==================== sc_ir_fetch_register_flat
### Wires at chosen ports, followed through buffers, sc_ir_fetch_register_flat

(4 px per um)
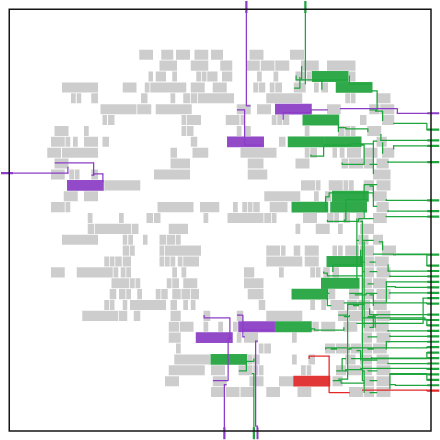
### M3 wires, sc_ir_fetch_register_flat

(4 px per um) Cells faint in the background.
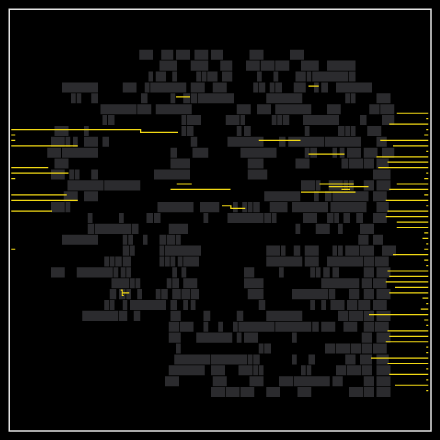
--- config.mk ---
export PLATFORM = sky130hd
export DESIGN_NAME = sc_ir_fetch_register_flat
export DESIGN_NICKNAME = d
export VERILOG_FILES = /design/src/rtl/sc_ir_fetch_register_if.sv /design/src/rtl/sc_ir_fetch_register.sv /design/src/flat_wrapper.sv
export SDC_FILE = /design/constraint.sdc
export NUM_CORES = 1
export LEC_CHECK = 0
export ABC_AREA = 1
export CAP_MARGIN = 30
export CORE_MARGIN = 8
export CORE_UTILIZATION = 25
export CTS_BUF_LIST = sky130_fd_sc_hd__clkbuf_4 sky130_fd_sc_hd__clkbuf_8
export CTS_CLUSTER_SIZE = 14
export DETAILED_ROUTE_END_ITERATION = 12
export GPL_TIMING_DRIVEN = 0
export HOLD_SLACK_MARGIN = 0.08
export SETUP_SLACK_MARGIN = 0.15
export SLEW_MARGIN = 10
export SYNTH_ARGS = -nofsm -noshare
export SYNTH_HDL_FRONTEND = slang
export SYNTH_SLANG_ARGS = --single-unit
--- constraint.sdc ---
create_clock -name SC_IR_CLOCK_50 -period 2 [get_ports SC_IR_CLOCK_50]
set_input_delay 0.5 -clock SC_IR_CLOCK_50 [delete_from_list [all_inputs] [get_ports SC_IR_CLOCK_50]]
set_output_delay 0.5 -clock SC_IR_CLOCK_50 [all_outputs]
set_load 0.02 [all_outputs]
--- src/rtl/sc_ir_fetch_register_if.sv ---
// -----------------------------------------------------------------------------
// sc_ir_fetch_register_if
// Memory-to-instruction-register handshake bundle.
//   SC_IR_MEM_DATA   instruction word from memory
//   SC_IR_MEM_VALID  memory drives a valid word this cycle
//   SC_IR_MEM_READY  instruction register accepts the word this cycle
// A beat transfers on a rising clock edge where VALID and READY are both 1.
// Modports:
//   master - memory side (drives data/valid, observes ready)
//   slave  - instruction register side (observes data/valid, drives ready)
// -----------------------------------------------------------------------------
interface sc_ir_fetch_register_if #(
    parameter int DATAWIDTH_BUS = 32
);
    logic [DATAWIDTH_BUS-1:0] SC_IR_MEM_DATA;
    logic                     SC_IR_MEM_VALID;
    logic                     SC_IR_MEM_READY;

    modport master (
        output SC_IR_MEM_DATA,
        output SC_IR_MEM_VALID,
        input  SC_IR_MEM_READY
    );

    modport slave (
        input  SC_IR_MEM_DATA,
        input  SC_IR_MEM_VALID,
        output SC_IR_MEM_READY
    );
endinterface

--- src/rtl/sc_ir_fetch_register.sv ---
// -----------------------------------------------------------------------------
// sc_ir_fetch_register
// Instruction register stage feeding the CC register-select muxes. Fetches a
// 32-bit SPARC-format instruction from memory over a valid/ready handshake,
// holds it and exposes its decoded fields. A watchdog raises a sticky timeout
// flag if memory does not answer a fetch within TIMEOUT_CYCLES cycles.
//
// Ports:
//   SC_IR_CLOCK_50      in   system clock, rising edge
//   SC_IR_RESET_InLow   in   asynchronous reset, active low
//   SC_IR_LOAD_InHigh   in   request: fetch next instruction
//   SC_IR_FLUSH_InHigh  in   discard held/pending instruction
//   mem_if (slave)           MEM_DATA / MEM_VALID in, MEM_READY out
//   SC_IR_VALID         out  held instruction valid
//   SC_IR_TIMEOUT       out  sticky fetch-timeout error flag
//   SC_IR_RD/RS1/RS2    out  register fields IR[29:25] / IR[18:14] / IR[4:0]
//   SC_IR_OP/OP2/OP3    out  IR[31:30] / IR[24:22] / IR[24:19]
//   SC_IR_BIT13         out  IR[13], immediate select
//   SC_IR_SIMM13        out  IR[12:0] sign-extended
//   SC_IR_PREV          out  previous IR (only with SC_IR_SHADOW_EN)
//
// Optional feature macro: SC_IR_SHADOW_EN
//   When defined, a shadow register keeps the instruction that was replaced by
//   the most recent handshake (for trap re-execution). FLUSH leaves it intact.
// -----------------------------------------------------------------------------
module sc_ir_fetch_register #(
    parameter int DATAWIDTH_BUS      = 32,
    parameter int DATAWIDTH_IR_FIELD = 5,
    parameter int TIMEOUT_CYCLES     = 16,
    parameter int DATAWIDTH_TIMEOUT  = 5
) (
    input  logic                          SC_IR_CLOCK_50,
    input  logic                          SC_IR_RESET_InLow,
    input  logic                          SC_IR_LOAD_InHigh,
    input  logic                          SC_IR_FLUSH_InHigh,
    sc_ir_fetch_register_if.slave         mem_if,
    output logic                          SC_IR_VALID,
    output logic                          SC_IR_TIMEOUT,
    output logic [DATAWIDTH_IR_FIELD-1:0] SC_IR_RD,
    output logic [DATAWIDTH_IR_FIELD-1:0] SC_IR_RS1,
    output logic [DATAWIDTH_IR_FIELD-1:0] SC_IR_RS2,
    output logic [1:0]                    SC_IR_OP,
    output logic [2:0]                    SC_IR_OP2,
    output logic [5:0]                    SC_IR_OP3,
    output logic                          SC_IR_BIT13,
`ifdef SC_IR_SHADOW_EN
    output logic [DATAWIDTH_BUS-1:0]      SC_IR_PREV,
`endif
    output logic [DATAWIDTH_BUS-1:0]      SC_IR_SIMM13
);

    typedef enum logic [1:0] {
        ST_IDLE  = 2'd0,
        ST_FETCH = 2'd1,
        ST_HOLD  = 2'd2
    } state_t;

    // Last counter value before the watchdog fires.
    localparam logic [DATAWIDTH_TIMEOUT-1:0] COUNT_LAST =
        DATAWIDTH_TIMEOUT'(TIMEOUT_CYCLES - 1);

    state_t                         state_r;
    state_t                         state_next_s;
    logic [DATAWIDTH_TIMEOUT-1:0]   count_r;
    logic [DATAWIDTH_TIMEOUT-1:0]   count_next_s;
    logic [DATAWIDTH_BUS-1:0]       ir_r;
    logic [DATAWIDTH_BUS-1:0]       ir_next_s;
    logic                           timeout_r;
    logic                           timeout_next_s;
    logic                           capture_s;
    logic                           mem_ready_r;
    logic                           mem_ready_next_s;
    logic                           valid_r;
    logic                           valid_next_s;
`ifdef SC_IR_SHADOW_EN
    logic [DATAWIDTH_BUS-1:0]       prev_r;
`endif

    // State register.
    always_ff @(posedge SC_IR_CLOCK_50 or negedge SC_IR_RESET_InLow) begin
        if (!SC_IR_RESET_InLow) begin
            state_r <= ST_IDLE;
        end else begin
            state_r <= state_next_s;
        end
    end

    // Next-state and datapath-next logic; FLUSH overrides handshake, handshake overrides LOAD.
    always_comb begin
        state_next_s   = state_r;
        count_next_s   = count_r;
        ir_next_s      = ir_r;
        timeout_next_s = timeout_r;
        capture_s      = 1'b0;
        if (SC_IR_FLUSH_InHigh) begin
            state_next_s = ST_IDLE;
            count_next_s = {DATAWIDTH_TIMEOUT{1'b0}};
            ir_next_s    = {DATAWIDTH_BUS{1'b0}};
        end else begin
            case (state_r)
                ST_IDLE, ST_HOLD: begin
                    if (SC_IR_LOAD_InHigh) begin
                        state_next_s = ST_FETCH;
                        count_next_s = {DATAWIDTH_TIMEOUT{1'b0}};
                    end else begin
                        state_next_s = state_r;
                    end
                end
                ST_FETCH: begin
                    // READY is high throughout FETCH, so MEM_VALID alone completes the beat.
                    // LOAD is deliberately ignored here: no restart of the watchdog.
                    if (mem_if.SC_IR_MEM_VALID) begin
                        state_next_s   = ST_HOLD;
                        ir_next_s      = mem_if.SC_IR_MEM_DATA;
                        timeout_next_s = 1'b0;
                        capture_s      = 1'b1;
                    end else if (count_r == COUNT_LAST) begin
                        state_next_s   = ST_IDLE;
                        count_next_s   = {DATAWIDTH_TIMEOUT{1'b0}};
                        timeout_next_s = 1'b1;
                    end else begin
                        count_next_s = count_r + {{(DATAWIDTH_TIMEOUT-1){1'b0}}, 1'b1};
                    end
                end
                default: begin
                    state_next_s = ST_IDLE;
                    count_next_s = {DATAWIDTH_TIMEOUT{1'b0}};
                end
            endcase
        end
    end

    // Output decode from the next state so the registered flags line up with the state.
    always_comb begin
        mem_ready_next_s = 1'b0;
        valid_next_s     = 1'b0;
        case (state_next_s)
            ST_IDLE: begin
                mem_ready_next_s = 1'b0;
                valid_next_s     = 1'b0;
            end
            ST_FETCH: begin
                mem_ready_next_s = 1'b1;
                valid_next_s     = 1'b0;
            end
            ST_HOLD: begin
                mem_ready_next_s = 1'b0;
                valid_next_s     = 1'b1;
            end
            default: begin
                mem_ready_next_s = 1'b0;
                valid_next_s     = 1'b0;
            end
        endcase
    end

    // Registered handshake/status outputs.
    always_ff @(posedge SC_IR_CLOCK_50 or negedge SC_IR_RESET_InLow) begin
        if (!SC_IR_RESET_InLow) begin
            mem_ready_r <= 1'b0;
            valid_r     <= 1'b0;
            timeout_r   <= 1'b0;
        end else begin
            mem_ready_r <= mem_ready_next_s;
            valid_r     <= valid_next_s;
            timeout_r   <= timeout_next_s;
        end
    end

    // Instruction register and watchdog counter.
    always_ff @(posedge SC_IR_CLOCK_50 or negedge SC_IR_RESET_InLow) begin
        if (!SC_IR_RESET_InLow) begin
            ir_r    <= {DATAWIDTH_BUS{1'b0}};
            count_r <= {DATAWIDTH_TIMEOUT{1'b0}};
        end else begin
            ir_r    <= ir_next_s;
            count_r <= count_next_s;
        end
    end

`ifdef SC_IR_SHADOW_EN
    // Shadow copy of the instruction being replaced; FLUSH does not touch it.
    always_ff @(posedge SC_IR_CLOCK_50 or negedge SC_IR_RESET_InLow) begin
        if (!SC_IR_RESET_InLow) begin
            prev_r <= {DATAWIDTH_BUS{1'b0}};
        end else if (capture_s) begin
            prev_r <= ir_r;
        end else begin
            prev_r <= prev_r;
        end
    end

    assign SC_IR_PREV = prev_r;
`endif

    assign mem_if.SC_IR_MEM_READY = mem_ready_r;
    assign SC_IR_VALID            = valid_r;
    assign SC_IR_TIMEOUT          = timeout_r;

    // Field slices are ungated; consumers qualify them with SC_IR_VALID.
    assign SC_IR_OP     = ir_r[31:30];
    assign SC_IR_RD     = ir_r[29:25];
    assign SC_IR_OP2    = ir_r[24:22];
    assign SC_IR_OP3    = ir_r[24:19];
    assign SC_IR_RS1    = ir_r[18:14];
    assign SC_IR_BIT13  = ir_r[13];
    assign SC_IR_RS2    = ir_r[4:0];
    assign SC_IR_SIMM13 = {{(DATAWIDTH_BUS-13){ir_r[12]}}, ir_r[12:0]};

endmodule

--- src/flat_wrapper.sv ---
// flat-port wrapper written by rule: the top's interface ports become plain ports
module sc_ir_fetch_register_flat 
#(
    parameter int DATAWIDTH_BUS      = 32,
    parameter int DATAWIDTH_IR_FIELD = 5,
    parameter int TIMEOUT_CYCLES     = 16,
    parameter int DATAWIDTH_TIMEOUT  = 5
)
  (SC_IR_CLOCK_50, SC_IR_RESET_InLow, SC_IR_LOAD_InHigh, SC_IR_FLUSH_InHigh, SC_IR_VALID, SC_IR_TIMEOUT, SC_IR_RD, SC_IR_RS1, SC_IR_RS2, SC_IR_OP, SC_IR_OP2, SC_IR_OP3, SC_IR_BIT13, SC_IR_SIMM13, mem_if_SC_IR_MEM_DATA, mem_if_SC_IR_MEM_VALID, mem_if_SC_IR_MEM_READY);
  sc_ir_fetch_register_if #(.DATAWIDTH_BUS(DATAWIDTH_BUS)) mem_if_i ();
  input  logic SC_IR_CLOCK_50;
  input  logic SC_IR_RESET_InLow;
  input  logic SC_IR_LOAD_InHigh;
  input  logic SC_IR_FLUSH_InHigh;
  output logic SC_IR_VALID;
  output logic SC_IR_TIMEOUT;
  output logic [DATAWIDTH_IR_FIELD-1:0] SC_IR_RD;
  output logic [DATAWIDTH_IR_FIELD-1:0] SC_IR_RS1;
  output logic [DATAWIDTH_IR_FIELD-1:0] SC_IR_RS2;
  output logic [1:0] SC_IR_OP;
  output logic [2:0] SC_IR_OP2;
  output logic [5:0] SC_IR_OP3;
  output logic SC_IR_BIT13;
  output logic [DATAWIDTH_BUS-1:0] SC_IR_SIMM13;
  input wire logic [$bits(mem_if_i.SC_IR_MEM_DATA)-1:0] mem_if_SC_IR_MEM_DATA;
  input wire logic [$bits(mem_if_i.SC_IR_MEM_VALID)-1:0] mem_if_SC_IR_MEM_VALID;
  output wire logic [$bits(mem_if_i.SC_IR_MEM_READY)-1:0] mem_if_SC_IR_MEM_READY;
  assign mem_if_i.SC_IR_MEM_DATA = mem_if_SC_IR_MEM_DATA;
  assign mem_if_i.SC_IR_MEM_VALID = mem_if_SC_IR_MEM_VALID;
  assign mem_if_SC_IR_MEM_READY = mem_if_i.SC_IR_MEM_READY;
  sc_ir_fetch_register #(.DATAWIDTH_BUS(DATAWIDTH_BUS), .DATAWIDTH_IR_FIELD(DATAWIDTH_IR_FIELD), .TIMEOUT_CYCLES(TIMEOUT_CYCLES), .DATAWIDTH_TIMEOUT(DATAWIDTH_TIMEOUT)) u_core (.SC_IR_CLOCK_50(SC_IR_CLOCK_50), .SC_IR_RESET_InLow(SC_IR_RESET_InLow), .SC_IR_LOAD_InHigh(SC_IR_LOAD_InHigh), .SC_IR_FLUSH_InHigh(SC_IR_FLUSH_InHigh), .mem_if(mem_if_i), .SC_IR_VALID(SC_IR_VALID), .SC_IR_TIMEOUT(SC_IR_TIMEOUT), .SC_IR_RD(SC_IR_RD), .SC_IR_RS1(SC_IR_RS1), .SC_IR_RS2(SC_IR_RS2), .SC_IR_OP(SC_IR_OP), .SC_IR_OP2(SC_IR_OP2), .SC_IR_OP3(SC_IR_OP3), .SC_IR_BIT13(SC_IR_BIT13), .SC_IR_SIMM13(SC_IR_SIMM13));
endmodule
==> qor.csv <==
stage;metric;value;unit
power;Comb. pwr;0.000381;W
clocking;hold_buf cts;0;
critical_path;reg2reg end;u_core.state_r[0];
critical_path;CP required;1.50;ns
floorplan;Taps Inserted;102;
finish;NonClk Buf Share;39.5;%
grt;met2 GRT Util;17.3;%
finish;Largest cell class;buffers;
yosys;Post-synth ARST share;100;%
timing;fmax;0.555;GHz
yosys;Ys Warns;0;
routing;met1 WL;2720;um
critical_path;critical path startpoint;u_core.ir_r[12];
power;register share of total power;49.3;%
finish;Seq/total area;32.8;%
critical_path;top cell family by delay on the critical path;buffers and inverters;
yosys;number of synthesized flops with an enable pin;0;
timing;Final Cycle Share;90.0;%
grt;pin count of the biggest net entering global routing;31;
finish;bufs w/o clock;137;
timing;clk_skew;0.00612;ns
timing;Slew Limit Fails;0;
grt;initial antenna violation count;0;
routing;met3 wire length;497;um
yosys;Post-synth regs;42;
finish;nonclk inv count;14;
power;Biggest consumer;sequential cells;
job;max_cap viols;0;
yosys;xor/xnor cell area share of the yosys netlist;0;%
finish;ANT cells;0;
yosys;syn_area_per_cell;8.65;um^2
outcome;status;finished, final reports clean;
timing;Fin. Hold Viols;0;
finish;Top cell excl fill/tap;nand2_1;
grt;global-route wire length before repair;10200;um
finish;Multi-In Gates;137;
grt;grt ovf;0;
job;tool warning count;27;
clocking;CTS clk-pin slew, worst paths;0.09;ns
critical_path;CP Capture Type;output pin;
critical_path;crit path buf inv count;3;
floorplan;Top Ports;99;
finish;clkbuf count;5;
finish;Flop area;0.00105;mm^2
grt;Top Usage Layer GRT;met2;
finish;registers with the most flip-flops;u_core.ir_r x32, u_core.count_r x5, u_core.state_r x2;
yosys;Most common reg cell;dfrtp_1;
Notes on 'Wires at chosen ports, followed through buffers' of sc_ir_fetch_register_flat above:
Key: purple = SC_IR_RD [bits 5, direction output, end cells 5, buffers 5, wire 187 um]; red = SC_IR_BIT13 [bits 1, direction output, end cells 1, buffers 1, wire 36.5 um]; green = SC_IR_SIMM13 [bits 32, direction output, end cells 13, buffers 58, wire 816 um]

Notes on 'M3 wires' of sc_ir_fetch_register_flat above:
The layer holds 8.3% of the routed length. 70 nets have wire on it. The layer carries 497 um of wire. The wires run mostly horizontal.

[metrics by stage]
| stage | hold WS, ns | cell area (um^2) | cells | power [W] | setup WS [ns] |
|---|---|---|---|---|---|
| final | 0.0965 | 3210 | 440 | 0.00184 | 0.199 |
| after global routing | 0.113 | 3210 | 440 | 0.00195 | 0.144 |
| after floorplan | 0.204 | 1980 | 229 | 0.00109 | 0.543 |
| after detailed placement | 0.427 | 3110 | 430 | 0.00132 | 0.000848 |
| after CTS | 0.0986 | 3170 | 440 | 0.00188 | 0.167 |
| after global placement | 0.494 | 3090 | 429 | 0.00132 | -0.800 |

==================== seven_seg_scan
[config.mk]
export PLATFORM = sky130hd
export DESIGN_NAME = seven_seg_scan
export DESIGN_NICKNAME = d
export VERILOG_FILES = /design/src/rtl/seven_seg_scan.sv
export SDC_FILE = /design/constraint.sdc
export NUM_CORES = 1
export LEC_CHECK = 0
export CORE_MARGIN = 5
export CORE_UTILIZATION = 46
export CTS_CLUSTER_DIAMETER = 200
export CTS_CLUSTER_SIZE = 12
export DETAILED_ROUTE_END_ITERATION = 8
export PLACE_DENSITY = 0.75
export SYNTH_ARGS = -nofsm -noshare
export SYNTH_HDL_FRONTEND = slang
export SYNTH_SLANG_ARGS = --single-unit
[constraint.sdc]
create_clock -name CLK -period 1.9 [get_ports CLK]
set_input_delay 0.285 -clock CLK [delete_from_list [all_inputs] [get_ports CLK]]
set_output_delay 0.285 -clock CLK [all_outputs]
set_load 0.005 [all_outputs]
[src/rtl/seven_seg_scan.sv]
// Multiplexed seven-segment driver: shadows the display value, scans one digit
// per prescaler slot, and applies PWM brightness plus optional leading-zero blanking.
module seven_seg_scan #(
    parameter int NUM_DIGITS = 4,
    parameter int DIV_WIDTH  = 10
) (
    input  logic                      CLK,
    input  logic                      resetn,
    input  logic [4*NUM_DIGITS-1:0]   din,
    input  logic [NUM_DIGITS-1:0]     dp_in,
    input  logic                      load,
    input  logic                      en,
    input  logic                      blank_lz,
    input  logic [3:0]                brightness,
    output logic [6:0]                seg,
    output logic                      dp,
    output logic [NUM_DIGITS-1:0]     dig_sel
);

    localparam int IDX_W = (NUM_DIGITS > 1) ? $clog2(NUM_DIGITS) : 1;

    logic [DIV_WIDTH-1:0]    r_cnt;
    logic [IDX_W-1:0]        r_idx;
    logic [4*NUM_DIGITS-1:0] r_shadow_din;
    logic [NUM_DIGITS-1:0]   r_shadow_dp;
    logic [6:0]              r_seg;
    logic                    r_dp;
    logic [NUM_DIGITS-1:0]   r_dig_sel;

    logic [3:0]              w_nibble [NUM_DIGITS];
    logic [NUM_DIGITS-1:0]   w_upper_zero;
    logic [NUM_DIGITS-1:0]   w_onehot;
    logic                    w_on;
    logic                    w_suppress;
    logic [3:0]              w_cur_nibble;
    logic [6:0]              w_hex;

    // w_upper_zero[i]: every nibble from i up to the most significant is zero
    generate
        for (genvar gi = 0; gi < NUM_DIGITS; gi++) begin : g_digit
            assign w_nibble[gi]     = r_shadow_din[4*gi +: 4];
            assign w_onehot[gi]     = (r_idx == IDX_W'(gi));
            assign w_upper_zero[gi] = (r_shadow_din[4*NUM_DIGITS-1:4*gi] == '0);
        end
    endgenerate

    always_comb begin
        w_on         = en && (r_cnt[DIV_WIDTH-1 -: 4] <= brightness);
        w_cur_nibble = w_nibble[r_idx];
        w_suppress   = blank_lz && (r_idx != '0) && w_upper_zero[r_idx];
        w_hex        = 7'h7F;
        case (w_cur_nibble)
            4'h0: w_hex = 7'h40;
            4'h1: w_hex = 7'h79;
            4'h2: w_hex = 7'h24;
            4'h3: w_hex = 7'h30;
            4'h4: w_hex = 7'h19;
            4'h5: w_hex = 7'h12;
            4'h6: w_hex = 7'h02;
            4'h7: w_hex = 7'h78;
            4'h8: w_hex = 7'h00;
            4'h9: w_hex = 7'h10;
            4'hA: w_hex = 7'h08;
            4'hB: w_hex = 7'h03;
            4'hC: w_hex = 7'h46;
            4'hD: w_hex = 7'h21;
            4'hE: w_hex = 7'h06;
            default: w_hex = 7'h0E;
        endcase
    end

    always_ff @(posedge CLK) begin
        if (!resetn) begin
            r_cnt        <= '0;
            r_idx        <= '0;
            r_shadow_din <= '0;
            r_shadow_dp  <= '0;
            r_seg        <= 7'h7F;
            r_dp         <= 1'b1;
            r_dig_sel    <= '0;
        end else begin
            r_cnt <= r_cnt + DIV_WIDTH'(1);
            if (&r_cnt) begin
                r_idx <= (r_idx == IDX_W'(NUM_DIGITS-1)) ? '0 : r_idx + IDX_W'(1);
            end
            if (load) begin
                r_shadow_din <= din;
                r_shadow_dp  <= dp_in;
            end
            // Outputs use pre-edge state so latency is exactly one cycle
            if (w_on) begin
                r_dig_sel <= w_onehot;
                r_seg     <= w_suppress ? 7'h7F : w_hex;
                r_dp      <= ~r_shadow_dp[r_idx];
            end else begin
                r_dig_sel <= '0;
                r_seg     <= 7'h7F;
                r_dp      <= 1'b1;
            end
        end
    end

    assign seg     = r_seg;
    assign dp      = r_dp;
    assign dig_sel = r_dig_sel;

endmodule

### M3 wires, seven_seg_scan

(4 px per um) Cells faint in the background.
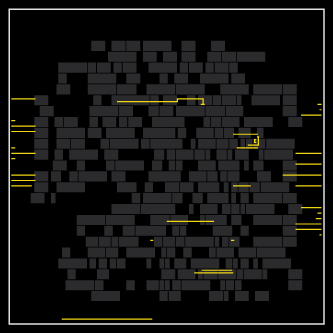
32 nets have wire on it. The longest straight run is 22.3 um. The wires run mostly horizontal. The layer holds 4.6% of the routed length. The layer carries 190 um of wire.

### Wires at chosen ports, followed through buffers, seven_seg_scan

(6 px per um)
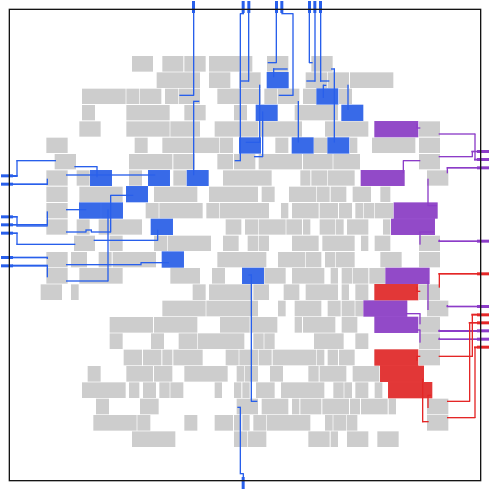
Key: purple = seg [bits 7, direction output, end cells 7, buffers 7, wire 74.7 um]; blue = din [bits 16, direction input, end cells 16, buffers 16, wire 362 um]; red = dig_sel [bits 4, direction output, end cells 4, buffers 4, wire 68.9 um]

==> qor.csv <==
stage;metric;value;unit
grt;met2 GRT Util;23.2;%
yosys;xor/xnor cell area share of the yosys netlist;3.26;%
yosys;Ys Warns;0;
yosys;Synth Seq Share;41.0;%
yosys;mapped cell area;0.00215;mm^2
power;Worst VDD drop;0.000289;V
grt;Top Usage Layer GRT;met2;
routing;Highest Signal Layer;met4;
critical_path;FF-to-FF Start;r_idx[0];
clocking;CTS Buf Count;5;
power;Seq power;0.000989;W
power;total power;0.00185;W
timing;Slew Limit Fails;0;
routing;met3 wire length;190;um
grt;initial antenna violation count;0;
power;Int Power;0.00142;W
timing;Fin. Hold Viols;0;
grt;overall routing resource usage;14.0;%
clocking;TritonCTS clock tree;built;
clocking;Post-CTS Setup Inserts;0;
yosys;ys cells;204;
timing;Rel. slew slack;75.3;%
routing;Initial DRT Pass Iterations;4;
finish;fillcell total;393;
finish;area grow syn2layout;28.2;%
yosys;syn_area_per_cell;10.5;um^2
job;tool warning count;34;
finish;layout cells sized above 1;12.9;%
floorplan;Chip Width;78.3;um
routing;final WL;4120;um
clocking;hold_buf cts;0;
worst_hold_path;Worst Hold Launch;r_cnt[0];
power;Cell Pwr Density;671;mW/mm^2
grt;global-route wire length before repair;6820;um
clocking;Clock Path Buffers;2;
routing;met1 WL;1880;um
yosys;top post-synthesis cells by count;44 x dfxtp_1, 23 x mux2i_1, 23 x nor2b_1, 15 x ha_1;
grt;vias in the first global route;1519;
finish;ANT cells;0;
critical_path;worst-path maximum fanout;7;
routing;Detail Route Antenna Nets;0;
critical_path;crit path buf inv count;3;
timing;Setup-failing EPs final;0;
critical_path;reg2reg end;seg[1];
routing;First DRT Iteration DRCs;67;
grt;grt ovf;0;
place;I/O Buffers;40;
timing;total negative slack;0;ns
worst_hold_path;Worst Hold Endpoint;r_cnt[0];
critical_path;R2R cell count;7;
floorplan;row count;24;
yosys;Post-synth regs;44;
yosys;Simple-Gate Area Share;18.5;%
critical_path;critical path startpoint;brightness[3];
power;switching power of the nets;0.000430;W
place;dpl cells;300;
critical_path;CP required;2.07;ns
timing;hold slack;0.469;ns
floorplan;die height;78.3;um
yosys;main logic family after synthesis;simple AND/OR/NAND/NOR gates;
critical_path;crit path DAT;1.96;ns
place;Placement Setup Slack;-0.157;ns
power;Comb. pwr;0.000269;W
grt;met1 Use GR;16.8;%
critical_path;Crit path largest cell delay;0.45;ns
yosys;Top-area cell share;41.0;%
finish;Finished Layout Cells;308;
outcome;status;finished, final reports clean;
### Clock network drawn from the DEF, seven_seg_scan

(6 px per um)
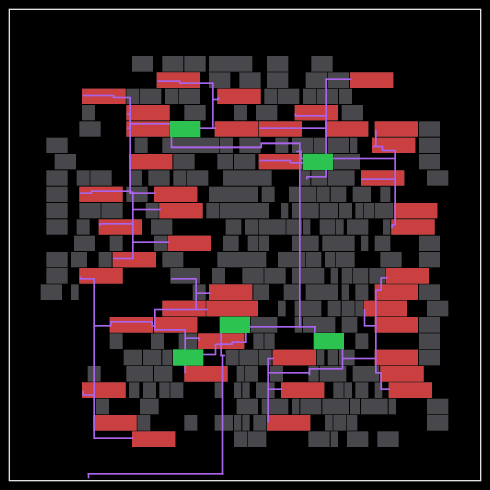
Key: red = flip-flops [count 44]; green = clock-net drivers [count 5]; purple = clock wires [length 484 um]
There are 6 routed clock nets.

==> area by class of cell <==
type / instances / area, um^2 / share of cell area, %
clock inverters: 2 / 10.0 / 0.364
clock buffers: 6 / 82.6 / 3.00
well taps: 52 / 65.1 / 2.36
inverters: 11 / 41.3 / 1.50
flip-flops and latches: 44 / 886 / 32.2
repair buffers: 53 / 510 / 18.5
multi-input cells: 140 / 1160 / 42.0
==> registers in the layout, indices dropped and copies added, names as in the netlist <==
register,count
r_shadow_din,16
r_cnt,10
seg,7
dig_sel,4
r_shadow_dp,4
r_idx,2
dp,1

==================== game_score_scheduler
$ cat src/rtl/game_score_scheduler.sv
// game_score_scheduler
//  Feeds the BCD score counter one point at a time. Frame ticks (divided down)
//  and bonus pickups credit a saturating pending-point counter; the FSM drains
//  it as isolated 1-cycle inc_en pulses, each followed by a low gap, so the
//  counter's edge detector sees exactly one increment per pulse.
//
// Ports
//  clk           clock
//  resetn        synchronous, active-low reset
//  gameState     game FSM state (menu clears, running credits/drains, else frozen)
//  frame_tick    1-cycle pulse per video frame
//  bonus_req     1-cycle bonus pickup strobe
//  bonus_amount  points added with bonus_req (0 = no-op)
//  inc_en        increment pulse to the score counter
//  pending       points credited but not yet issued
//  overflow      sticky flag: a credit was clipped by saturation
//  busy          FSM not idle or points still pending

`ifndef GAME_MENU
`define GAME_MENU 4'd0
`endif
`ifndef GAME_RUNNING
`define GAME_RUNNING 4'd1
`endif
`ifndef GAME_OVER
`define GAME_OVER 4'd2
`endif

module game_score_scheduler #(
    parameter int FRAMES_PER_POINT = 6,
    parameter int PEND_W           = 6,
    parameter int GAP_CYCLES       = 2
) (
    input  logic              clk,
    input  logic              resetn,
    input  logic [3:0]        gameState,
    input  logic              frame_tick,
    input  logic              bonus_req,
    input  logic [3:0]        bonus_amount,
    output logic              inc_en,
    output logic [PEND_W-1:0] pending,
    output logic              overflow,
    output logic              busy
);

    localparam int DIV_W = (FRAMES_PER_POINT > 1) ? $clog2(FRAMES_PER_POINT) : 1;
    localparam int GAP_W = $clog2(GAP_CYCLES + 1);
    localparam int SUM_W = PEND_W + 5;

    localparam logic [SUM_W-1:0] PEND_MAX = SUM_W'((2 ** PEND_W) - 1);
    localparam logic [DIV_W-1:0] DIV_LAST = DIV_W'(FRAMES_PER_POINT - 1);
    localparam logic [GAP_W-1:0] GAP_LOAD = GAP_W'(GAP_CYCLES);
    localparam logic [GAP_W-1:0] GAP_ONE  = GAP_W'(1);

    typedef enum logic [1:0] {
        IDLE,
        PULSE,
        GAP
    } state_t;

    state_t            state_q, state_d;
    logic [PEND_W-1:0] pending_q, pending_d;
    logic              overflow_q, overflow_d;
    logic [DIV_W-1:0]  div_q, div_d;
    logic [GAP_W-1:0]  gap_q, gap_d;

    logic              clear;
    logic              running;
    logic              fcredit;
    logic [3:0]        bcredit;
    logic              dec;
    logic [SUM_W-1:0]  sum;

    assign clear   = !resetn || (gameState == `GAME_MENU);
    assign running = (gameState == `GAME_RUNNING);

    // Credit sources, decrement and the single saturating adder. Outside
    // Running every term is zero, so pending, divider and overflow hold.
    // The pending!=0 guard on dec keeps the adder from wrapping below zero.
    always_comb begin
        div_d   = div_q;
        fcredit = 1'b0;
        bcredit = 4'd0;
        dec     = 1'b0;

        if (running && frame_tick) begin
            if (div_q == DIV_LAST) begin
                div_d   = '0;
                fcredit = 1'b1;
            end else begin
                div_d = div_q + DIV_W'(1);
            end
        end

        if (running && bonus_req) begin
            bcredit = bonus_amount;
        end

        if ((state_q == PULSE) && running && (pending_q != '0)) begin
            dec = 1'b1;
        end

        sum = {5'b0, pending_q}
            + {{(SUM_W-1){1'b0}}, fcredit}
            + {{(SUM_W-4){1'b0}}, bcredit}
            - {{(SUM_W-1){1'b0}}, dec};

        overflow_d = overflow_q;
        if (sum > PEND_MAX) begin
            pending_d  = PEND_MAX[PEND_W-1:0];
            overflow_d = 1'b1;
        end else begin
            pending_d = sum[PEND_W-1:0];
        end
    end

    // Pulse sequencer: one PULSE cycle, GAP_CYCLES low cycles, then back to
    // IDLE, which costs one more cycle before the next pulse can start.
    always_comb begin
        state_d = state_q;
        gap_d   = gap_q;

        unique case (state_q)
            IDLE: begin
                if (running && (pending_q != '0)) begin
                    state_d = PULSE;
                end
            end
            PULSE: begin
                state_d = GAP;
                gap_d   = GAP_LOAD;
            end
            GAP: begin
                if (gap_q == GAP_ONE) begin
                    state_d = IDLE;
                    gap_d   = '0;
                end else begin
                    gap_d = gap_q - GAP_ONE;
                end
            end
            default: begin
                state_d = IDLE;
                gap_d   = '0;
            end
        endcase
    end

    // Menu clear shares the synchronous reset path and beats every other event.
    always_ff @(posedge clk) begin
        if (clear) begin
            state_q    <= IDLE;
            pending_q  <= '0;
            overflow_q <= 1'b0;
            div_q      <= '0;
            gap_q      <= '0;
        end else begin
            state_q    <= state_d;
            pending_q  <= pending_d;
            overflow_q <= overflow_d;
            div_q      <= div_d;
            gap_q      <= gap_d;
        end
    end

    assign inc_en   = (state_q == PULSE);
    assign pending  = pending_q;
    assign overflow = overflow_q;
    assign busy     = (state_q != IDLE) || (pending_q != '0);

endmodule

$ cat config.mk
export PLATFORM = sky130hd
export DESIGN_NAME = game_score_scheduler
export DESIGN_NICKNAME = d
export VERILOG_FILES = /design/src/rtl/game_score_scheduler.sv
export SDC_FILE = /design/constraint.sdc
export NUM_CORES = 1
export LEC_CHECK = 0
export CAP_MARGIN = 10
export CELL_PAD_IN_SITES_DETAIL_PLACEMENT = 1
export CELL_PAD_IN_SITES_GLOBAL_PLACEMENT = 2
export CORE_MARGIN = 4
export CORE_UTILIZATION = 31
export DETAILED_ROUTE_END_ITERATION = 10
export GPL_TIMING_DRIVEN = 0
export PLACE_DENSITY = 0.8
export REMOVE_ABC_BUFFERS = 1
export SLEW_MARGIN = 20
export SYNTH_ARGS = -nofsm -noshare
export SYNTH_HDL_FRONTEND = slang
export SYNTH_SLANG_ARGS = --single-unit
$ cat constraint.sdc
create_clock -name clk -period 6.1 [get_ports clk]
set_input_delay 1.83 -clock clk [delete_from_list [all_inputs] [get_ports clk]]
set_output_delay 1.83 -clock clk [all_outputs]
set_load 0.01 [all_outputs]
### Wires at chosen ports, followed through buffers, game_score_scheduler

(8 px per um)
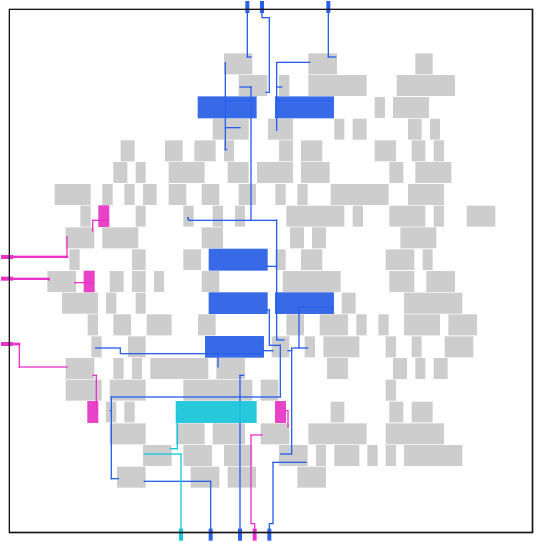
Key: magenta = bonus_amount [bits 4, direction input, end cells 4, buffers 4, wire 50.5 um]; blue = pending [bits 6, direction output, end cells 6, buffers 6, wire 251 um]; cyan = resetn [bits 1, direction input, end cells 1, buffers 1, wire 19.6 um]

==> qor.csv <==
stage;metric;value;unit
outcome;status;finished, final reports clean;
finish;layout cells sized above 1;5.48;%
job;tool warning count;30;
grt;Top Usage Layer GRT;met2;
timing;clk_skew;0.00292;ns
power;Seq power;0.000144;W
yosys;Synth Seq Share;27.6;%
grt;met1 Use GR;14.3;%
clocking;CTS Buf Count;3;
critical_path;Setup Crit Path Kind;in -> reg;
place;Placement Setup Slack;0.442;ns
power;leakage;0.545;nW
yosys;Post-synth ARST share;0;%
critical_path;R2R cell count;11;
place;GP Congestion;0.766;
routing;Detail Route Antenna Nets;0;
routing;DR WL/cell;11.8;um
grt;initial antenna violation count;0;
grt;met2 GRT Util;21.7;%
yosys;main logic family after synthesis;adder cells;
clocking;Worst-Skew Late Latency;0.28;ns
yosys;Syn Inst Count;123;
power;Comb. pwr;0.000397;W
critical_path;crit path cell chain;clkdlybuf4s50_1, nor4b_4, nand3_1, nor2_1, nand2_1, ha_1, fa_1, fa_1, nand2b_1, a21oi_1, o31ai_1, xnor2_1, a31oi_1;
finish;Final Util;42.2;%
yosys;Top-area cell share;27.6;%
timing;worst-margin pin slew;0.579;ns
yosys;Post-synth regs;14;
critical_path;Crit-path slowest cell;clkdlybuf4s50_1;
critical_path;Crit path largest cell delay;0.50;ns
yosys;Cell variety after synth;29;
floorplan;die area;0.00425;mm^2
routing;First DRT Iteration DRCs;15;
power;logic gate share of total power;67.0;%
finish;area grow syn2layout;29.1;%
grt;vias in the first global route;927;
worst_hold_path;Worst Hold Launch;gap_q[0];
power;power share of the clock group;8.7;%
yosys;ao+oa area frac;15.0;%
timing;Final min period;5.32;ns
yosys;post-synthesis chip area from yosys;0.00101;mm^2
yosys;Synth area leader;dfxtp_1;
### Clock network drawn from the DEF, game_score_scheduler

(8 px per um)
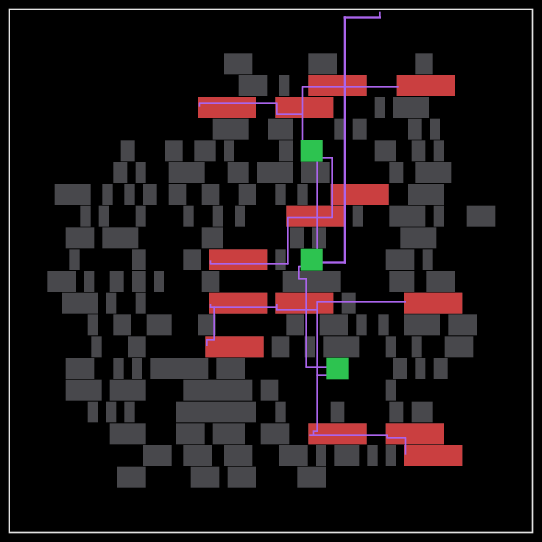
Key: green = clock-net drivers [count 3]; purple = clock wires [length 206 um]; red = flip-flops [count 14]
There are 4 routed clock nets.

==> layer usage <==
| layer | vias up | wire length [um] |
|---|---|---|
| met5 | - | 0 |
| met4 | 0 | 30 |
| met3 | 2 | 27 |
| met2 | 8 | 1160 |
| met1 | 410 | 1030 |
| li1 | 457 | - |
==> area by class of cell <==
cell class	count	area, um^2	share of cell area (%)
clock buffer	3	22.5	1.72
inverter	18	67.6	5.16
multi-input combinational	90	673	51.4
sequential	14	280	21.4
tap	44	55.1	4.20
timing repair buffer	21	211	16.1
==> state kept, by name (all words and copies together), names as in the netlist <==
signal	cells
pending	6
div_q	3
gap_q	2
state_q	2
overflow	1

==================== quant_fp32_int8
`config.mk`:
```
export PLATFORM = sky130hd
export DESIGN_NAME = quant_fp32_int8
export DESIGN_NICKNAME = d
export VERILOG_FILES = /design/src/rtl/quant_pkg.sv /design/src/rtl/quant_round_sat.sv /design/src/rtl/quant_fp32_int8.sv
export SDC_FILE = /design/constraint.sdc
export NUM_CORES = 2
export LEC_CHECK = 0
export CAP_MARGIN = 15
export CORE_UTILIZATION = 25
export DETAILED_ROUTE_END_ITERATION = 10
export GPL_TIMING_DRIVEN = 0
export PLACE_DENSITY = 0.42
export SLEW_MARGIN = 20
export SYNTH_ARGS = -nofsm -noshare
export SYNTH_HDL_FRONTEND = slang
export SYNTH_HIERARCHICAL = 1
export SYNTH_SLANG_ARGS = --single-unit
export TNS_END_PERCENT = 50
```
`constraint.sdc`:
```
create_clock -name clk -period 10.6 [get_ports clk]
set_input_delay 2.65 -clock clk [delete_from_list [all_inputs] [get_ports clk]]
set_output_delay 2.65 -clock clk [all_outputs]
set_load 0.1 [all_outputs]
```
`src/rtl/quant_pkg.sv`:
```
// -----------------------------------------------------------------------------
// quant_pkg
//  Shared types and constants for the fp32 <-> int8 quant/dequant blocks.
//  Contents:
//   fp32_t       IEEE-754 binary32 field view
//   fp_class_e   coarse operand class (zero/normal/inf/nan)
//   fp32_class   special-case decode; denormals classify as zero (flushed)
//   q_s1_t       multiply-stage register contents
//   q_s2_t       align-stage register contents
// -----------------------------------------------------------------------------
package quant_pkg;

   typedef struct packed {
      logic        sign;
      logic [7:0]  exp;
      logic [22:0] mant;
   } fp32_t;

   localparam int FP32_BIAS     = 127;
   localparam int INT8_MAX      = 127;
   localparam int INT8_MIN_SYM  = -127;
   localparam int INT8_MIN_ASYM = -128;

   typedef enum logic [1:0] {
      FP_ZERO,
      FP_NORM,
      FP_INF,
      FP_NAN
   } fp_class_e;

   // Denormals have no hidden bit in this datapath, so they are treated as zero.
   function automatic fp_class_e fp32_class(input fp32_t f);
      fp_class_e c;
      if (f.exp == 8'd0)
         c = FP_ZERO;
      else if (f.exp == 8'hFF)
         c = (f.mant != 23'd0) ? FP_NAN : FP_INF;
      else
         c = FP_NORM;
      return c;
   endfunction

   // exp holds e_a + e_b - bias as a 10-bit two's-complement value.
   typedef struct packed {
      logic        sign;
      logic [9:0]  exp;
      logic [47:0] prod;
      logic        nan;
      logic        inf;
      logic        zero;
   } q_s1_t;

   typedef struct packed {
      logic        sign;
      logic [8:0]  mag;
      logic        guard;
      logic        sticky;
      logic        fsat;
      logic        nan;
      logic        inf;
      logic        zero;
   } q_s2_t;

endpackage

```
`src/rtl/quant_round_sat.sv`:
```
// -----------------------------------------------------------------------------
// quant_round_sat
//  Combinational round/saturate: round-to-nearest-even on (mag lsb, guard,
//  sticky), apply sign, clamp to the int8 range, flag clamping.
//  Ports:
//   sign       in   result sign
//   mag        in   9-bit integer magnitude (pre-round)
//   guard      in   first bit below the integer point
//   sticky     in   OR of all bits below guard
//   force_sat  in   magnitude already known to be out of range
//   nan/inf/zero in special-case flags (nan has priority)
//   q          out  two's-complement int8 result
//   sat        out  result was clamped (includes Inf)
// -----------------------------------------------------------------------------
module quant_round_sat
   import quant_pkg::*;
#(
   parameter bit SYMMETRIC = 1'b1
) (
   input  logic       sign,
   input  logic [8:0] mag,
   input  logic       guard,
   input  logic       sticky,
   input  logic       force_sat,
   input  logic       nan,
   input  logic       inf,
   input  logic       zero,
   output logic [7:0] q,
   output logic       sat
);

   localparam logic [7:0] QMAX    = 8'(INT8_MAX);
   localparam logic [7:0] QMIN    = SYMMETRIC ? 8'(INT8_MIN_SYM) : 8'(INT8_MIN_ASYM);
   localparam logic [9:0] NEG_LIM = SYMMETRIC ? 10'd127 : 10'd128;

   logic [9:0] rnd;

   always_comb begin
      rnd = {1'b0, mag} + 10'(guard & (sticky | mag[0]));
      q   = 8'd0;
      sat = 1'b0;
      if (nan) begin
         q   = 8'd0;
      end else if (inf || force_sat) begin
         sat = 1'b1;
         q   = sign ? QMIN : QMAX;
      end else if (zero) begin
         q   = 8'd0;
      end else if (sign) begin
         if (rnd > NEG_LIM) begin
            sat = 1'b1;
            q   = QMIN;
         end else begin
            // Negating a rounded zero yields 0x00, so -0 never escapes.
            q   = ~rnd[7:0] + 8'd1;
         end
      end else begin
         if (rnd > 10'd127) begin
            sat = 1'b1;
            q   = QMAX;
         end else begin
            q   = rnd[7:0];
         end
      end
   end

endmodule

```
`src/rtl/quant_fp32_int8.sv`:
```
// -----------------------------------------------------------------------------
// quant_fp32_int8
//  3-stage pipelined quantizer: out = sat(round_half_even(in_fp * scale)).
//   S1 unpack + 24x24 mantissa multiply, S2 align to the integer point,
//   S3 round/saturate into the output register.
//  Ports:
//   clk, rst              clock, synchronous active-high reset
//   in_valid/in_ready     input handshake (in_ready independent of in_valid)
//   in_fp, scale          binary32 operands, captured together on accept
//   out_valid/out_ready   output handshake
//   out_int8, out_sat     result and clamp flag, held while stalled
//   sat_clr               synchronous clear of sat_count (wins over increment)
//   sat_count             saturating count of transferred outputs with out_sat
// -----------------------------------------------------------------------------
module quant_fp32_int8
   import quant_pkg::*;
#(
   parameter bit SYMMETRIC = 1'b1,
   parameter int CNT_W     = 16
) (
   input  logic             clk,
   input  logic             rst,
   input  logic             in_valid,
   output logic             in_ready,
   input  logic [31:0]      in_fp,
   input  logic [31:0]      scale,
   output logic             out_valid,
   input  logic             out_ready,
   output logic [7:0]       out_int8,
   output logic             out_sat,
   input  logic             sat_clr,
   output logic [CNT_W-1:0] sat_count
);

   logic [3:1] vld_pipe;
   logic       ld1, ld2, ld3;

   // A stage loads when it is empty or its successor takes its contents,
   // so bubbles collapse and a full pipe still streams one per cycle.
   assign ld3       = !vld_pipe[3] || out_ready;
   assign ld2       = !vld_pipe[2] || ld3;
   assign ld1       = !vld_pipe[1] || ld2;
   assign in_ready  = ld1;
   assign out_valid = vld_pipe[3];

   // ---------------- S1: unpack + multiply ----------------
   fp32_t     a, b;
   fp_class_e ca, cb;
   q_s1_t     s1_d, s1_q;

   assign a  = in_fp;
   assign b  = scale;
   assign ca = fp32_class(a);
   assign cb = fp32_class(b);

   always_comb begin
      s1_d      = '0;
      s1_d.sign = a.sign ^ b.sign;
      // Range is -125..381, so 10-bit two's complement never wraps.
      s1_d.exp  = {2'b00, a.exp} + {2'b00, b.exp} - 10'(FP32_BIAS);
      s1_d.prod = 48'({1'b1, a.mant}) * 48'({1'b1, b.mant});
      s1_d.nan  = (ca == FP_NAN) || (cb == FP_NAN) ||
                  (ca == FP_INF && cb == FP_ZERO) || (ca == FP_ZERO && cb == FP_INF);
      s1_d.inf  = !s1_d.nan && (ca == FP_INF || cb == FP_INF);
      s1_d.zero = !s1_d.nan && !s1_d.inf && (ca == FP_ZERO || cb == FP_ZERO);
   end

   // ---------------- S2: align ----------------
   // After normalizing so the leading one sits on bit 47, the value is
   // pn * 2^(en - 127 - 47); the integer point lies sh = 174 - en bits up.
   q_s2_t              s2_d, s2_q;
   logic signed [10:0] en, sh;
   logic [47:0]        pn, below;
   logic [5:0]         shu;

   always_comb begin
      s2_d      = '0;
      s2_d.sign = s1_q.sign;
      s2_d.nan  = s1_q.nan;
      s2_d.inf  = s1_q.inf;
      s2_d.zero = s1_q.zero;
      en    = {s1_q.exp[9], s1_q.exp} + {10'd0, s1_q.prod[47]};
      pn    = s1_q.prod[47] ? s1_q.prod : {s1_q.prod[46:0], 1'b0};
      sh    = 11'sd174 - en;
      shu   = sh[5:0];
      below = '0;
      if (sh <= 11'sd39) begin
         // Integer part >= 256: out of range regardless of rounding.
         s2_d.fsat = 1'b1;
      end else if (sh >= 11'sd49) begin
         // Value below 0.5 but nonzero: rounds to zero.
         s2_d.sticky = 1'b1;
      end else begin
         below       = (48'd1 << (shu - 6'd1)) - 48'd1;
         s2_d.mag    = 9'(pn >> shu);
         s2_d.guard  = pn[shu - 6'd1];
         s2_d.sticky = |(pn & below);
      end
   end

   // ---------------- S3: round / saturate ----------------
   logic [7:0] q_d;
   logic       sat_d;

   quant_round_sat #(.SYMMETRIC(SYMMETRIC)) u_round_sat (
      .sign      (s2_q.sign),
      .mag       (s2_q.mag),
      .guard     (s2_q.guard),
      .sticky    (s2_q.sticky),
      .force_sat (s2_q.fsat),
      .nan       (s2_q.nan),
      .inf       (s2_q.inf),
      .zero      (s2_q.zero),
      .q         (q_d),
      .sat       (sat_d)
   );

   // ---------------- registers ----------------
   always_ff @(posedge clk) begin
      if (rst) begin
         vld_pipe <= '0;
         out_int8 <= 8'd0;
         out_sat  <= 1'b0;
      end else begin
         if (ld1) vld_pipe[1] <= in_valid;
         if (ld2) vld_pipe[2] <= vld_pipe[1];
         if (ld3) vld_pipe[3] <= vld_pipe[2];
         if (ld3 && vld_pipe[2]) begin
            out_int8 <= q_d;
            out_sat  <= sat_d;
         end
      end
   end

   // Payload registers need no reset: their valid bits gate everything.
   always_ff @(posedge clk) begin
      if (ld1 && in_valid)    s1_q <= s1_d;
      if (ld2 && vld_pipe[1]) s2_q <= s2_d;
   end

   always_ff @(posedge clk) begin
      if (rst || sat_clr)
         sat_count <= '0;
      else if (out_valid && out_ready && out_sat && !(&sat_count))
         sat_count <= sat_count + 1'b1;
   end

endmodule
```
### M3 wires, quant_fp32_int8

(1 px per um) Cells faint in the background.
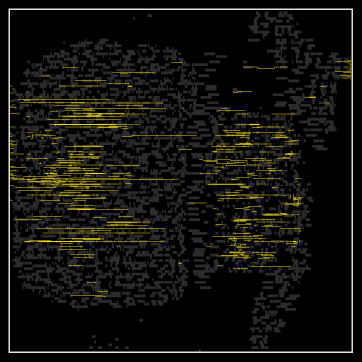
The layer holds 5.7% of the routed length. The layer carries 6,520 um of wire. The wires run mostly horizontal. The longest straight run is 139 um. 310 nets have wire on it.

### Wires at chosen ports, followed through buffers, quant_fp32_int8

(1.5 px per um)
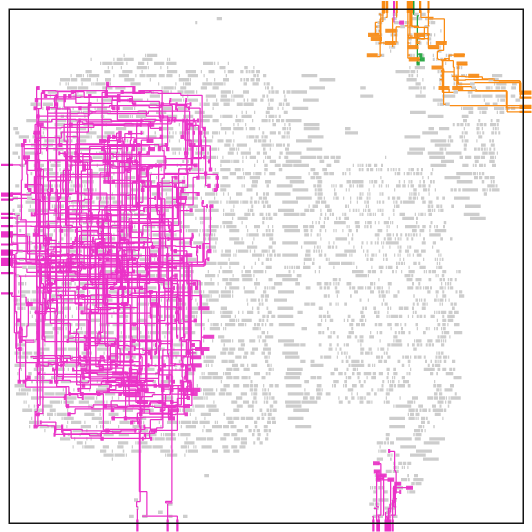
Key: green = out_ready [bits 1, direction input, end cells 3, buffers 1, wire 40.2 um]; magenta = in_fp [bits 32, direction input, end cells 538, buffers 77, wire 19,900 um]; orange = sat_count [bits 16, direction output, end cells 16, buffers 16, wire 835 um]

### Clock network drawn from the DEF, quant_fp32_int8

(1.5 px per um)
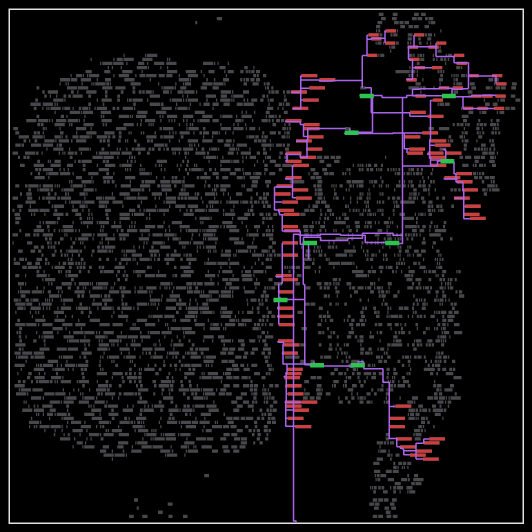
Key: purple = clock wires [length 1,920 um]; red = flip-flops [count 106]; green = clock-net drivers [count 9]
There are 10 routed clock nets.

==> qor.csv <==
stage;metric;value;unit
critical_path;CP endpoint;s1_q[50];
yosys;Synth area leader;fa_1;
yosys;biggest area cells;fa_1 34%, ha_1 9.2%, inv_1 8.2%;
yosys;main logic family after synthesis;adder cells;
yosys;total nets after synthesis;4117;
timing;fmax;0.0967;GHz
yosys;Ys Warns;6;
routing;DR DRC count;0;
outcome;status;finished, final reports clean;
critical_path;reg2reg end;s2_q[4];
clocking;hold_buf cts;0;
yosys;ys cells;3352;
floorplan;core area;0.114;mm^2
finish;Finished Layout Cells;4986;
floorplan;Taps Inserted;1512;
timing;Rel. slew slack;22.6;%
job;max_cap viols;0;
critical_path;Crit path largest cell delay;0.83;ns
critical_path;startpoint types;input port;
timing;Final Cycle Share;97.6;%
yosys;Post-synth ARST share;0;%
clocking;CTS Root Cell;clkbuf_16;
finish;ANT cells;2;
grt;pin count of the biggest net entering global routing;23;
finish;NonClk Buf Share;5.90;%
critical_path;crit path DAT;10.48;ns
critical_path;Critical Path Stages;27;
finish;Largest Register;s1_q;
critical_path;CP Capture Type;flip-flop;
grt;vias in the first global route;25000;
yosys;Post-synth regs;106;
clocking;CTS clk-pin slew, worst paths;0.08;ns
routing;Detail Route Antenna Nets;0;
finish;clock tree cell share of total cell area;0.971;%
floorplan;Floorplan Utilization;25.2;%
yosys;Cell variety after synth;103;
floorplan;die height;342;um
place;GP Congestion;0.933;
yosys;xor/xnor cell area share of the yosys netlist;2.96;%
grt;overall routing resource usage;19.6;%
grt;grt ovf;0;
routing;final WL;114000;um
finish;footprint of the multi-input gates;0.0229;mm^2
finish;bufs w/o clock;275;
worst_hold_path;Worst Hold Endpoint;s2_q[2];
clocking;H-tree lvl count;3;
worst_hold_path;hold path depth;0;
critical_path;critical path startpoint;scale[15];
finish;Top cells excl fill/tap;624 x inv_1, 484 x fa_1, 414 x nand2_1, 265 x and2_1, 212 x ha_1;
clocking;# clock sinks;106;
timing;Setup-failing EPs final;0;
critical_path;crit path buf inv count;8;
[metal layers]
metal  GRT usage [%]  share of wire, %  vias to the layer above
met1            26.3                44                    12000
li1                -                 -                    10900
met4            6.69               3.2                        0
met3            2.49               5.7                      154
met2            32.3                47                      813
met5               0                 0                        -
[per-stage QoR]
stage,instance area (um^2),hold WS [ns],util (%)
6_report,32300,0.428,28.3
5_1_grt,32300,0.436,28.3
4_1_cts,32300,0.432,28.2
3_5_place_dp,31800,0.410,27.8
3_3_place_gp,31700,0.405,27.7
2_1_floorplan,28800,0.400,-

==================== swap_initiator
--- src/rtl/swap_initiator_pkg.sv ---
// Shared FSM encoding, default widths and read-mux select decode for swap_initiator.
package swap_initiator_pkg;

    typedef enum logic [2:0] {
        S_IDLE = 3'd0,
        S_RD_A = 3'd1,
        S_RD_B = 3'd2,
        S_WR_A = 3'd3,
        S_WR_B = 3'd4,
        S_DONE = 3'd5
    } state_t;

    localparam int ADDR_W_DEF = 7;
    localparam int DATA_W_DEF = 8;
    localparam int CNT_W_DEF  = 16;

    localparam logic [1:0] SEL_ZERO = 2'd0;
    localparam logic [1:0] SEL_A    = 2'd1;
    localparam logic [1:0] SEL_B    = 2'd2;

    // Read address only leaves zero during the two read states.
    function automatic logic [1:0] rd_sel(input state_t s);
        case (s)
            S_RD_A:  return SEL_A;
            S_RD_B:  return SEL_B;
            default: return SEL_ZERO;
        endcase
    endfunction

endpackage

--- src/rtl/swap_initiator_mux_4x1_nbits.sv ---
// 4:1 N-bit combinational selector.
// Latency: combinational. Backpressure: none.
module swap_initiator_mux_4x1_nbits #(
    parameter int N = 8
) (
    input  logic [1:0]   sel,
    input  logic [N-1:0] in0,
    input  logic [N-1:0] in1,
    input  logic [N-1:0] in2,
    input  logic [N-1:0] in3,
    output logic [N-1:0] out
);

    always_comb begin
        out = in0;
        case (sel)
            2'd0:    out = in0;
            2'd1:    out = in1;
            2'd2:    out = in2;
            default: out = in3;
        endcase
    end

endmodule

--- src/rtl/swap_initiator.sv ---
// Swaps two register-file words via read-read-write-write on an async-read/sync-write port.
// Latency: done 5 cycles after handshake (1 when addresses match). Backpressure: cmd_ready low while busy.
module swap_initiator
    import swap_initiator_pkg::*;
#(
    parameter int ADDR_width = ADDR_W_DEF,
    parameter int DATA_width = DATA_W_DEF,
    parameter int CNT_width  = CNT_W_DEF
) (
    input  logic                  clk,
    input  logic                  reset,
    input  logic                  cmd_valid,
    output logic                  cmd_ready,
    input  logic [ADDR_width-1:0] cmd_addr_a,
    input  logic [ADDR_width-1:0] cmd_addr_b,
    output logic                  done,
    output logic                  busy,
    output logic [CNT_width-1:0]  swap_count,
    output logic [ADDR_width-1:0] mem_address_r,
    input  logic [DATA_width-1:0] mem_data_r,
    output logic                  mem_we,
    output logic [ADDR_width-1:0] mem_address_w,
    output logic [DATA_width-1:0] mem_data_w
);

    state_t                  state_q, state_d;
    logic [ADDR_width-1:0]   a_q, a_d;
    logic [ADDR_width-1:0]   b_q, b_d;
    logic [DATA_width-1:0]   tmp_a_q, tmp_a_d;
    logic [DATA_width-1:0]   tmp_b_q, tmp_b_d;
    logic [CNT_width-1:0]    swap_count_q, swap_count_d;

    always_ff @(posedge clk or posedge reset) begin
        if (reset) begin
            state_q      <= S_IDLE;
            a_q          <= '0;
            b_q          <= '0;
            tmp_a_q      <= '0;
            tmp_b_q      <= '0;
            swap_count_q <= '0;
        end else begin
            state_q      <= state_d;
            a_q          <= a_d;
            b_q          <= b_d;
            tmp_a_q      <= tmp_a_d;
            tmp_b_q      <= tmp_b_d;
            swap_count_q <= swap_count_d;
        end
    end

    always_comb begin
        state_d      = state_q;
        a_d          = a_q;
        b_d          = b_q;
        tmp_a_d      = tmp_a_q;
        tmp_b_d      = tmp_b_q;
        swap_count_d = swap_count_q;
        case (state_q)
            S_IDLE: begin
                if (cmd_valid && cmd_ready) begin
                    a_d     = cmd_addr_a;
                    b_d     = cmd_addr_b;
                    // A self-swap is a no-op on memory but still counts.
                    state_d = (cmd_addr_a == cmd_addr_b) ? S_DONE : S_RD_A;
                end
            end
            S_RD_A: begin
                tmp_a_d = mem_data_r;
                state_d = S_RD_B;
            end
            S_RD_B: begin
                tmp_b_d = mem_data_r;
                state_d = S_WR_A;
            end
            S_WR_A:  state_d = S_WR_B;
            S_WR_B:  state_d = S_DONE;
            S_DONE: begin
                swap_count_d = swap_count_q + CNT_width'(1);
                state_d      = S_IDLE;
            end
            default: state_d = S_IDLE;
        endcase
    end

    always_comb begin
        cmd_ready     = (state_q == S_IDLE) && !reset;
        busy          = (state_q != S_IDLE);
        done          = (state_q == S_DONE);
        mem_we        = 1'b0;
        mem_address_w = '0;
        mem_data_w    = '0;
        case (state_q)
            S_WR_A: begin
                mem_we        = 1'b1;
                mem_address_w = a_q;
                mem_data_w    = tmp_b_q;
            end
            S_WR_B: begin
                mem_we        = 1'b1;
                mem_address_w = b_q;
                mem_data_w    = tmp_a_q;
            end
            default: ;
        endcase
    end

    assign swap_count = swap_count_q;

    swap_initiator_mux_4x1_nbits #(
        .N (ADDR_width)
    ) u_rd_mux (
        .sel (rd_sel(state_q)),
        .in0 ('0),
        .in1 (a_q),
        .in2 (b_q),
        .in3 ('0),
        .out (mem_address_r)
    );

endmodule

--- config.mk ---
export PLATFORM = sky130hd
export DESIGN_NAME = swap_initiator
export DESIGN_NICKNAME = d
export VERILOG_FILES = /design/src/rtl/swap_initiator_pkg.sv /design/src/rtl/swap_initiator_mux_4x1_nbits.sv /design/src/rtl/swap_initiator.sv
export SDC_FILE = /design/constraint.sdc
export NUM_CORES = 1
export LEC_CHECK = 0
export CORE_MARGIN = 8
export CORE_UTILIZATION = 30
export DETAILED_ROUTE_END_ITERATION = 10
export GPL_ROUTABILITY_DRIVEN = 0
export PLACE_DENSITY = 0.61
export REMOVE_ABC_BUFFERS = 1
export SLEW_MARGIN = 20
export SYNTH_ARGS = -nofsm -noshare
export SYNTH_HDL_FRONTEND = slang
export SYNTH_HIERARCHICAL = 1
export SYNTH_SLANG_ARGS = --single-unit
--- constraint.sdc ---
create_clock -name clk -period 1.9 [get_ports clk]
set_input_delay 0.19 -clock clk [delete_from_list [all_inputs] [get_ports clk]]
set_output_delay 0.19 -clock clk [all_outputs]
set_load 0.05 [all_outputs]
### M3 wires, swap_initiator

(4 px per um) Cells faint in the background.
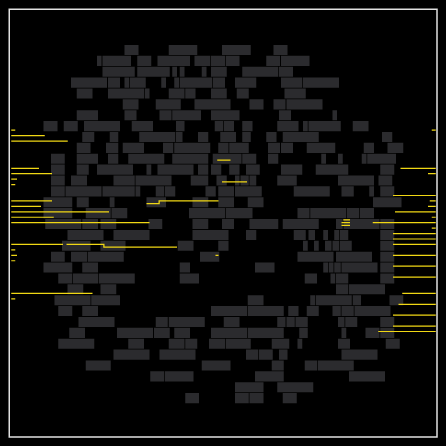
The layer holds 6.3% of the routed length. The wires run mostly horizontal.

### Placement by cell class, swap_initiator

(2 px per um)
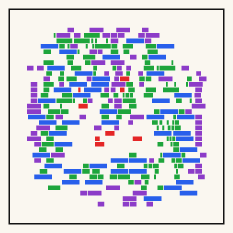
Key: red = clock drivers and dummy loads [cells 8]; green = remaining logic cells [cells 134]; purple = remaining buffers and delay cells [cells 88]; blue = registers [cells 49]

==> qor.csv <==
stage;metric;value;unit
outcome;status;finished, violations left;
outcome;failing checks;negative setup slack;
yosys;Synth area leader;dfrtp_1;
finish;bufs w/o clock;88;
timing;setup ws final;-0.137;ns
grt;met1 Use GR;13.0;%
finish;Top cells excl fill/tap;49 x dfrtp_1, 40 x clkdlybuf4s50_1, 21 x mux2_2, 21 x xnor2_1, 20 x buf_12;
power;leakage;1.62;nW
yosys;mapped cell area;0.00246;mm^2
critical_path;flop2flop setup slack;0.17;ns
clocking;hold_buf cts;0;
timing;Final Cycle Share;107;%
critical_path;crit path cell chain;nor3b_2, buf_4, mux4_2, buf_6;
routing;Initial DRT Pass Iterations;4;
grt;grt ovf;0;
clocking;H-tree lvl count;2;
power;Seq power;0.00173;W
routing;Highest Signal Layer;met4;
grt;vias in the first global route;1967;
worst_hold_path;Hold Path Class;in -> async;
routing;DR vias;1762;
yosys;biggest area cells;dfrtp_1 50%, mux2_2 9.6%, xnor2_1 7.5%;
clocking;TritonCTS clock tree;built;
finish;clkbuf count;6;
power;Int Power;0.00371;W
critical_path;FF-to-FF Start;state_q[2];
critical_path;top cell family by delay on the critical path;multiplexers;
place;post-DP HPWL;4450;um
timing;Setup-failing EPs final;8;
timing;clk_skew;0.00499;ns
critical_path;startpoint types;flip-flop;
power;Cell Pwr Density;1680;mW/mm^2
critical_path;Setup Crit Path Kind;reg -> out;
routing;met3 wire length;387;um
### Clock network drawn from the DEF, swap_initiator

(4 px per um)
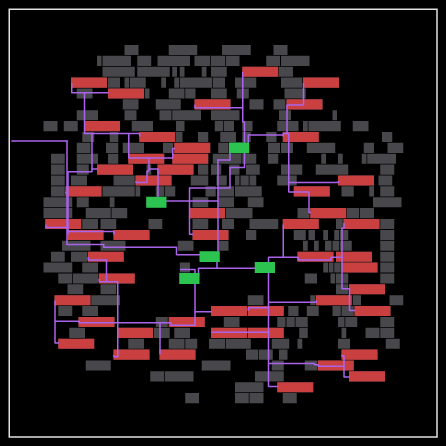
Key: red = flip-flops [count 49]; purple = clock wires [length 675 um]; green = clock-net drivers [count 5]
There are 6 routed clock nets.

-- timing repair --
item                                   4_1_cts  5_1_grt
setup endpoints to repair                   16       20
resized                                     11       10
endpoints found under the hold margin        0        0
pin swaps                                    1        2
buffers inserted                             0        4
cloned                                       0        1
-- registers in the layout, summed over array words and instances (netlist names) --
signal      count
tmp_b_q         8
swap_count     16
a_q             7
state_q         3
b_q             7
tmp_a_q         8
-- worst register-to-register path: stages, from the launching register on --
cell	delay [ns]
dfrtp_1	0.40
buf_4	0.17
nor3b_4	0.16
buf_4	0.15
buf_6	0.13
or2_2	0.31
or2_2	0.30

==================== intra_pred_gen8_flat
--- src/rtl/intra_pred_gen8_pkg.sv ---
// intra_pred_pkg: mode constants, FSM state encoding and DC default for intra_pred_gen8
package intra_pred_pkg;
  localparam logic [1:0] MODE_VERT = 2'd0;
  localparam logic [1:0] MODE_HOR  = 2'd1;
  localparam logic [1:0] MODE_DC   = 2'd2;
  localparam logic [1:0] IDLE = 2'd0;
  localparam logic [1:0] CALC = 2'd1;
  localparam logic [1:0] OUT  = 2'd2;
  function automatic int dc_default(input int w);
    return 1 << (w - 1);
  endfunction
endpackage

--- src/rtl/intra_pred_gen8_if.sv ---
// intra_pred_gen8_if: predicted-row stream, master = predictor, slave = consumer
// pred_data (8*PIX_W, column 0 in LSBs), pred_row, pred_valid, pred_last from master; pred_ready from slave
interface intra_pred_gen8_if #(parameter int PIX_W = 8);
  logic [8*PIX_W-1:0] pred_data;
  logic [2:0] pred_row;
  logic pred_valid;
  logic pred_ready;
  logic pred_last;
  modport master(output pred_data, pred_row, pred_valid, pred_last, input pred_ready);
  modport slave(input pred_data, pred_row, pred_valid, pred_last, output pred_ready);
endinterface

--- src/rtl/intra_pred_gen8_dc_sum.sv ---
// intra_dc_sum: combinational DC value from top/left reference sums, selected by availability
// in: top, left (8 pixels each, index 0 = column/row 0), top_avail, left_avail; out: dc
module intra_dc_sum #(
  parameter int PIX_W = 8,
  parameter logic [PIX_W-1:0] DC_DEFAULT = PIX_W'(1 << (PIX_W - 1))
) (
  input  logic [7:0][PIX_W-1:0] top,
  input  logic [7:0][PIX_W-1:0] left,
  input  logic top_avail,
  input  logic left_avail,
  output logic [PIX_W-1:0] dc
);
  localparam logic [PIX_W+3:0] R4 = 4;
  localparam logic [PIX_W+3:0] R8 = 8;
  logic [PIX_W+3:0] st, sl, sb, ts, ls;
  always_comb begin
    st = '0;
    sl = '0;
    for (int i = 0; i < 8; i++) begin
      st = st + (PIX_W+4)'(top[i]);
      sl = sl + (PIX_W+4)'(left[i]);
    end
    sb = (st + sl + R8) >> 4;
    ts = (st + R4) >> 3;
    ls = (sl + R4) >> 3;
    dc = top_avail && left_avail ? sb[PIX_W-1:0] :
         top_avail ? ts[PIX_W-1:0] :
         left_avail ? ls[PIX_W-1:0] : DC_DEFAULT;
  end
endmodule

--- src/rtl/intra_pred_gen8.sv ---
// intra_pred_gen8: 8x8 intra predictor (VERT/DC, HOR when INTRA_HOR_EN is defined), one row per cycle
// in: CLK, RST_n (async low), flush, start, mode, top_avail, left_avail, REF_TOP0..7, REF_LEFT0..7 (INTRA_HOR_EN)
// out: pi (pred_data/pred_row/pred_valid/pred_last, pred_ready in), busy, done
module intra_pred_gen8 import intra_pred_pkg::*; #(
  parameter int PIX_W = 8,
  parameter logic [PIX_W-1:0] DC_DEFAULT = PIX_W'(dc_default(PIX_W))
) (
  input  logic CLK,
  input  logic RST_n,
  input  logic flush,
  input  logic start,
  input  logic [1:0] mode,
  input  logic top_avail,
  input  logic left_avail,
  input  logic [PIX_W-1:0] REF_TOP0, REF_TOP1, REF_TOP2, REF_TOP3,
  input  logic [PIX_W-1:0] REF_TOP4, REF_TOP5, REF_TOP6, REF_TOP7,
`ifdef INTRA_HOR_EN
  input  logic [PIX_W-1:0] REF_LEFT0, REF_LEFT1, REF_LEFT2, REF_LEFT3,
  input  logic [PIX_W-1:0] REF_LEFT4, REF_LEFT5, REF_LEFT6, REF_LEFT7,
`endif
  intra_pred_gen8_if.master pi,
  output logic busy,
  output logic done
);
  logic [1:0] st, mode_q, m_in;
  logic [2:0] row;
  logic [7:0][PIX_W-1:0] top_q, left_q, left_in;
  logic [PIX_W-1:0] dc_q, dc;
  logic ta_q, la_q, la_in, fire, use_v, use_h;
`ifdef INTRA_HOR_EN
  assign left_in = {REF_LEFT7, REF_LEFT6, REF_LEFT5, REF_LEFT4, REF_LEFT3, REF_LEFT2, REF_LEFT1, REF_LEFT0};
  assign la_in = left_avail;
  assign m_in = mode;
`else
  logic unused_left;
  assign unused_left = left_avail;
  assign left_in = '0;
  assign la_in = 1'b0;
  assign m_in = mode == MODE_HOR ? MODE_VERT : mode;
`endif
  intra_dc_sum #(.PIX_W(PIX_W), .DC_DEFAULT(DC_DEFAULT)) u_dc (
    .top(top_q), .left(left_q), .top_avail(ta_q), .left_avail(la_q), .dc(dc)
  );
  assign fire = st == OUT && pi.pred_ready;
  assign use_v = mode_q == MODE_VERT && ta_q;
  assign use_h = mode_q == MODE_HOR && la_q;
  always_comb begin
    pi.pred_valid = st == OUT;
    pi.pred_row = pi.pred_valid ? row : 3'd0;
    pi.pred_last = pi.pred_valid && row == 3'd7;
    pi.pred_data = !pi.pred_valid ? '0 : use_v ? top_q : use_h ? {8{left_q[row]}} : {8{dc_q}};
    busy = st != IDLE;
    done = fire && row == 3'd7 && !flush;
  end
  always_ff @(posedge CLK or negedge RST_n)
    if (!RST_n) begin
      st <= IDLE;
      row <= '0;
      top_q <= '0;
      left_q <= '0;
      mode_q <= '0;
      ta_q <= 1'b0;
      la_q <= 1'b0;
      dc_q <= '0;
    end else if (flush) begin
      st <= IDLE;
      row <= '0;
    end else begin
      if (st == IDLE && start) begin
        st <= CALC;
        row <= '0;
        top_q <= {REF_TOP7, REF_TOP6, REF_TOP5, REF_TOP4, REF_TOP3, REF_TOP2, REF_TOP1, REF_TOP0};
        left_q <= left_in;
        mode_q <= m_in;
        ta_q <= top_avail;
        la_q <= la_in;
      end
      if (st == CALC) begin
        st <= OUT;
        dc_q <= dc;
      end
      if (fire) begin
        row <= row + 3'd1;
        if (row == 3'd7) st <= IDLE;
      end
    end
endmodule

--- src/flat_wrapper.sv ---
// flat-port wrapper written by rule: the top's interface ports become plain ports
module intra_pred_gen8_flat import intra_pred_pkg::*;
#(
  parameter int PIX_W = 8,
  parameter logic [PIX_W-1:0] DC_DEFAULT = PIX_W'(dc_default(PIX_W))
)
  (CLK, RST_n, flush, start, mode, top_avail, left_avail, REF_TOP0, REF_TOP1, REF_TOP2, REF_TOP3, REF_TOP4, REF_TOP5, REF_TOP6, REF_TOP7, busy, done, pi_pred_data, pi_pred_row, pi_pred_valid, pi_pred_last, pi_pred_ready);
  intra_pred_gen8_if #(.PIX_W(PIX_W)) pi_i ();
  input  logic CLK;
  input  logic RST_n;
  input  logic flush;
  input  logic start;
  input  logic [1:0] mode;
  input  logic top_avail;
  input  logic left_avail;
  input  logic [PIX_W-1:0] REF_TOP0;
  input  logic [PIX_W-1:0] REF_TOP1;
  input  logic [PIX_W-1:0] REF_TOP2;
  input  logic [PIX_W-1:0] REF_TOP3;
  input  logic [PIX_W-1:0] REF_TOP4;
  input  logic [PIX_W-1:0] REF_TOP5;
  input  logic [PIX_W-1:0] REF_TOP6;
  input  logic [PIX_W-1:0] REF_TOP7;
  output logic busy;
  output logic done;
  output wire logic [$bits(pi_i.pred_data)-1:0] pi_pred_data;
  output wire logic [$bits(pi_i.pred_row)-1:0] pi_pred_row;
  output wire logic [$bits(pi_i.pred_valid)-1:0] pi_pred_valid;
  output wire logic [$bits(pi_i.pred_last)-1:0] pi_pred_last;
  input wire logic [$bits(pi_i.pred_ready)-1:0] pi_pred_ready;
  assign pi_pred_data = pi_i.pred_data;
  assign pi_pred_row = pi_i.pred_row;
  assign pi_pred_valid = pi_i.pred_valid;
  assign pi_pred_last = pi_i.pred_last;
  assign pi_i.pred_ready = pi_pred_ready;
  intra_pred_gen8 #(.PIX_W(PIX_W), .DC_DEFAULT(DC_DEFAULT)) u_core (.CLK(CLK), .RST_n(RST_n), .flush(flush), .start(start), .mode(mode), .top_avail(top_avail), .left_avail(left_avail), .REF_TOP0(REF_TOP0), .REF_TOP1(REF_TOP1), .REF_TOP2(REF_TOP2), .REF_TOP3(REF_TOP3), .REF_TOP4(REF_TOP4), .REF_TOP5(REF_TOP5), .REF_TOP6(REF_TOP6), .REF_TOP7(REF_TOP7), .pi(pi_i), .busy(busy), .done(done));
endmodule
--- config.mk ---
export PLATFORM = sky130hd
export DESIGN_NAME = intra_pred_gen8_flat
export DESIGN_NICKNAME = d
export VERILOG_FILES = /design/src/rtl/intra_pred_gen8_pkg.sv /design/src/rtl/intra_pred_gen8_if.sv /design/src/rtl/intra_pred_gen8_dc_sum.sv /design/src/rtl/intra_pred_gen8.sv /design/src/flat_wrapper.sv
export SDC_FILE = /design/constraint.sdc
export NUM_CORES = 1
export LEC_CHECK = 0
export CAP_MARGIN = 20
export CELL_PAD_IN_SITES_DETAIL_PLACEMENT = 1
export CELL_PAD_IN_SITES_GLOBAL_PLACEMENT = 2
export CORE_MARGIN = 2
export CORE_UTILIZATION = 32
export CTS_BUF_LIST = sky130_fd_sc_hd__clkbuf_8
export DETAILED_ROUTE_END_ITERATION = 6
export MAX_ROUTING_LAYER = met4
export PLACE_DENSITY_LB_ADDON = 0.1
export SLEW_MARGIN = 20
export SYNTH_ARGS = -nofsm -noshare
export SYNTH_HDL_FRONTEND = slang
export SYNTH_SLANG_ARGS = --single-unit
--- constraint.sdc ---
create_clock -name CLK -period 5.45 [get_ports CLK]
set_input_delay 1.635 -clock CLK [delete_from_list [all_inputs] [get_ports CLK]]
set_output_delay 1.635 -clock CLK [all_outputs]
set_load 0.005 [all_outputs]
### M3 wires, intra_pred_gen8_flat

(3 px per um) Cells faint in the background.
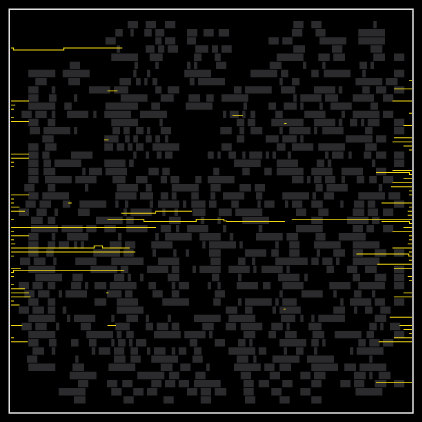
The layer holds 4.4% of the routed length. The longest straight run is 48.1 um. The wires run mostly horizontal.

### Clock network drawn from the DEF, intra_pred_gen8_flat

(4 px per um)
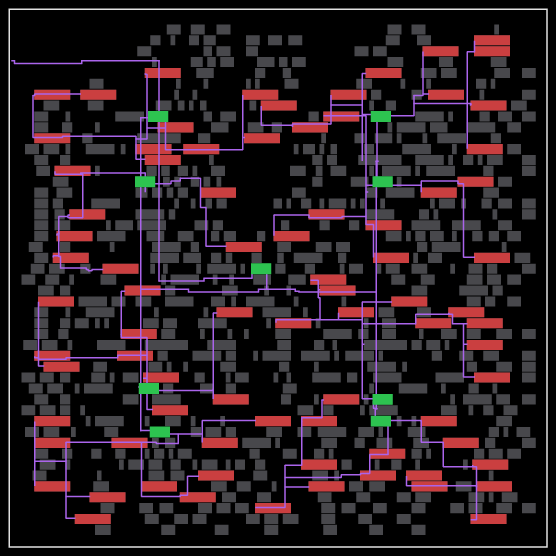
Key: purple = clock wires [length 1,410 um]; green = clock-net drivers [count 9]; red = flip-flops [count 80]
Position of the flops: all over the die.

### Wires at chosen ports, followed through buffers, intra_pred_gen8_flat

(4 px per um)
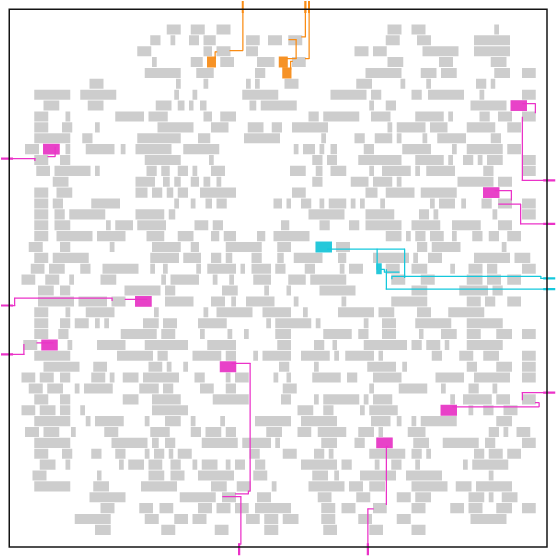
Key: cyan = mode [bits 2, direction input, end cells 2, buffers 2, wire 121 um]; orange = pi_pred_row [bits 3, direction output, end cells 3, buffers 3, wire 46.3 um]; magenta = REF_TOP3 [bits 8, direction input, end cells 8, buffers 8, wire 218 um]

==> qor.csv <==
stage;metric;value;unit
outcome;status;finished, final reports clean;
place;post-DP HPWL;11000;um
yosys;Cell variety after synth;41;
finish;combinational share of cell area;39.4;%
worst_hold_path;Worst Hold Launch;u_core.dc_q[2];
finish;Largest Register;u_core.top_q;
floorplan;Floorplan Utilization;32.6;%
finish;flip-flops;80;
grt;global-route wire length before repair;23600;um
timing;Rel. slew slack;47.8;%
grt;grt met3 use;3.36;%
timing;Slew Limit Fails;0;
power;Comb. pwr;0.00410;W
yosys;Syn Inst Count;487;
finish;registers with the most flip-flops;u_core.top_q x64, u_core.dc_q x8, u_core.row x3;
power;Sw Share;47.1;%
routing;final WL;14200;um
power;power share of the clock group;10.9;%
critical_path;CP Capture Type;output pin;
yosys;total nets after synthesis;619;
critical_path;reg2reg end;u_core.dc_q[4];
routing;Vias per Instance;4.62;
yosys;syn_area_per_cell;11.1;um^2
floorplan;core area;0.0166;mm^2
clocking;Post-CTS Setup Inserts;0;
job;max_cap viols;0;
yosys;Simple-Gate Area Share;4.81;%
grt;vias in the first global route;4660;
timing;total negative slack;0;ns
job;tool warning count;27;
critical_path;startpoint types;input port;
clocking;hold_buf cts;0;
yosys;ys cells;487;
place;Cell Area, Placed;0.00708;mm^2
finish;clkbuf count;9;
yosys;Mux cell area share;13.9;%
grt;overall routing resource usage;17.4;%
finish;NonClk Buf Share;20.1;%
grt;initial antenna violation count;1;
timing;Setup-failing EPs final;0;
power;Worst VDD drop;0.000544;V
finish;Finished Layout Cells;852;
routing;Detail Route Antenna Nets;0;
floorplan;Chip Width;134;um
critical_path;CP required;3.82;ns
timing;hold slack;0.497;ns
finish;Final Instance Area;0.00735;mm^2
grt;met1 Use GR;20.4;%
yosys;Most common reg cell;dfrtp_1;
critical_path;Crit path largest cell delay;0.50;ns
critical_path;Critical Path Stages;4;
critical_path;cell mode on critical path;clkdlybuf4s50_1;
yosys;number of synthesized flops with an enable pin;0;
finish;layout cells sized above 1;15.8;%
finish;area grow syn2layout;35.9;%
grt;Top Usage Layer GRT;met2;
power;total power;0.00551;W
floorplan;row count;47;
timing;RSZ-0062 raised after global routing;false;
finish;ANT cells;1;
clocking;CTS Buf Count;9;
routing;DR vias;3934;
worst_hold_path;Hold Path Class;reg -> reg;
finish;clock tree cell share of total cell area;3.62;%
yosys;Synth area leader;dfrtp_1;
yosys;Post-synth ARST share;100;%
grt;grt ovf;0;
critical_path;FF-to-FF Start;u_core.top_q[4];
critical_path;Setup Crit Path Kind;in -> out;
layout by cell type (no fill, tap or decap), drive strengths merged, types with 2 or more instances in the layout:
cell,Yosys,layout
nor2,8,8
a21oi,5,5
buf,10,7
clkinv,0,2
nor3,4,4
a21boi,57,57
bufinv,0,4
a22oi,3,3
o21ai,2,2
a32oi,2,2
dfrtp,80,80
a21o,2,2
o221a,2,2
o31ai,2,2
and4bb,2,2
ha,11,11
and2,7,7
nand3,3,3
clkbuf,10,9
inv,114,115
nor2b,2,2
fa,48,48
o21a,18,18
or3,4,4
mux2,66,66
clkdlybuf4s50,0,141
nand2,11,11

==================== alu_arbiter_flat
### M3 wires, alu_arbiter_flat

(2 px per um) Cells faint in the background.
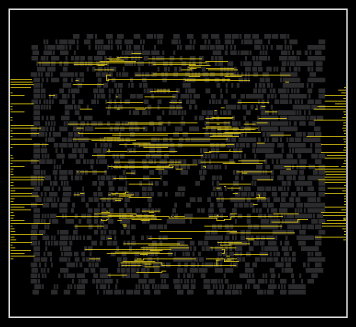
### Clock network drawn from the DEF, alu_arbiter_flat

(3 px per um)
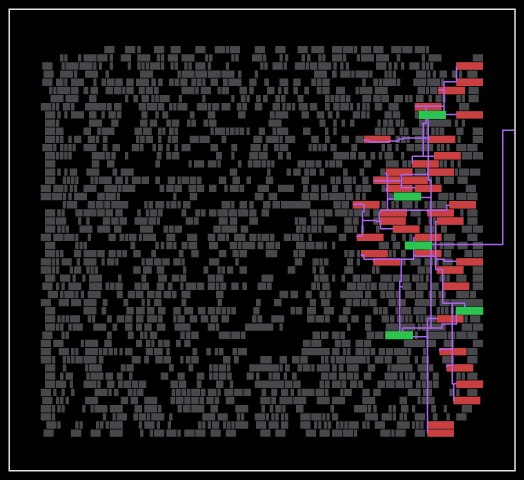
**src/rtl/alu_arbiter_if.sv**
```systemverilog
// Requester/consumer bundle for the shared-ALU arbiter: per-requester operation
// lanes plus the single valid/ready response slot.
interface alu_arbiter_if #(
  parameter int NREQ = 2,
  parameter int IDW  = 1
);
  logic [NREQ-1:0]    req_valid;
  logic [NREQ-1:0]    req_ready;
  logic [3*NREQ-1:0]  req_op;
  logic [32*NREQ-1:0] req_a;
  logic [32*NREQ-1:0] req_b;
  logic               rsp_valid;
  logic               rsp_ready;
  logic [IDW-1:0]     rsp_id;
  logic [31:0]        rsp_result;
  logic               rsp_zero;
  logic               rsp_illegal;

  modport slave (
    input  req_valid, req_op, req_a, req_b, rsp_ready,
    output req_ready, rsp_valid, rsp_id, rsp_result, rsp_zero, rsp_illegal
  );

  modport master (
    output req_valid, req_op, req_a, req_b, rsp_ready,
    input  req_ready, rsp_valid, rsp_id, rsp_result, rsp_zero, rsp_illegal
  );
endinterface

```
**src/rtl/alu_arbiter.sv**
```systemverilog
// Round-robin arbiter sharing one 32-bit ALU between NREQ requesters; the result
// lands in a single-entry response slot drained by valid/ready.
module alu_arbiter #(
  parameter int NREQ = 2,
  parameter int IDW  = 1
) (
  input logic          clk,
  input logic          rst_n,
  alu_arbiter_if.slave bus
);

  typedef enum logic {SLOT_EMPTY = 1'b0, SLOT_FULL = 1'b1} slot_e;

  // Returns {illegal, result}; undefined encodings yield a recognisable poison value.
  function automatic logic [32:0] alu_calc(input logic [2:0] op,
                                           input logic [31:0] a,
                                           input logic [31:0] b);
    case (op)
      3'b000:  return {1'b0, a + b};
      3'b001:  return {1'b0, a - b};
      3'b010:  return {1'b0, a & b};
      3'b011:  return {1'b0, a | b};
      3'b101:  return {1'b0, 31'd0, (a < b)};
      default: return {1'b1, 32'hDEADBEEF};
    endcase
  endfunction

  slot_e          state_q, state_d;
  logic [IDW-1:0] rr_ptr_q, rr_ptr_d;
  logic [IDW-1:0] rsp_id_q, rsp_id_d;
  logic [31:0]    rsp_result_q, rsp_result_d;
  logic           rsp_zero_q, rsp_zero_d;
  logic           rsp_illegal_q, rsp_illegal_d;

  logic           can_accept_s;
  logic           grant_s;
  logic           found_s;
  logic [IDW-1:0] grant_idx_s;
  logic [IDW:0]   cand_s;
  logic [2:0]     sel_op_s;
  logic [31:0]    sel_a_s;
  logic [31:0]    sel_b_s;
  logic [32:0]    alu_out_s;

  // Round-robin search starting at rr_ptr, wrapping at NREQ (not a power of two).
  always_comb begin
    found_s     = 1'b0;
    grant_idx_s = '0;
    cand_s      = '0;
    for (int k = 0; k < NREQ; k++) begin
      cand_s      = {1'b0, rr_ptr_q} + (IDW+1)'(k);
      cand_s      = (cand_s >= (IDW+1)'(NREQ)) ? cand_s - (IDW+1)'(NREQ) : cand_s;
      grant_idx_s = (!found_s && bus.req_valid[cand_s[IDW-1:0]]) ? cand_s[IDW-1:0] : grant_idx_s;
      found_s     = found_s | bus.req_valid[cand_s[IDW-1:0]];
    end
  end

  // Slot output decode: acceptance window and grant qualification.
  always_comb begin
    can_accept_s  = (state_q == SLOT_EMPTY) | bus.rsp_ready;
    grant_s       = can_accept_s & found_s & rst_n;
    bus.req_ready = grant_s ? (NREQ'(1) << grant_idx_s) : '0;
  end

  // Operand mux feeding the shared ALU from the winning lane.
  always_comb begin
    sel_op_s  = bus.req_op[3*int'(grant_idx_s) +: 3];
    sel_a_s   = bus.req_a[32*int'(grant_idx_s) +: 32];
    sel_b_s   = bus.req_b[32*int'(grant_idx_s) +: 32];
    alu_out_s = alu_calc(sel_op_s, sel_a_s, sel_b_s);
  end

  // Slot next state: a grant always fills; a drain without a grant empties.
  always_comb begin
    case (state_q)
      SLOT_EMPTY: state_d = grant_s ? SLOT_FULL : SLOT_EMPTY;
      SLOT_FULL:  state_d = (grant_s || !bus.rsp_ready) ? SLOT_FULL : SLOT_EMPTY;
      default:    state_d = SLOT_EMPTY;
    endcase
  end

  // Response payload and pointer update, only on grant edges.
  always_comb begin
    if (grant_s) begin
      rsp_id_d      = grant_idx_s;
      rsp_result_d  = alu_out_s[31:0];
      rsp_zero_d    = (alu_out_s[31:0] == 32'd0);
      rsp_illegal_d = alu_out_s[32];
      rr_ptr_d      = (grant_idx_s == IDW'(NREQ-1)) ? '0 : grant_idx_s + IDW'(1);
    end else begin
      rsp_id_d      = rsp_id_q;
      rsp_result_d  = rsp_result_q;
      rsp_zero_d    = rsp_zero_q;
      rsp_illegal_d = rsp_illegal_q;
      rr_ptr_d      = rr_ptr_q;
    end
  end

  // Slot state register.
  always_ff @(posedge clk or negedge rst_n) begin
    if (!rst_n) begin
      state_q <= SLOT_EMPTY;
    end else begin
      state_q <= state_d;
    end
  end

  // Response payload and round-robin pointer registers.
  always_ff @(posedge clk or negedge rst_n) begin
    if (!rst_n) begin
      rr_ptr_q      <= '0;
      rsp_id_q      <= '0;
      rsp_result_q  <= 32'd0;
      rsp_zero_q    <= 1'b0;
      rsp_illegal_q <= 1'b0;
    end else begin
      rr_ptr_q      <= rr_ptr_d;
      rsp_id_q      <= rsp_id_d;
      rsp_result_q  <= rsp_result_d;
      rsp_zero_q    <= rsp_zero_d;
      rsp_illegal_q <= rsp_illegal_d;
    end
  end

  assign bus.rsp_valid   = (state_q == SLOT_FULL);
  assign bus.rsp_id      = rsp_id_q;
  assign bus.rsp_result  = rsp_result_q;
  assign bus.rsp_zero    = rsp_zero_q;
  assign bus.rsp_illegal = rsp_illegal_q;

endmodule

```
**src/flat_wrapper.sv**
```systemverilog
// flat-port wrapper written by rule: the top's interface ports become plain ports
module alu_arbiter_flat 
#(
  parameter int NREQ = 2,
  parameter int IDW  = 1
)
  (clk, rst_n, bus_req_valid, bus_req_op, bus_req_a, bus_req_b, bus_rsp_ready, bus_req_ready, bus_rsp_valid, bus_rsp_id, bus_rsp_result, bus_rsp_zero, bus_rsp_illegal);
  alu_arbiter_if #(.NREQ(NREQ), .IDW(IDW)) bus_i ();
  input logic clk;
  input logic rst_n;
  input wire logic [$bits(bus_i.req_valid)-1:0] bus_req_valid;
  input wire logic [$bits(bus_i.req_op)-1:0] bus_req_op;
  input wire logic [$bits(bus_i.req_a)-1:0] bus_req_a;
  input wire logic [$bits(bus_i.req_b)-1:0] bus_req_b;
  input wire logic [$bits(bus_i.rsp_ready)-1:0] bus_rsp_ready;
  output wire logic [$bits(bus_i.req_ready)-1:0] bus_req_ready;
  output wire logic [$bits(bus_i.rsp_valid)-1:0] bus_rsp_valid;
  output wire logic [$bits(bus_i.rsp_id)-1:0] bus_rsp_id;
  output wire logic [$bits(bus_i.rsp_result)-1:0] bus_rsp_result;
  output wire logic [$bits(bus_i.rsp_zero)-1:0] bus_rsp_zero;
  output wire logic [$bits(bus_i.rsp_illegal)-1:0] bus_rsp_illegal;
  assign bus_i.req_valid = bus_req_valid;
  assign bus_i.req_op = bus_req_op;
  assign bus_i.req_a = bus_req_a;
  assign bus_i.req_b = bus_req_b;
  assign bus_i.rsp_ready = bus_rsp_ready;
  assign bus_req_ready = bus_i.req_ready;
  assign bus_rsp_valid = bus_i.rsp_valid;
  assign bus_rsp_id = bus_i.rsp_id;
  assign bus_rsp_result = bus_i.rsp_result;
  assign bus_rsp_zero = bus_i.rsp_zero;
  assign bus_rsp_illegal = bus_i.rsp_illegal;
  alu_arbiter #(.NREQ(NREQ), .IDW(IDW)) u_core (.clk(clk), .rst_n(rst_n), .bus(bus_i));
endmodule
```
**config.mk**
```make
export PLATFORM = sky130hd
export DESIGN_NAME = alu_arbiter_flat
export DESIGN_NICKNAME = d
export VERILOG_FILES = /design/src/rtl/alu_arbiter_if.sv /design/src/rtl/alu_arbiter.sv /design/src/flat_wrapper.sv
export SDC_FILE = /design/constraint.sdc
export NUM_CORES = 1
export LEC_CHECK = 0
export CORE_ASPECT_RATIO = 0.9
export CORE_MARGIN = 10
export CORE_UTILIZATION = 40
export CTS_CLUSTER_SIZE = 14
export DETAILED_ROUTE_END_ITERATION = 16
export HOLD_SLACK_MARGIN = 0.02
export PLACE_DENSITY = 0.66
export SLEW_MARGIN = 0
export SYNTH_ARGS = -nofsm -noshare
export SYNTH_HDL_FRONTEND = slang
export SYNTH_SLANG_ARGS = --single-unit
export TNS_END_PERCENT = 20
```
**constraint.sdc**
```tcl
create_clock -name clk -period 5.2 [get_ports clk]
set_input_delay 0.78 -clock clk [delete_from_list [all_inputs] [get_ports clk]]
set_output_delay 0.78 -clock clk [all_outputs]
set_load 0.005 [all_outputs]
```
==> qor.csv <==
stage;metric;value;unit
timing;Final Cycle Share;97.4;%
yosys;Synth Seq Share;11.7;%
power;register share of total power;13.4;%
timing;clk_skew;0.00485;ns
critical_path;flop2flop setup slack;0.62;ns
clocking;CTS Buf Count;5;
place;GP Congestion;1.01;
power;switching power of the nets;0.00139;W
critical_path;crit path buf inv count;6;
grt;grt ovf;0;
floorplan;Floorplan Utilization;41.0;%
grt;met1 Use GR;37.1;%
routing;DR DRC count;0;
place;dpl cells;1742;
yosys;Mux cell area share;1.46;%
clocking;CTS clk-pin slew, worst paths;0.06;ns
finish;clock tree cell share of total cell area;1.70;%
clocking;PostCTS Resize Cnt;0;
yosys;Simple-Gate Area Share;27.6;%
grt;vias in the first global route;9466;
routing;DR vias;10000;
timing;total negative slack;0;ns
power;Int Power;0.00165;W
yosys;Most common reg cell;dfrtp_1;
power;total power;0.00304;W
yosys;ys cells;1200;
yosys;Syn Inst Count;1200;
yosys;biggest area cells;ha_1 16%, nand2_1 13%, dfrtp_1 12%;
power;Comb. pwr;0.00222;W
grt;Top Usage Layer GRT;met2;
critical_path;cell mode on critical path;buf_4;
critical_path;CP required;5.41;ns
clocking;Post-CTS Setup Inserts;0;
clocking;Worst-Skew Late Latency;0.29;ns
timing;Slew Limit Fails;0;
outcome;status;finished, final reports clean;
critical_path;reg2reg end;u_core.bus.rsp_zero;
power;Sw Share;45.8;%
grt;grt met3 use;5.92;%
floorplan;Taps Inserted;250;
finish;Top cell excl fill/tap;nand2_1;
finish;Flop area;926;um^2
finish;Largest cell class;logic gates;
timing;Setup-failing EPs final;0;
worst_hold_path;Worst Hold Endpoint;u_core.bus.rsp_result[25];
yosys;Cell variety after synth;96;
place;post-DP HPWL;29800;um
## Picture notes: 'M3 wires' of alu_arbiter_flat
249 nets have wire on it. The longest straight run is 84.2 um. The layer carries 3,370 um of wire. The wires run mostly horizontal. The layer holds 9.4% of the routed length.

## Picture notes: 'Clock network drawn from the DEF' of alu_arbiter_flat
Key: red = flip-flops [count 37]; green = clock-net drivers [count 5]; purple = clock wires [length 598 um]
There are 6 routed clock nets.

## sequential cells by signal, summed over array words and instances, names as in the netlist
signal                  cells
u_core.bus.rsp_result      32
u_core.bus.rsp_illegal      1
u_core.bus.rsp_zero         1
u_core.bus.rsp_id           1
u_core.rr_ptr_q             1
u_core.bus.rsp_valid        1
## worst max path at each step
stage / endpoint / cells past startpoint
6_report: u_core.bus.rsp_zero / 22
5_1_grt: u_core.bus.rsp_zero / 23
4_1_cts: u_core.bus.rsp_zero / 20
3_5_place_dp: u_core.bus.rsp_zero / 20
3_3_place_gp: u_core.bus.rsp_zero / 20
2_1_floorplan: u_core.bus.rsp_zero / 21

==================== washer_pwm_capture
`src/rtl/washer_pwm_capture.sv`:
```
// Servo PWM capture: measures high time and period of each pulse, decodes UP/DOWN, flags bad/missing signal.
// Latency: valid/errPulse are registered one cycle after the synchronized closing rise; no backpressure (strobes only).
module washer_pwm_capture #(
  parameter int CNT_W      = 10,
  parameter int THRESH     = 72,
  parameter int PERIOD_MIN = 900,
  parameter int PERIOD_MAX = 1000,
  parameter int TIMEOUT    = 1023
) (
  input  logic             CLK,
  input  logic             nRST,
  input  logic             pwmIn,
  output logic [CNT_W-1:0] widthOut,
  output logic [CNT_W-1:0] periodOut,
  output logic             valid,
  output logic             servoDown,
  output logic             errPulse,
  output logic             noSignal
);

  typedef enum logic [1:0] {IDLE, HIGH, LOW} state_t;

  localparam logic [CNT_W-1:0] CNT_MAX = '1;
  localparam logic [CNT_W-1:0] TO_C    = CNT_W'(TIMEOUT);
  localparam logic [CNT_W-1:0] PMIN_C  = CNT_W'(PERIOD_MIN);
  localparam logic [CNT_W-1:0] PMAX_C  = CNT_W'(PERIOD_MAX);
  localparam logic [CNT_W-1:0] THR_C   = CNT_W'(THRESH);

  logic             s1_q, s2_q, prev_q;
  logic [CNT_W-1:0] cnt_q, cnt_d;
  logic [CNT_W-1:0] hiw_q, hiw_d;
  logic [CNT_W-1:0] width_q, width_d;
  logic [CNT_W-1:0] period_q, period_d;
  logic             valid_q, valid_d;
  logic             err_q, err_d;
  logic             down_q, down_d;
  logic             nosig_q, nosig_d;
  state_t           state_q, state_d;
  logic             rise, fall, accept;

  always_comb begin
    rise   = s2_q & ~prev_q;
    fall   = ~s2_q & prev_q;
    // cnt_q is the closing period here, hiw_q the high time captured on the fall
    accept = (cnt_q >= PMIN_C) && (cnt_q <= PMAX_C) &&
             (hiw_q != '0) && (hiw_q < cnt_q);

    cnt_d    = rise ? CNT_W'(1) : ((cnt_q == CNT_MAX) ? cnt_q : cnt_q + CNT_W'(1));
    hiw_d    = hiw_q;
    width_d  = width_q;
    period_d = period_q;
    down_d   = down_q;
    nosig_d  = nosig_q;
    valid_d  = 1'b0;
    err_d    = 1'b0;
    state_d  = state_q;

    case (state_q)
      IDLE: begin
        if (rise) state_d = HIGH;
      end
      HIGH: begin
        if (fall) begin
          hiw_d   = cnt_q;
          state_d = LOW;
        end else if (cnt_q == TO_C) begin
          nosig_d = 1'b1;
          state_d = IDLE;
        end
      end
      LOW: begin
        if (rise) begin
          state_d = HIGH;
          if (accept) begin
            width_d  = hiw_q;
            period_d = cnt_q;
            down_d   = (hiw_q < THR_C);
            valid_d  = 1'b1;
            nosig_d  = 1'b0;
          end else begin
            err_d = 1'b1;
          end
        end else if (cnt_q == TO_C) begin
          nosig_d = 1'b1;
          state_d = IDLE;
        end
      end
      default: state_d = IDLE;
    endcase
  end

  always_ff @(posedge CLK) begin
    if (!nRST) begin
      // Synchronizer presets high so a line already high at release is not a rise
      s1_q     <= 1'b1;
      s2_q     <= 1'b1;
      prev_q   <= 1'b1;
      cnt_q    <= '0;
      hiw_q    <= '0;
      width_q  <= '0;
      period_q <= '0;
      valid_q  <= 1'b0;
      err_q    <= 1'b0;
      down_q   <= 1'b0;
      nosig_q  <= 1'b0;
      state_q  <= IDLE;
    end else begin
      s1_q     <= pwmIn;
      s2_q     <= s1_q;
      prev_q   <= s2_q;
      cnt_q    <= cnt_d;
      hiw_q    <= hiw_d;
      width_q  <= width_d;
      period_q <= period_d;
      valid_q  <= valid_d;
      err_q    <= err_d;
      down_q   <= down_d;
      nosig_q  <= nosig_d;
      state_q  <= state_d;
    end
  end

  assign widthOut  = width_q;
  assign periodOut = period_q;
  assign valid     = valid_q;
  assign errPulse  = err_q;
  assign servoDown = down_q;
  assign noSignal  = nosig_q;

endmodule
```
`config.mk`:
```
export PLATFORM = sky130hd
export DESIGN_NAME = washer_pwm_capture
export DESIGN_NICKNAME = d
export VERILOG_FILES = /design/src/rtl/washer_pwm_capture.sv
export SDC_FILE = /design/constraint.sdc
export NUM_CORES = 1
export LEC_CHECK = 0
export ABC_AREA = 1
export ABC_CLOCK_PERIOD_IN_PS = 2080
export CAP_MARGIN = 10
export CORE_ASPECT_RATIO = 0.9
export CORE_MARGIN = 4
export CORE_UTILIZATION = 55
export DETAILED_ROUTE_END_ITERATION = 12
export PLACE_DENSITY = 0.88
export REMOVE_ABC_BUFFERS = 1
export SETUP_SLACK_MARGIN = 0.05
export SLEW_MARGIN = 10
export SYNTH_ARGS = -nofsm -noshare
export SYNTH_HDL_FRONTEND = slang
export SYNTH_SLANG_ARGS = --single-unit
```
`constraint.sdc`:
```
create_clock -name CLK -period 2.08 [get_ports CLK]
set_clock_uncertainty 0.05 [all_clocks]
set_input_delay 0.312 -clock CLK [delete_from_list [all_inputs] [get_ports CLK]]
set_output_delay 0.312 -clock CLK [all_outputs]
set_load 0.05 [all_outputs]
```
### M3 wires, washer_pwm_capture

(4 px per um) Cells faint in the background.
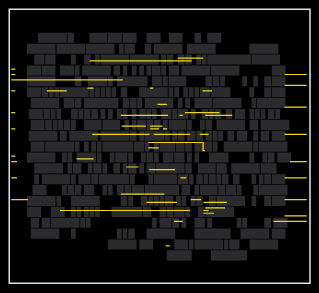
The wires run mostly horizontal. The longest straight run is 32.2 um.

### Wires at chosen ports, followed through buffers, washer_pwm_capture

(6 px per um)
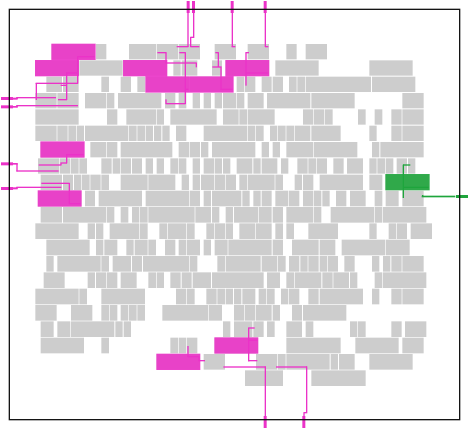
Key: green = servoDown [bits 1, direction output, end cells 1, buffers 1, wire 16.1 um]; magenta = periodOut [bits 10, direction output, end cells 10, buffers 10, wire 193 um]

### Clock network drawn from the DEF, washer_pwm_capture

(6 px per um)
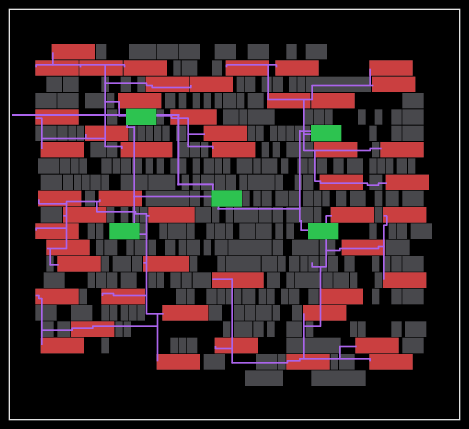
Key: purple = clock wires [length 516 um]; red = flip-flops [count 49]; green = clock-net drivers [count 5]
There are 6 routed clock nets.

==> qor.csv <==
stage;metric;value;unit
grt;Top Usage Layer GRT;met2;
clocking;PostCTS Resize Cnt;1;
power;Sw Share;21.2;%
yosys;number of synthesized flops with an enable pin;0;
power;Biggest consumer;sequential cells;
critical_path;CP required;2.27;ns
outcome;status;finished, final reports clean;
yosys;Synth area leader;dfxtp_1;
routing;Initial DRT Pass Iterations;5;
place;I/O Buffers;26;
yosys;Synth top cell by count;nor2_1;
finish;nonclk inv count;38;
critical_path;crit path DAT;2.07;ns
finish;clock tree cell share of total cell area;3.75;%
critical_path;flop2flop setup slack;0.20;ns
finish;Largest cell class;logic gates;
yosys;syn_area_per_cell;7.52;um^2
power;logic gate share of total power;4.8;%
clocking;TritonCTS clock tree;built;
critical_path;CP endpoint;periodOut[1];
yosys;Synth Seq Share;44.4;%
[critical path, cell delays in order (launching register included)]
cell	delay, ns
dfxtp_4	0.38
inv_2	0.07
ha_4	0.24
nand2_1	0.06
nand2_1	0.05
nor2_1	0.09
nand3_1	0.09
nor2_2	0.17
nand2_2	0.11
nor2_4	0.19
buf_12	0.16
o21ai_0	0.07
nor2_1	0.10
[kinds of logic (layout without fill, tap and decap cells)]
logic type,after synthesis,in the layout
compound gates,63,63
xor+xnor,3,3
fa+ha+maj,11,11
buf+inv,47,87
flops,49,49
simple gates,121,121


==> gallery <==
Clock wiring as the flow saved it.
shot_01.png
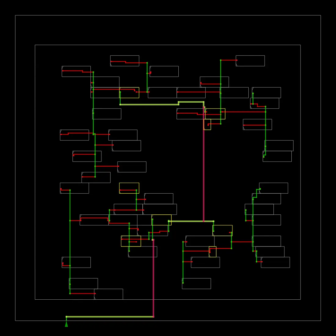
shot_02.png
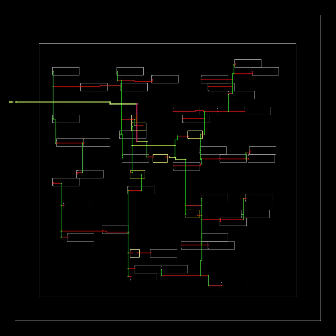
shot_03.png
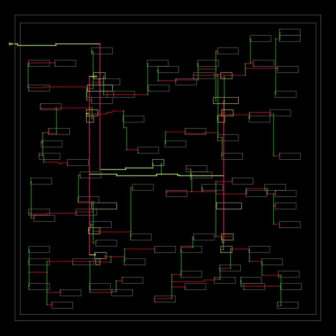
shot_04.png
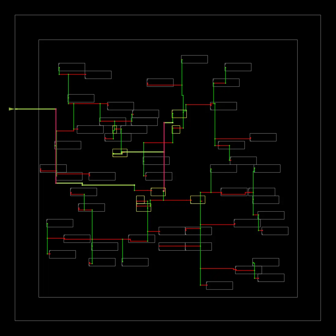
shot_05.png
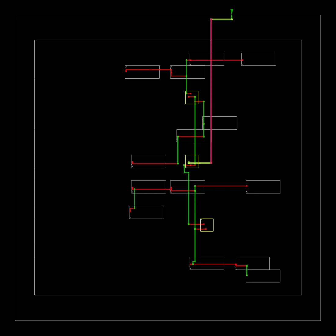
shot_06.png
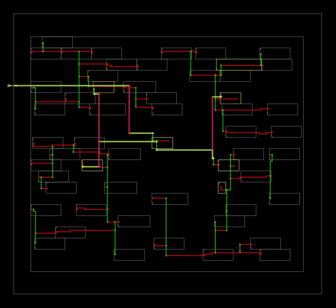
- most sequential cells: shot_03.png
- shot_03.png = intra_pred_gen8_flat
- shot_06.png = washer_pwm_capture
- shot_05.png = game_score_scheduler
- shot_01.png = seven_seg_scan
- shot_04.png = swap_initiator
- shot_02.png = sc_ir_fetch_register_flat


==> gallery <==
Placement by cell class.
panel A
(1.5 px per um)
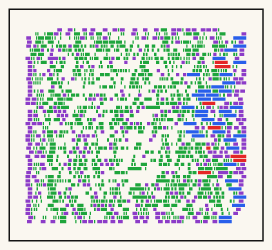
panel B
(1 px per um)
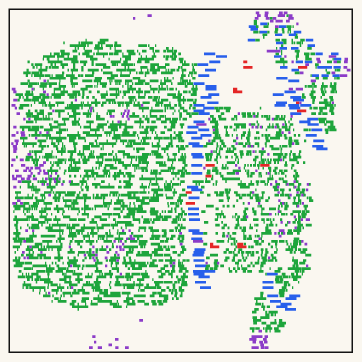
panel C
(4 px per um)
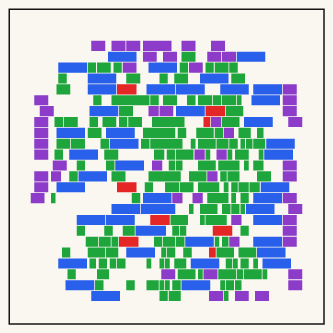
panel D
(4 px per um)
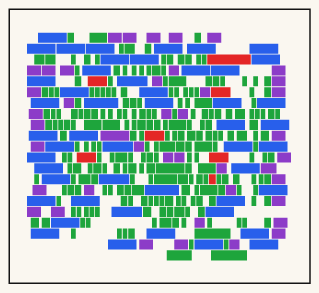
panel E
(2 px per um)
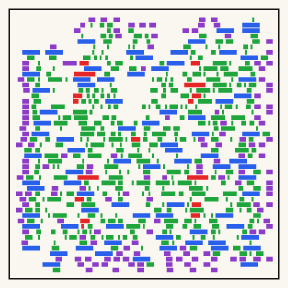
panel F
(3 px per um)
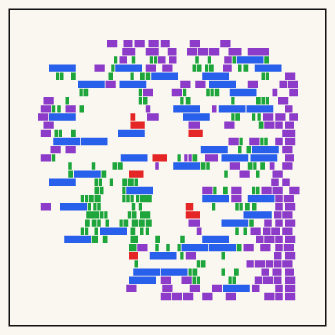
The one with the most sequential cells is panel B.
- alu_arbiter_flat = panel A
- intra_pred_gen8_flat = panel E
- washer_pwm_capture = panel D
- quant_fp32_int8 = panel B
- sc_ir_fetch_register_flat = panel F
- seven_seg_scan = panel C

Power figures rest on the tool's default switching activity, not on a simulated workload.
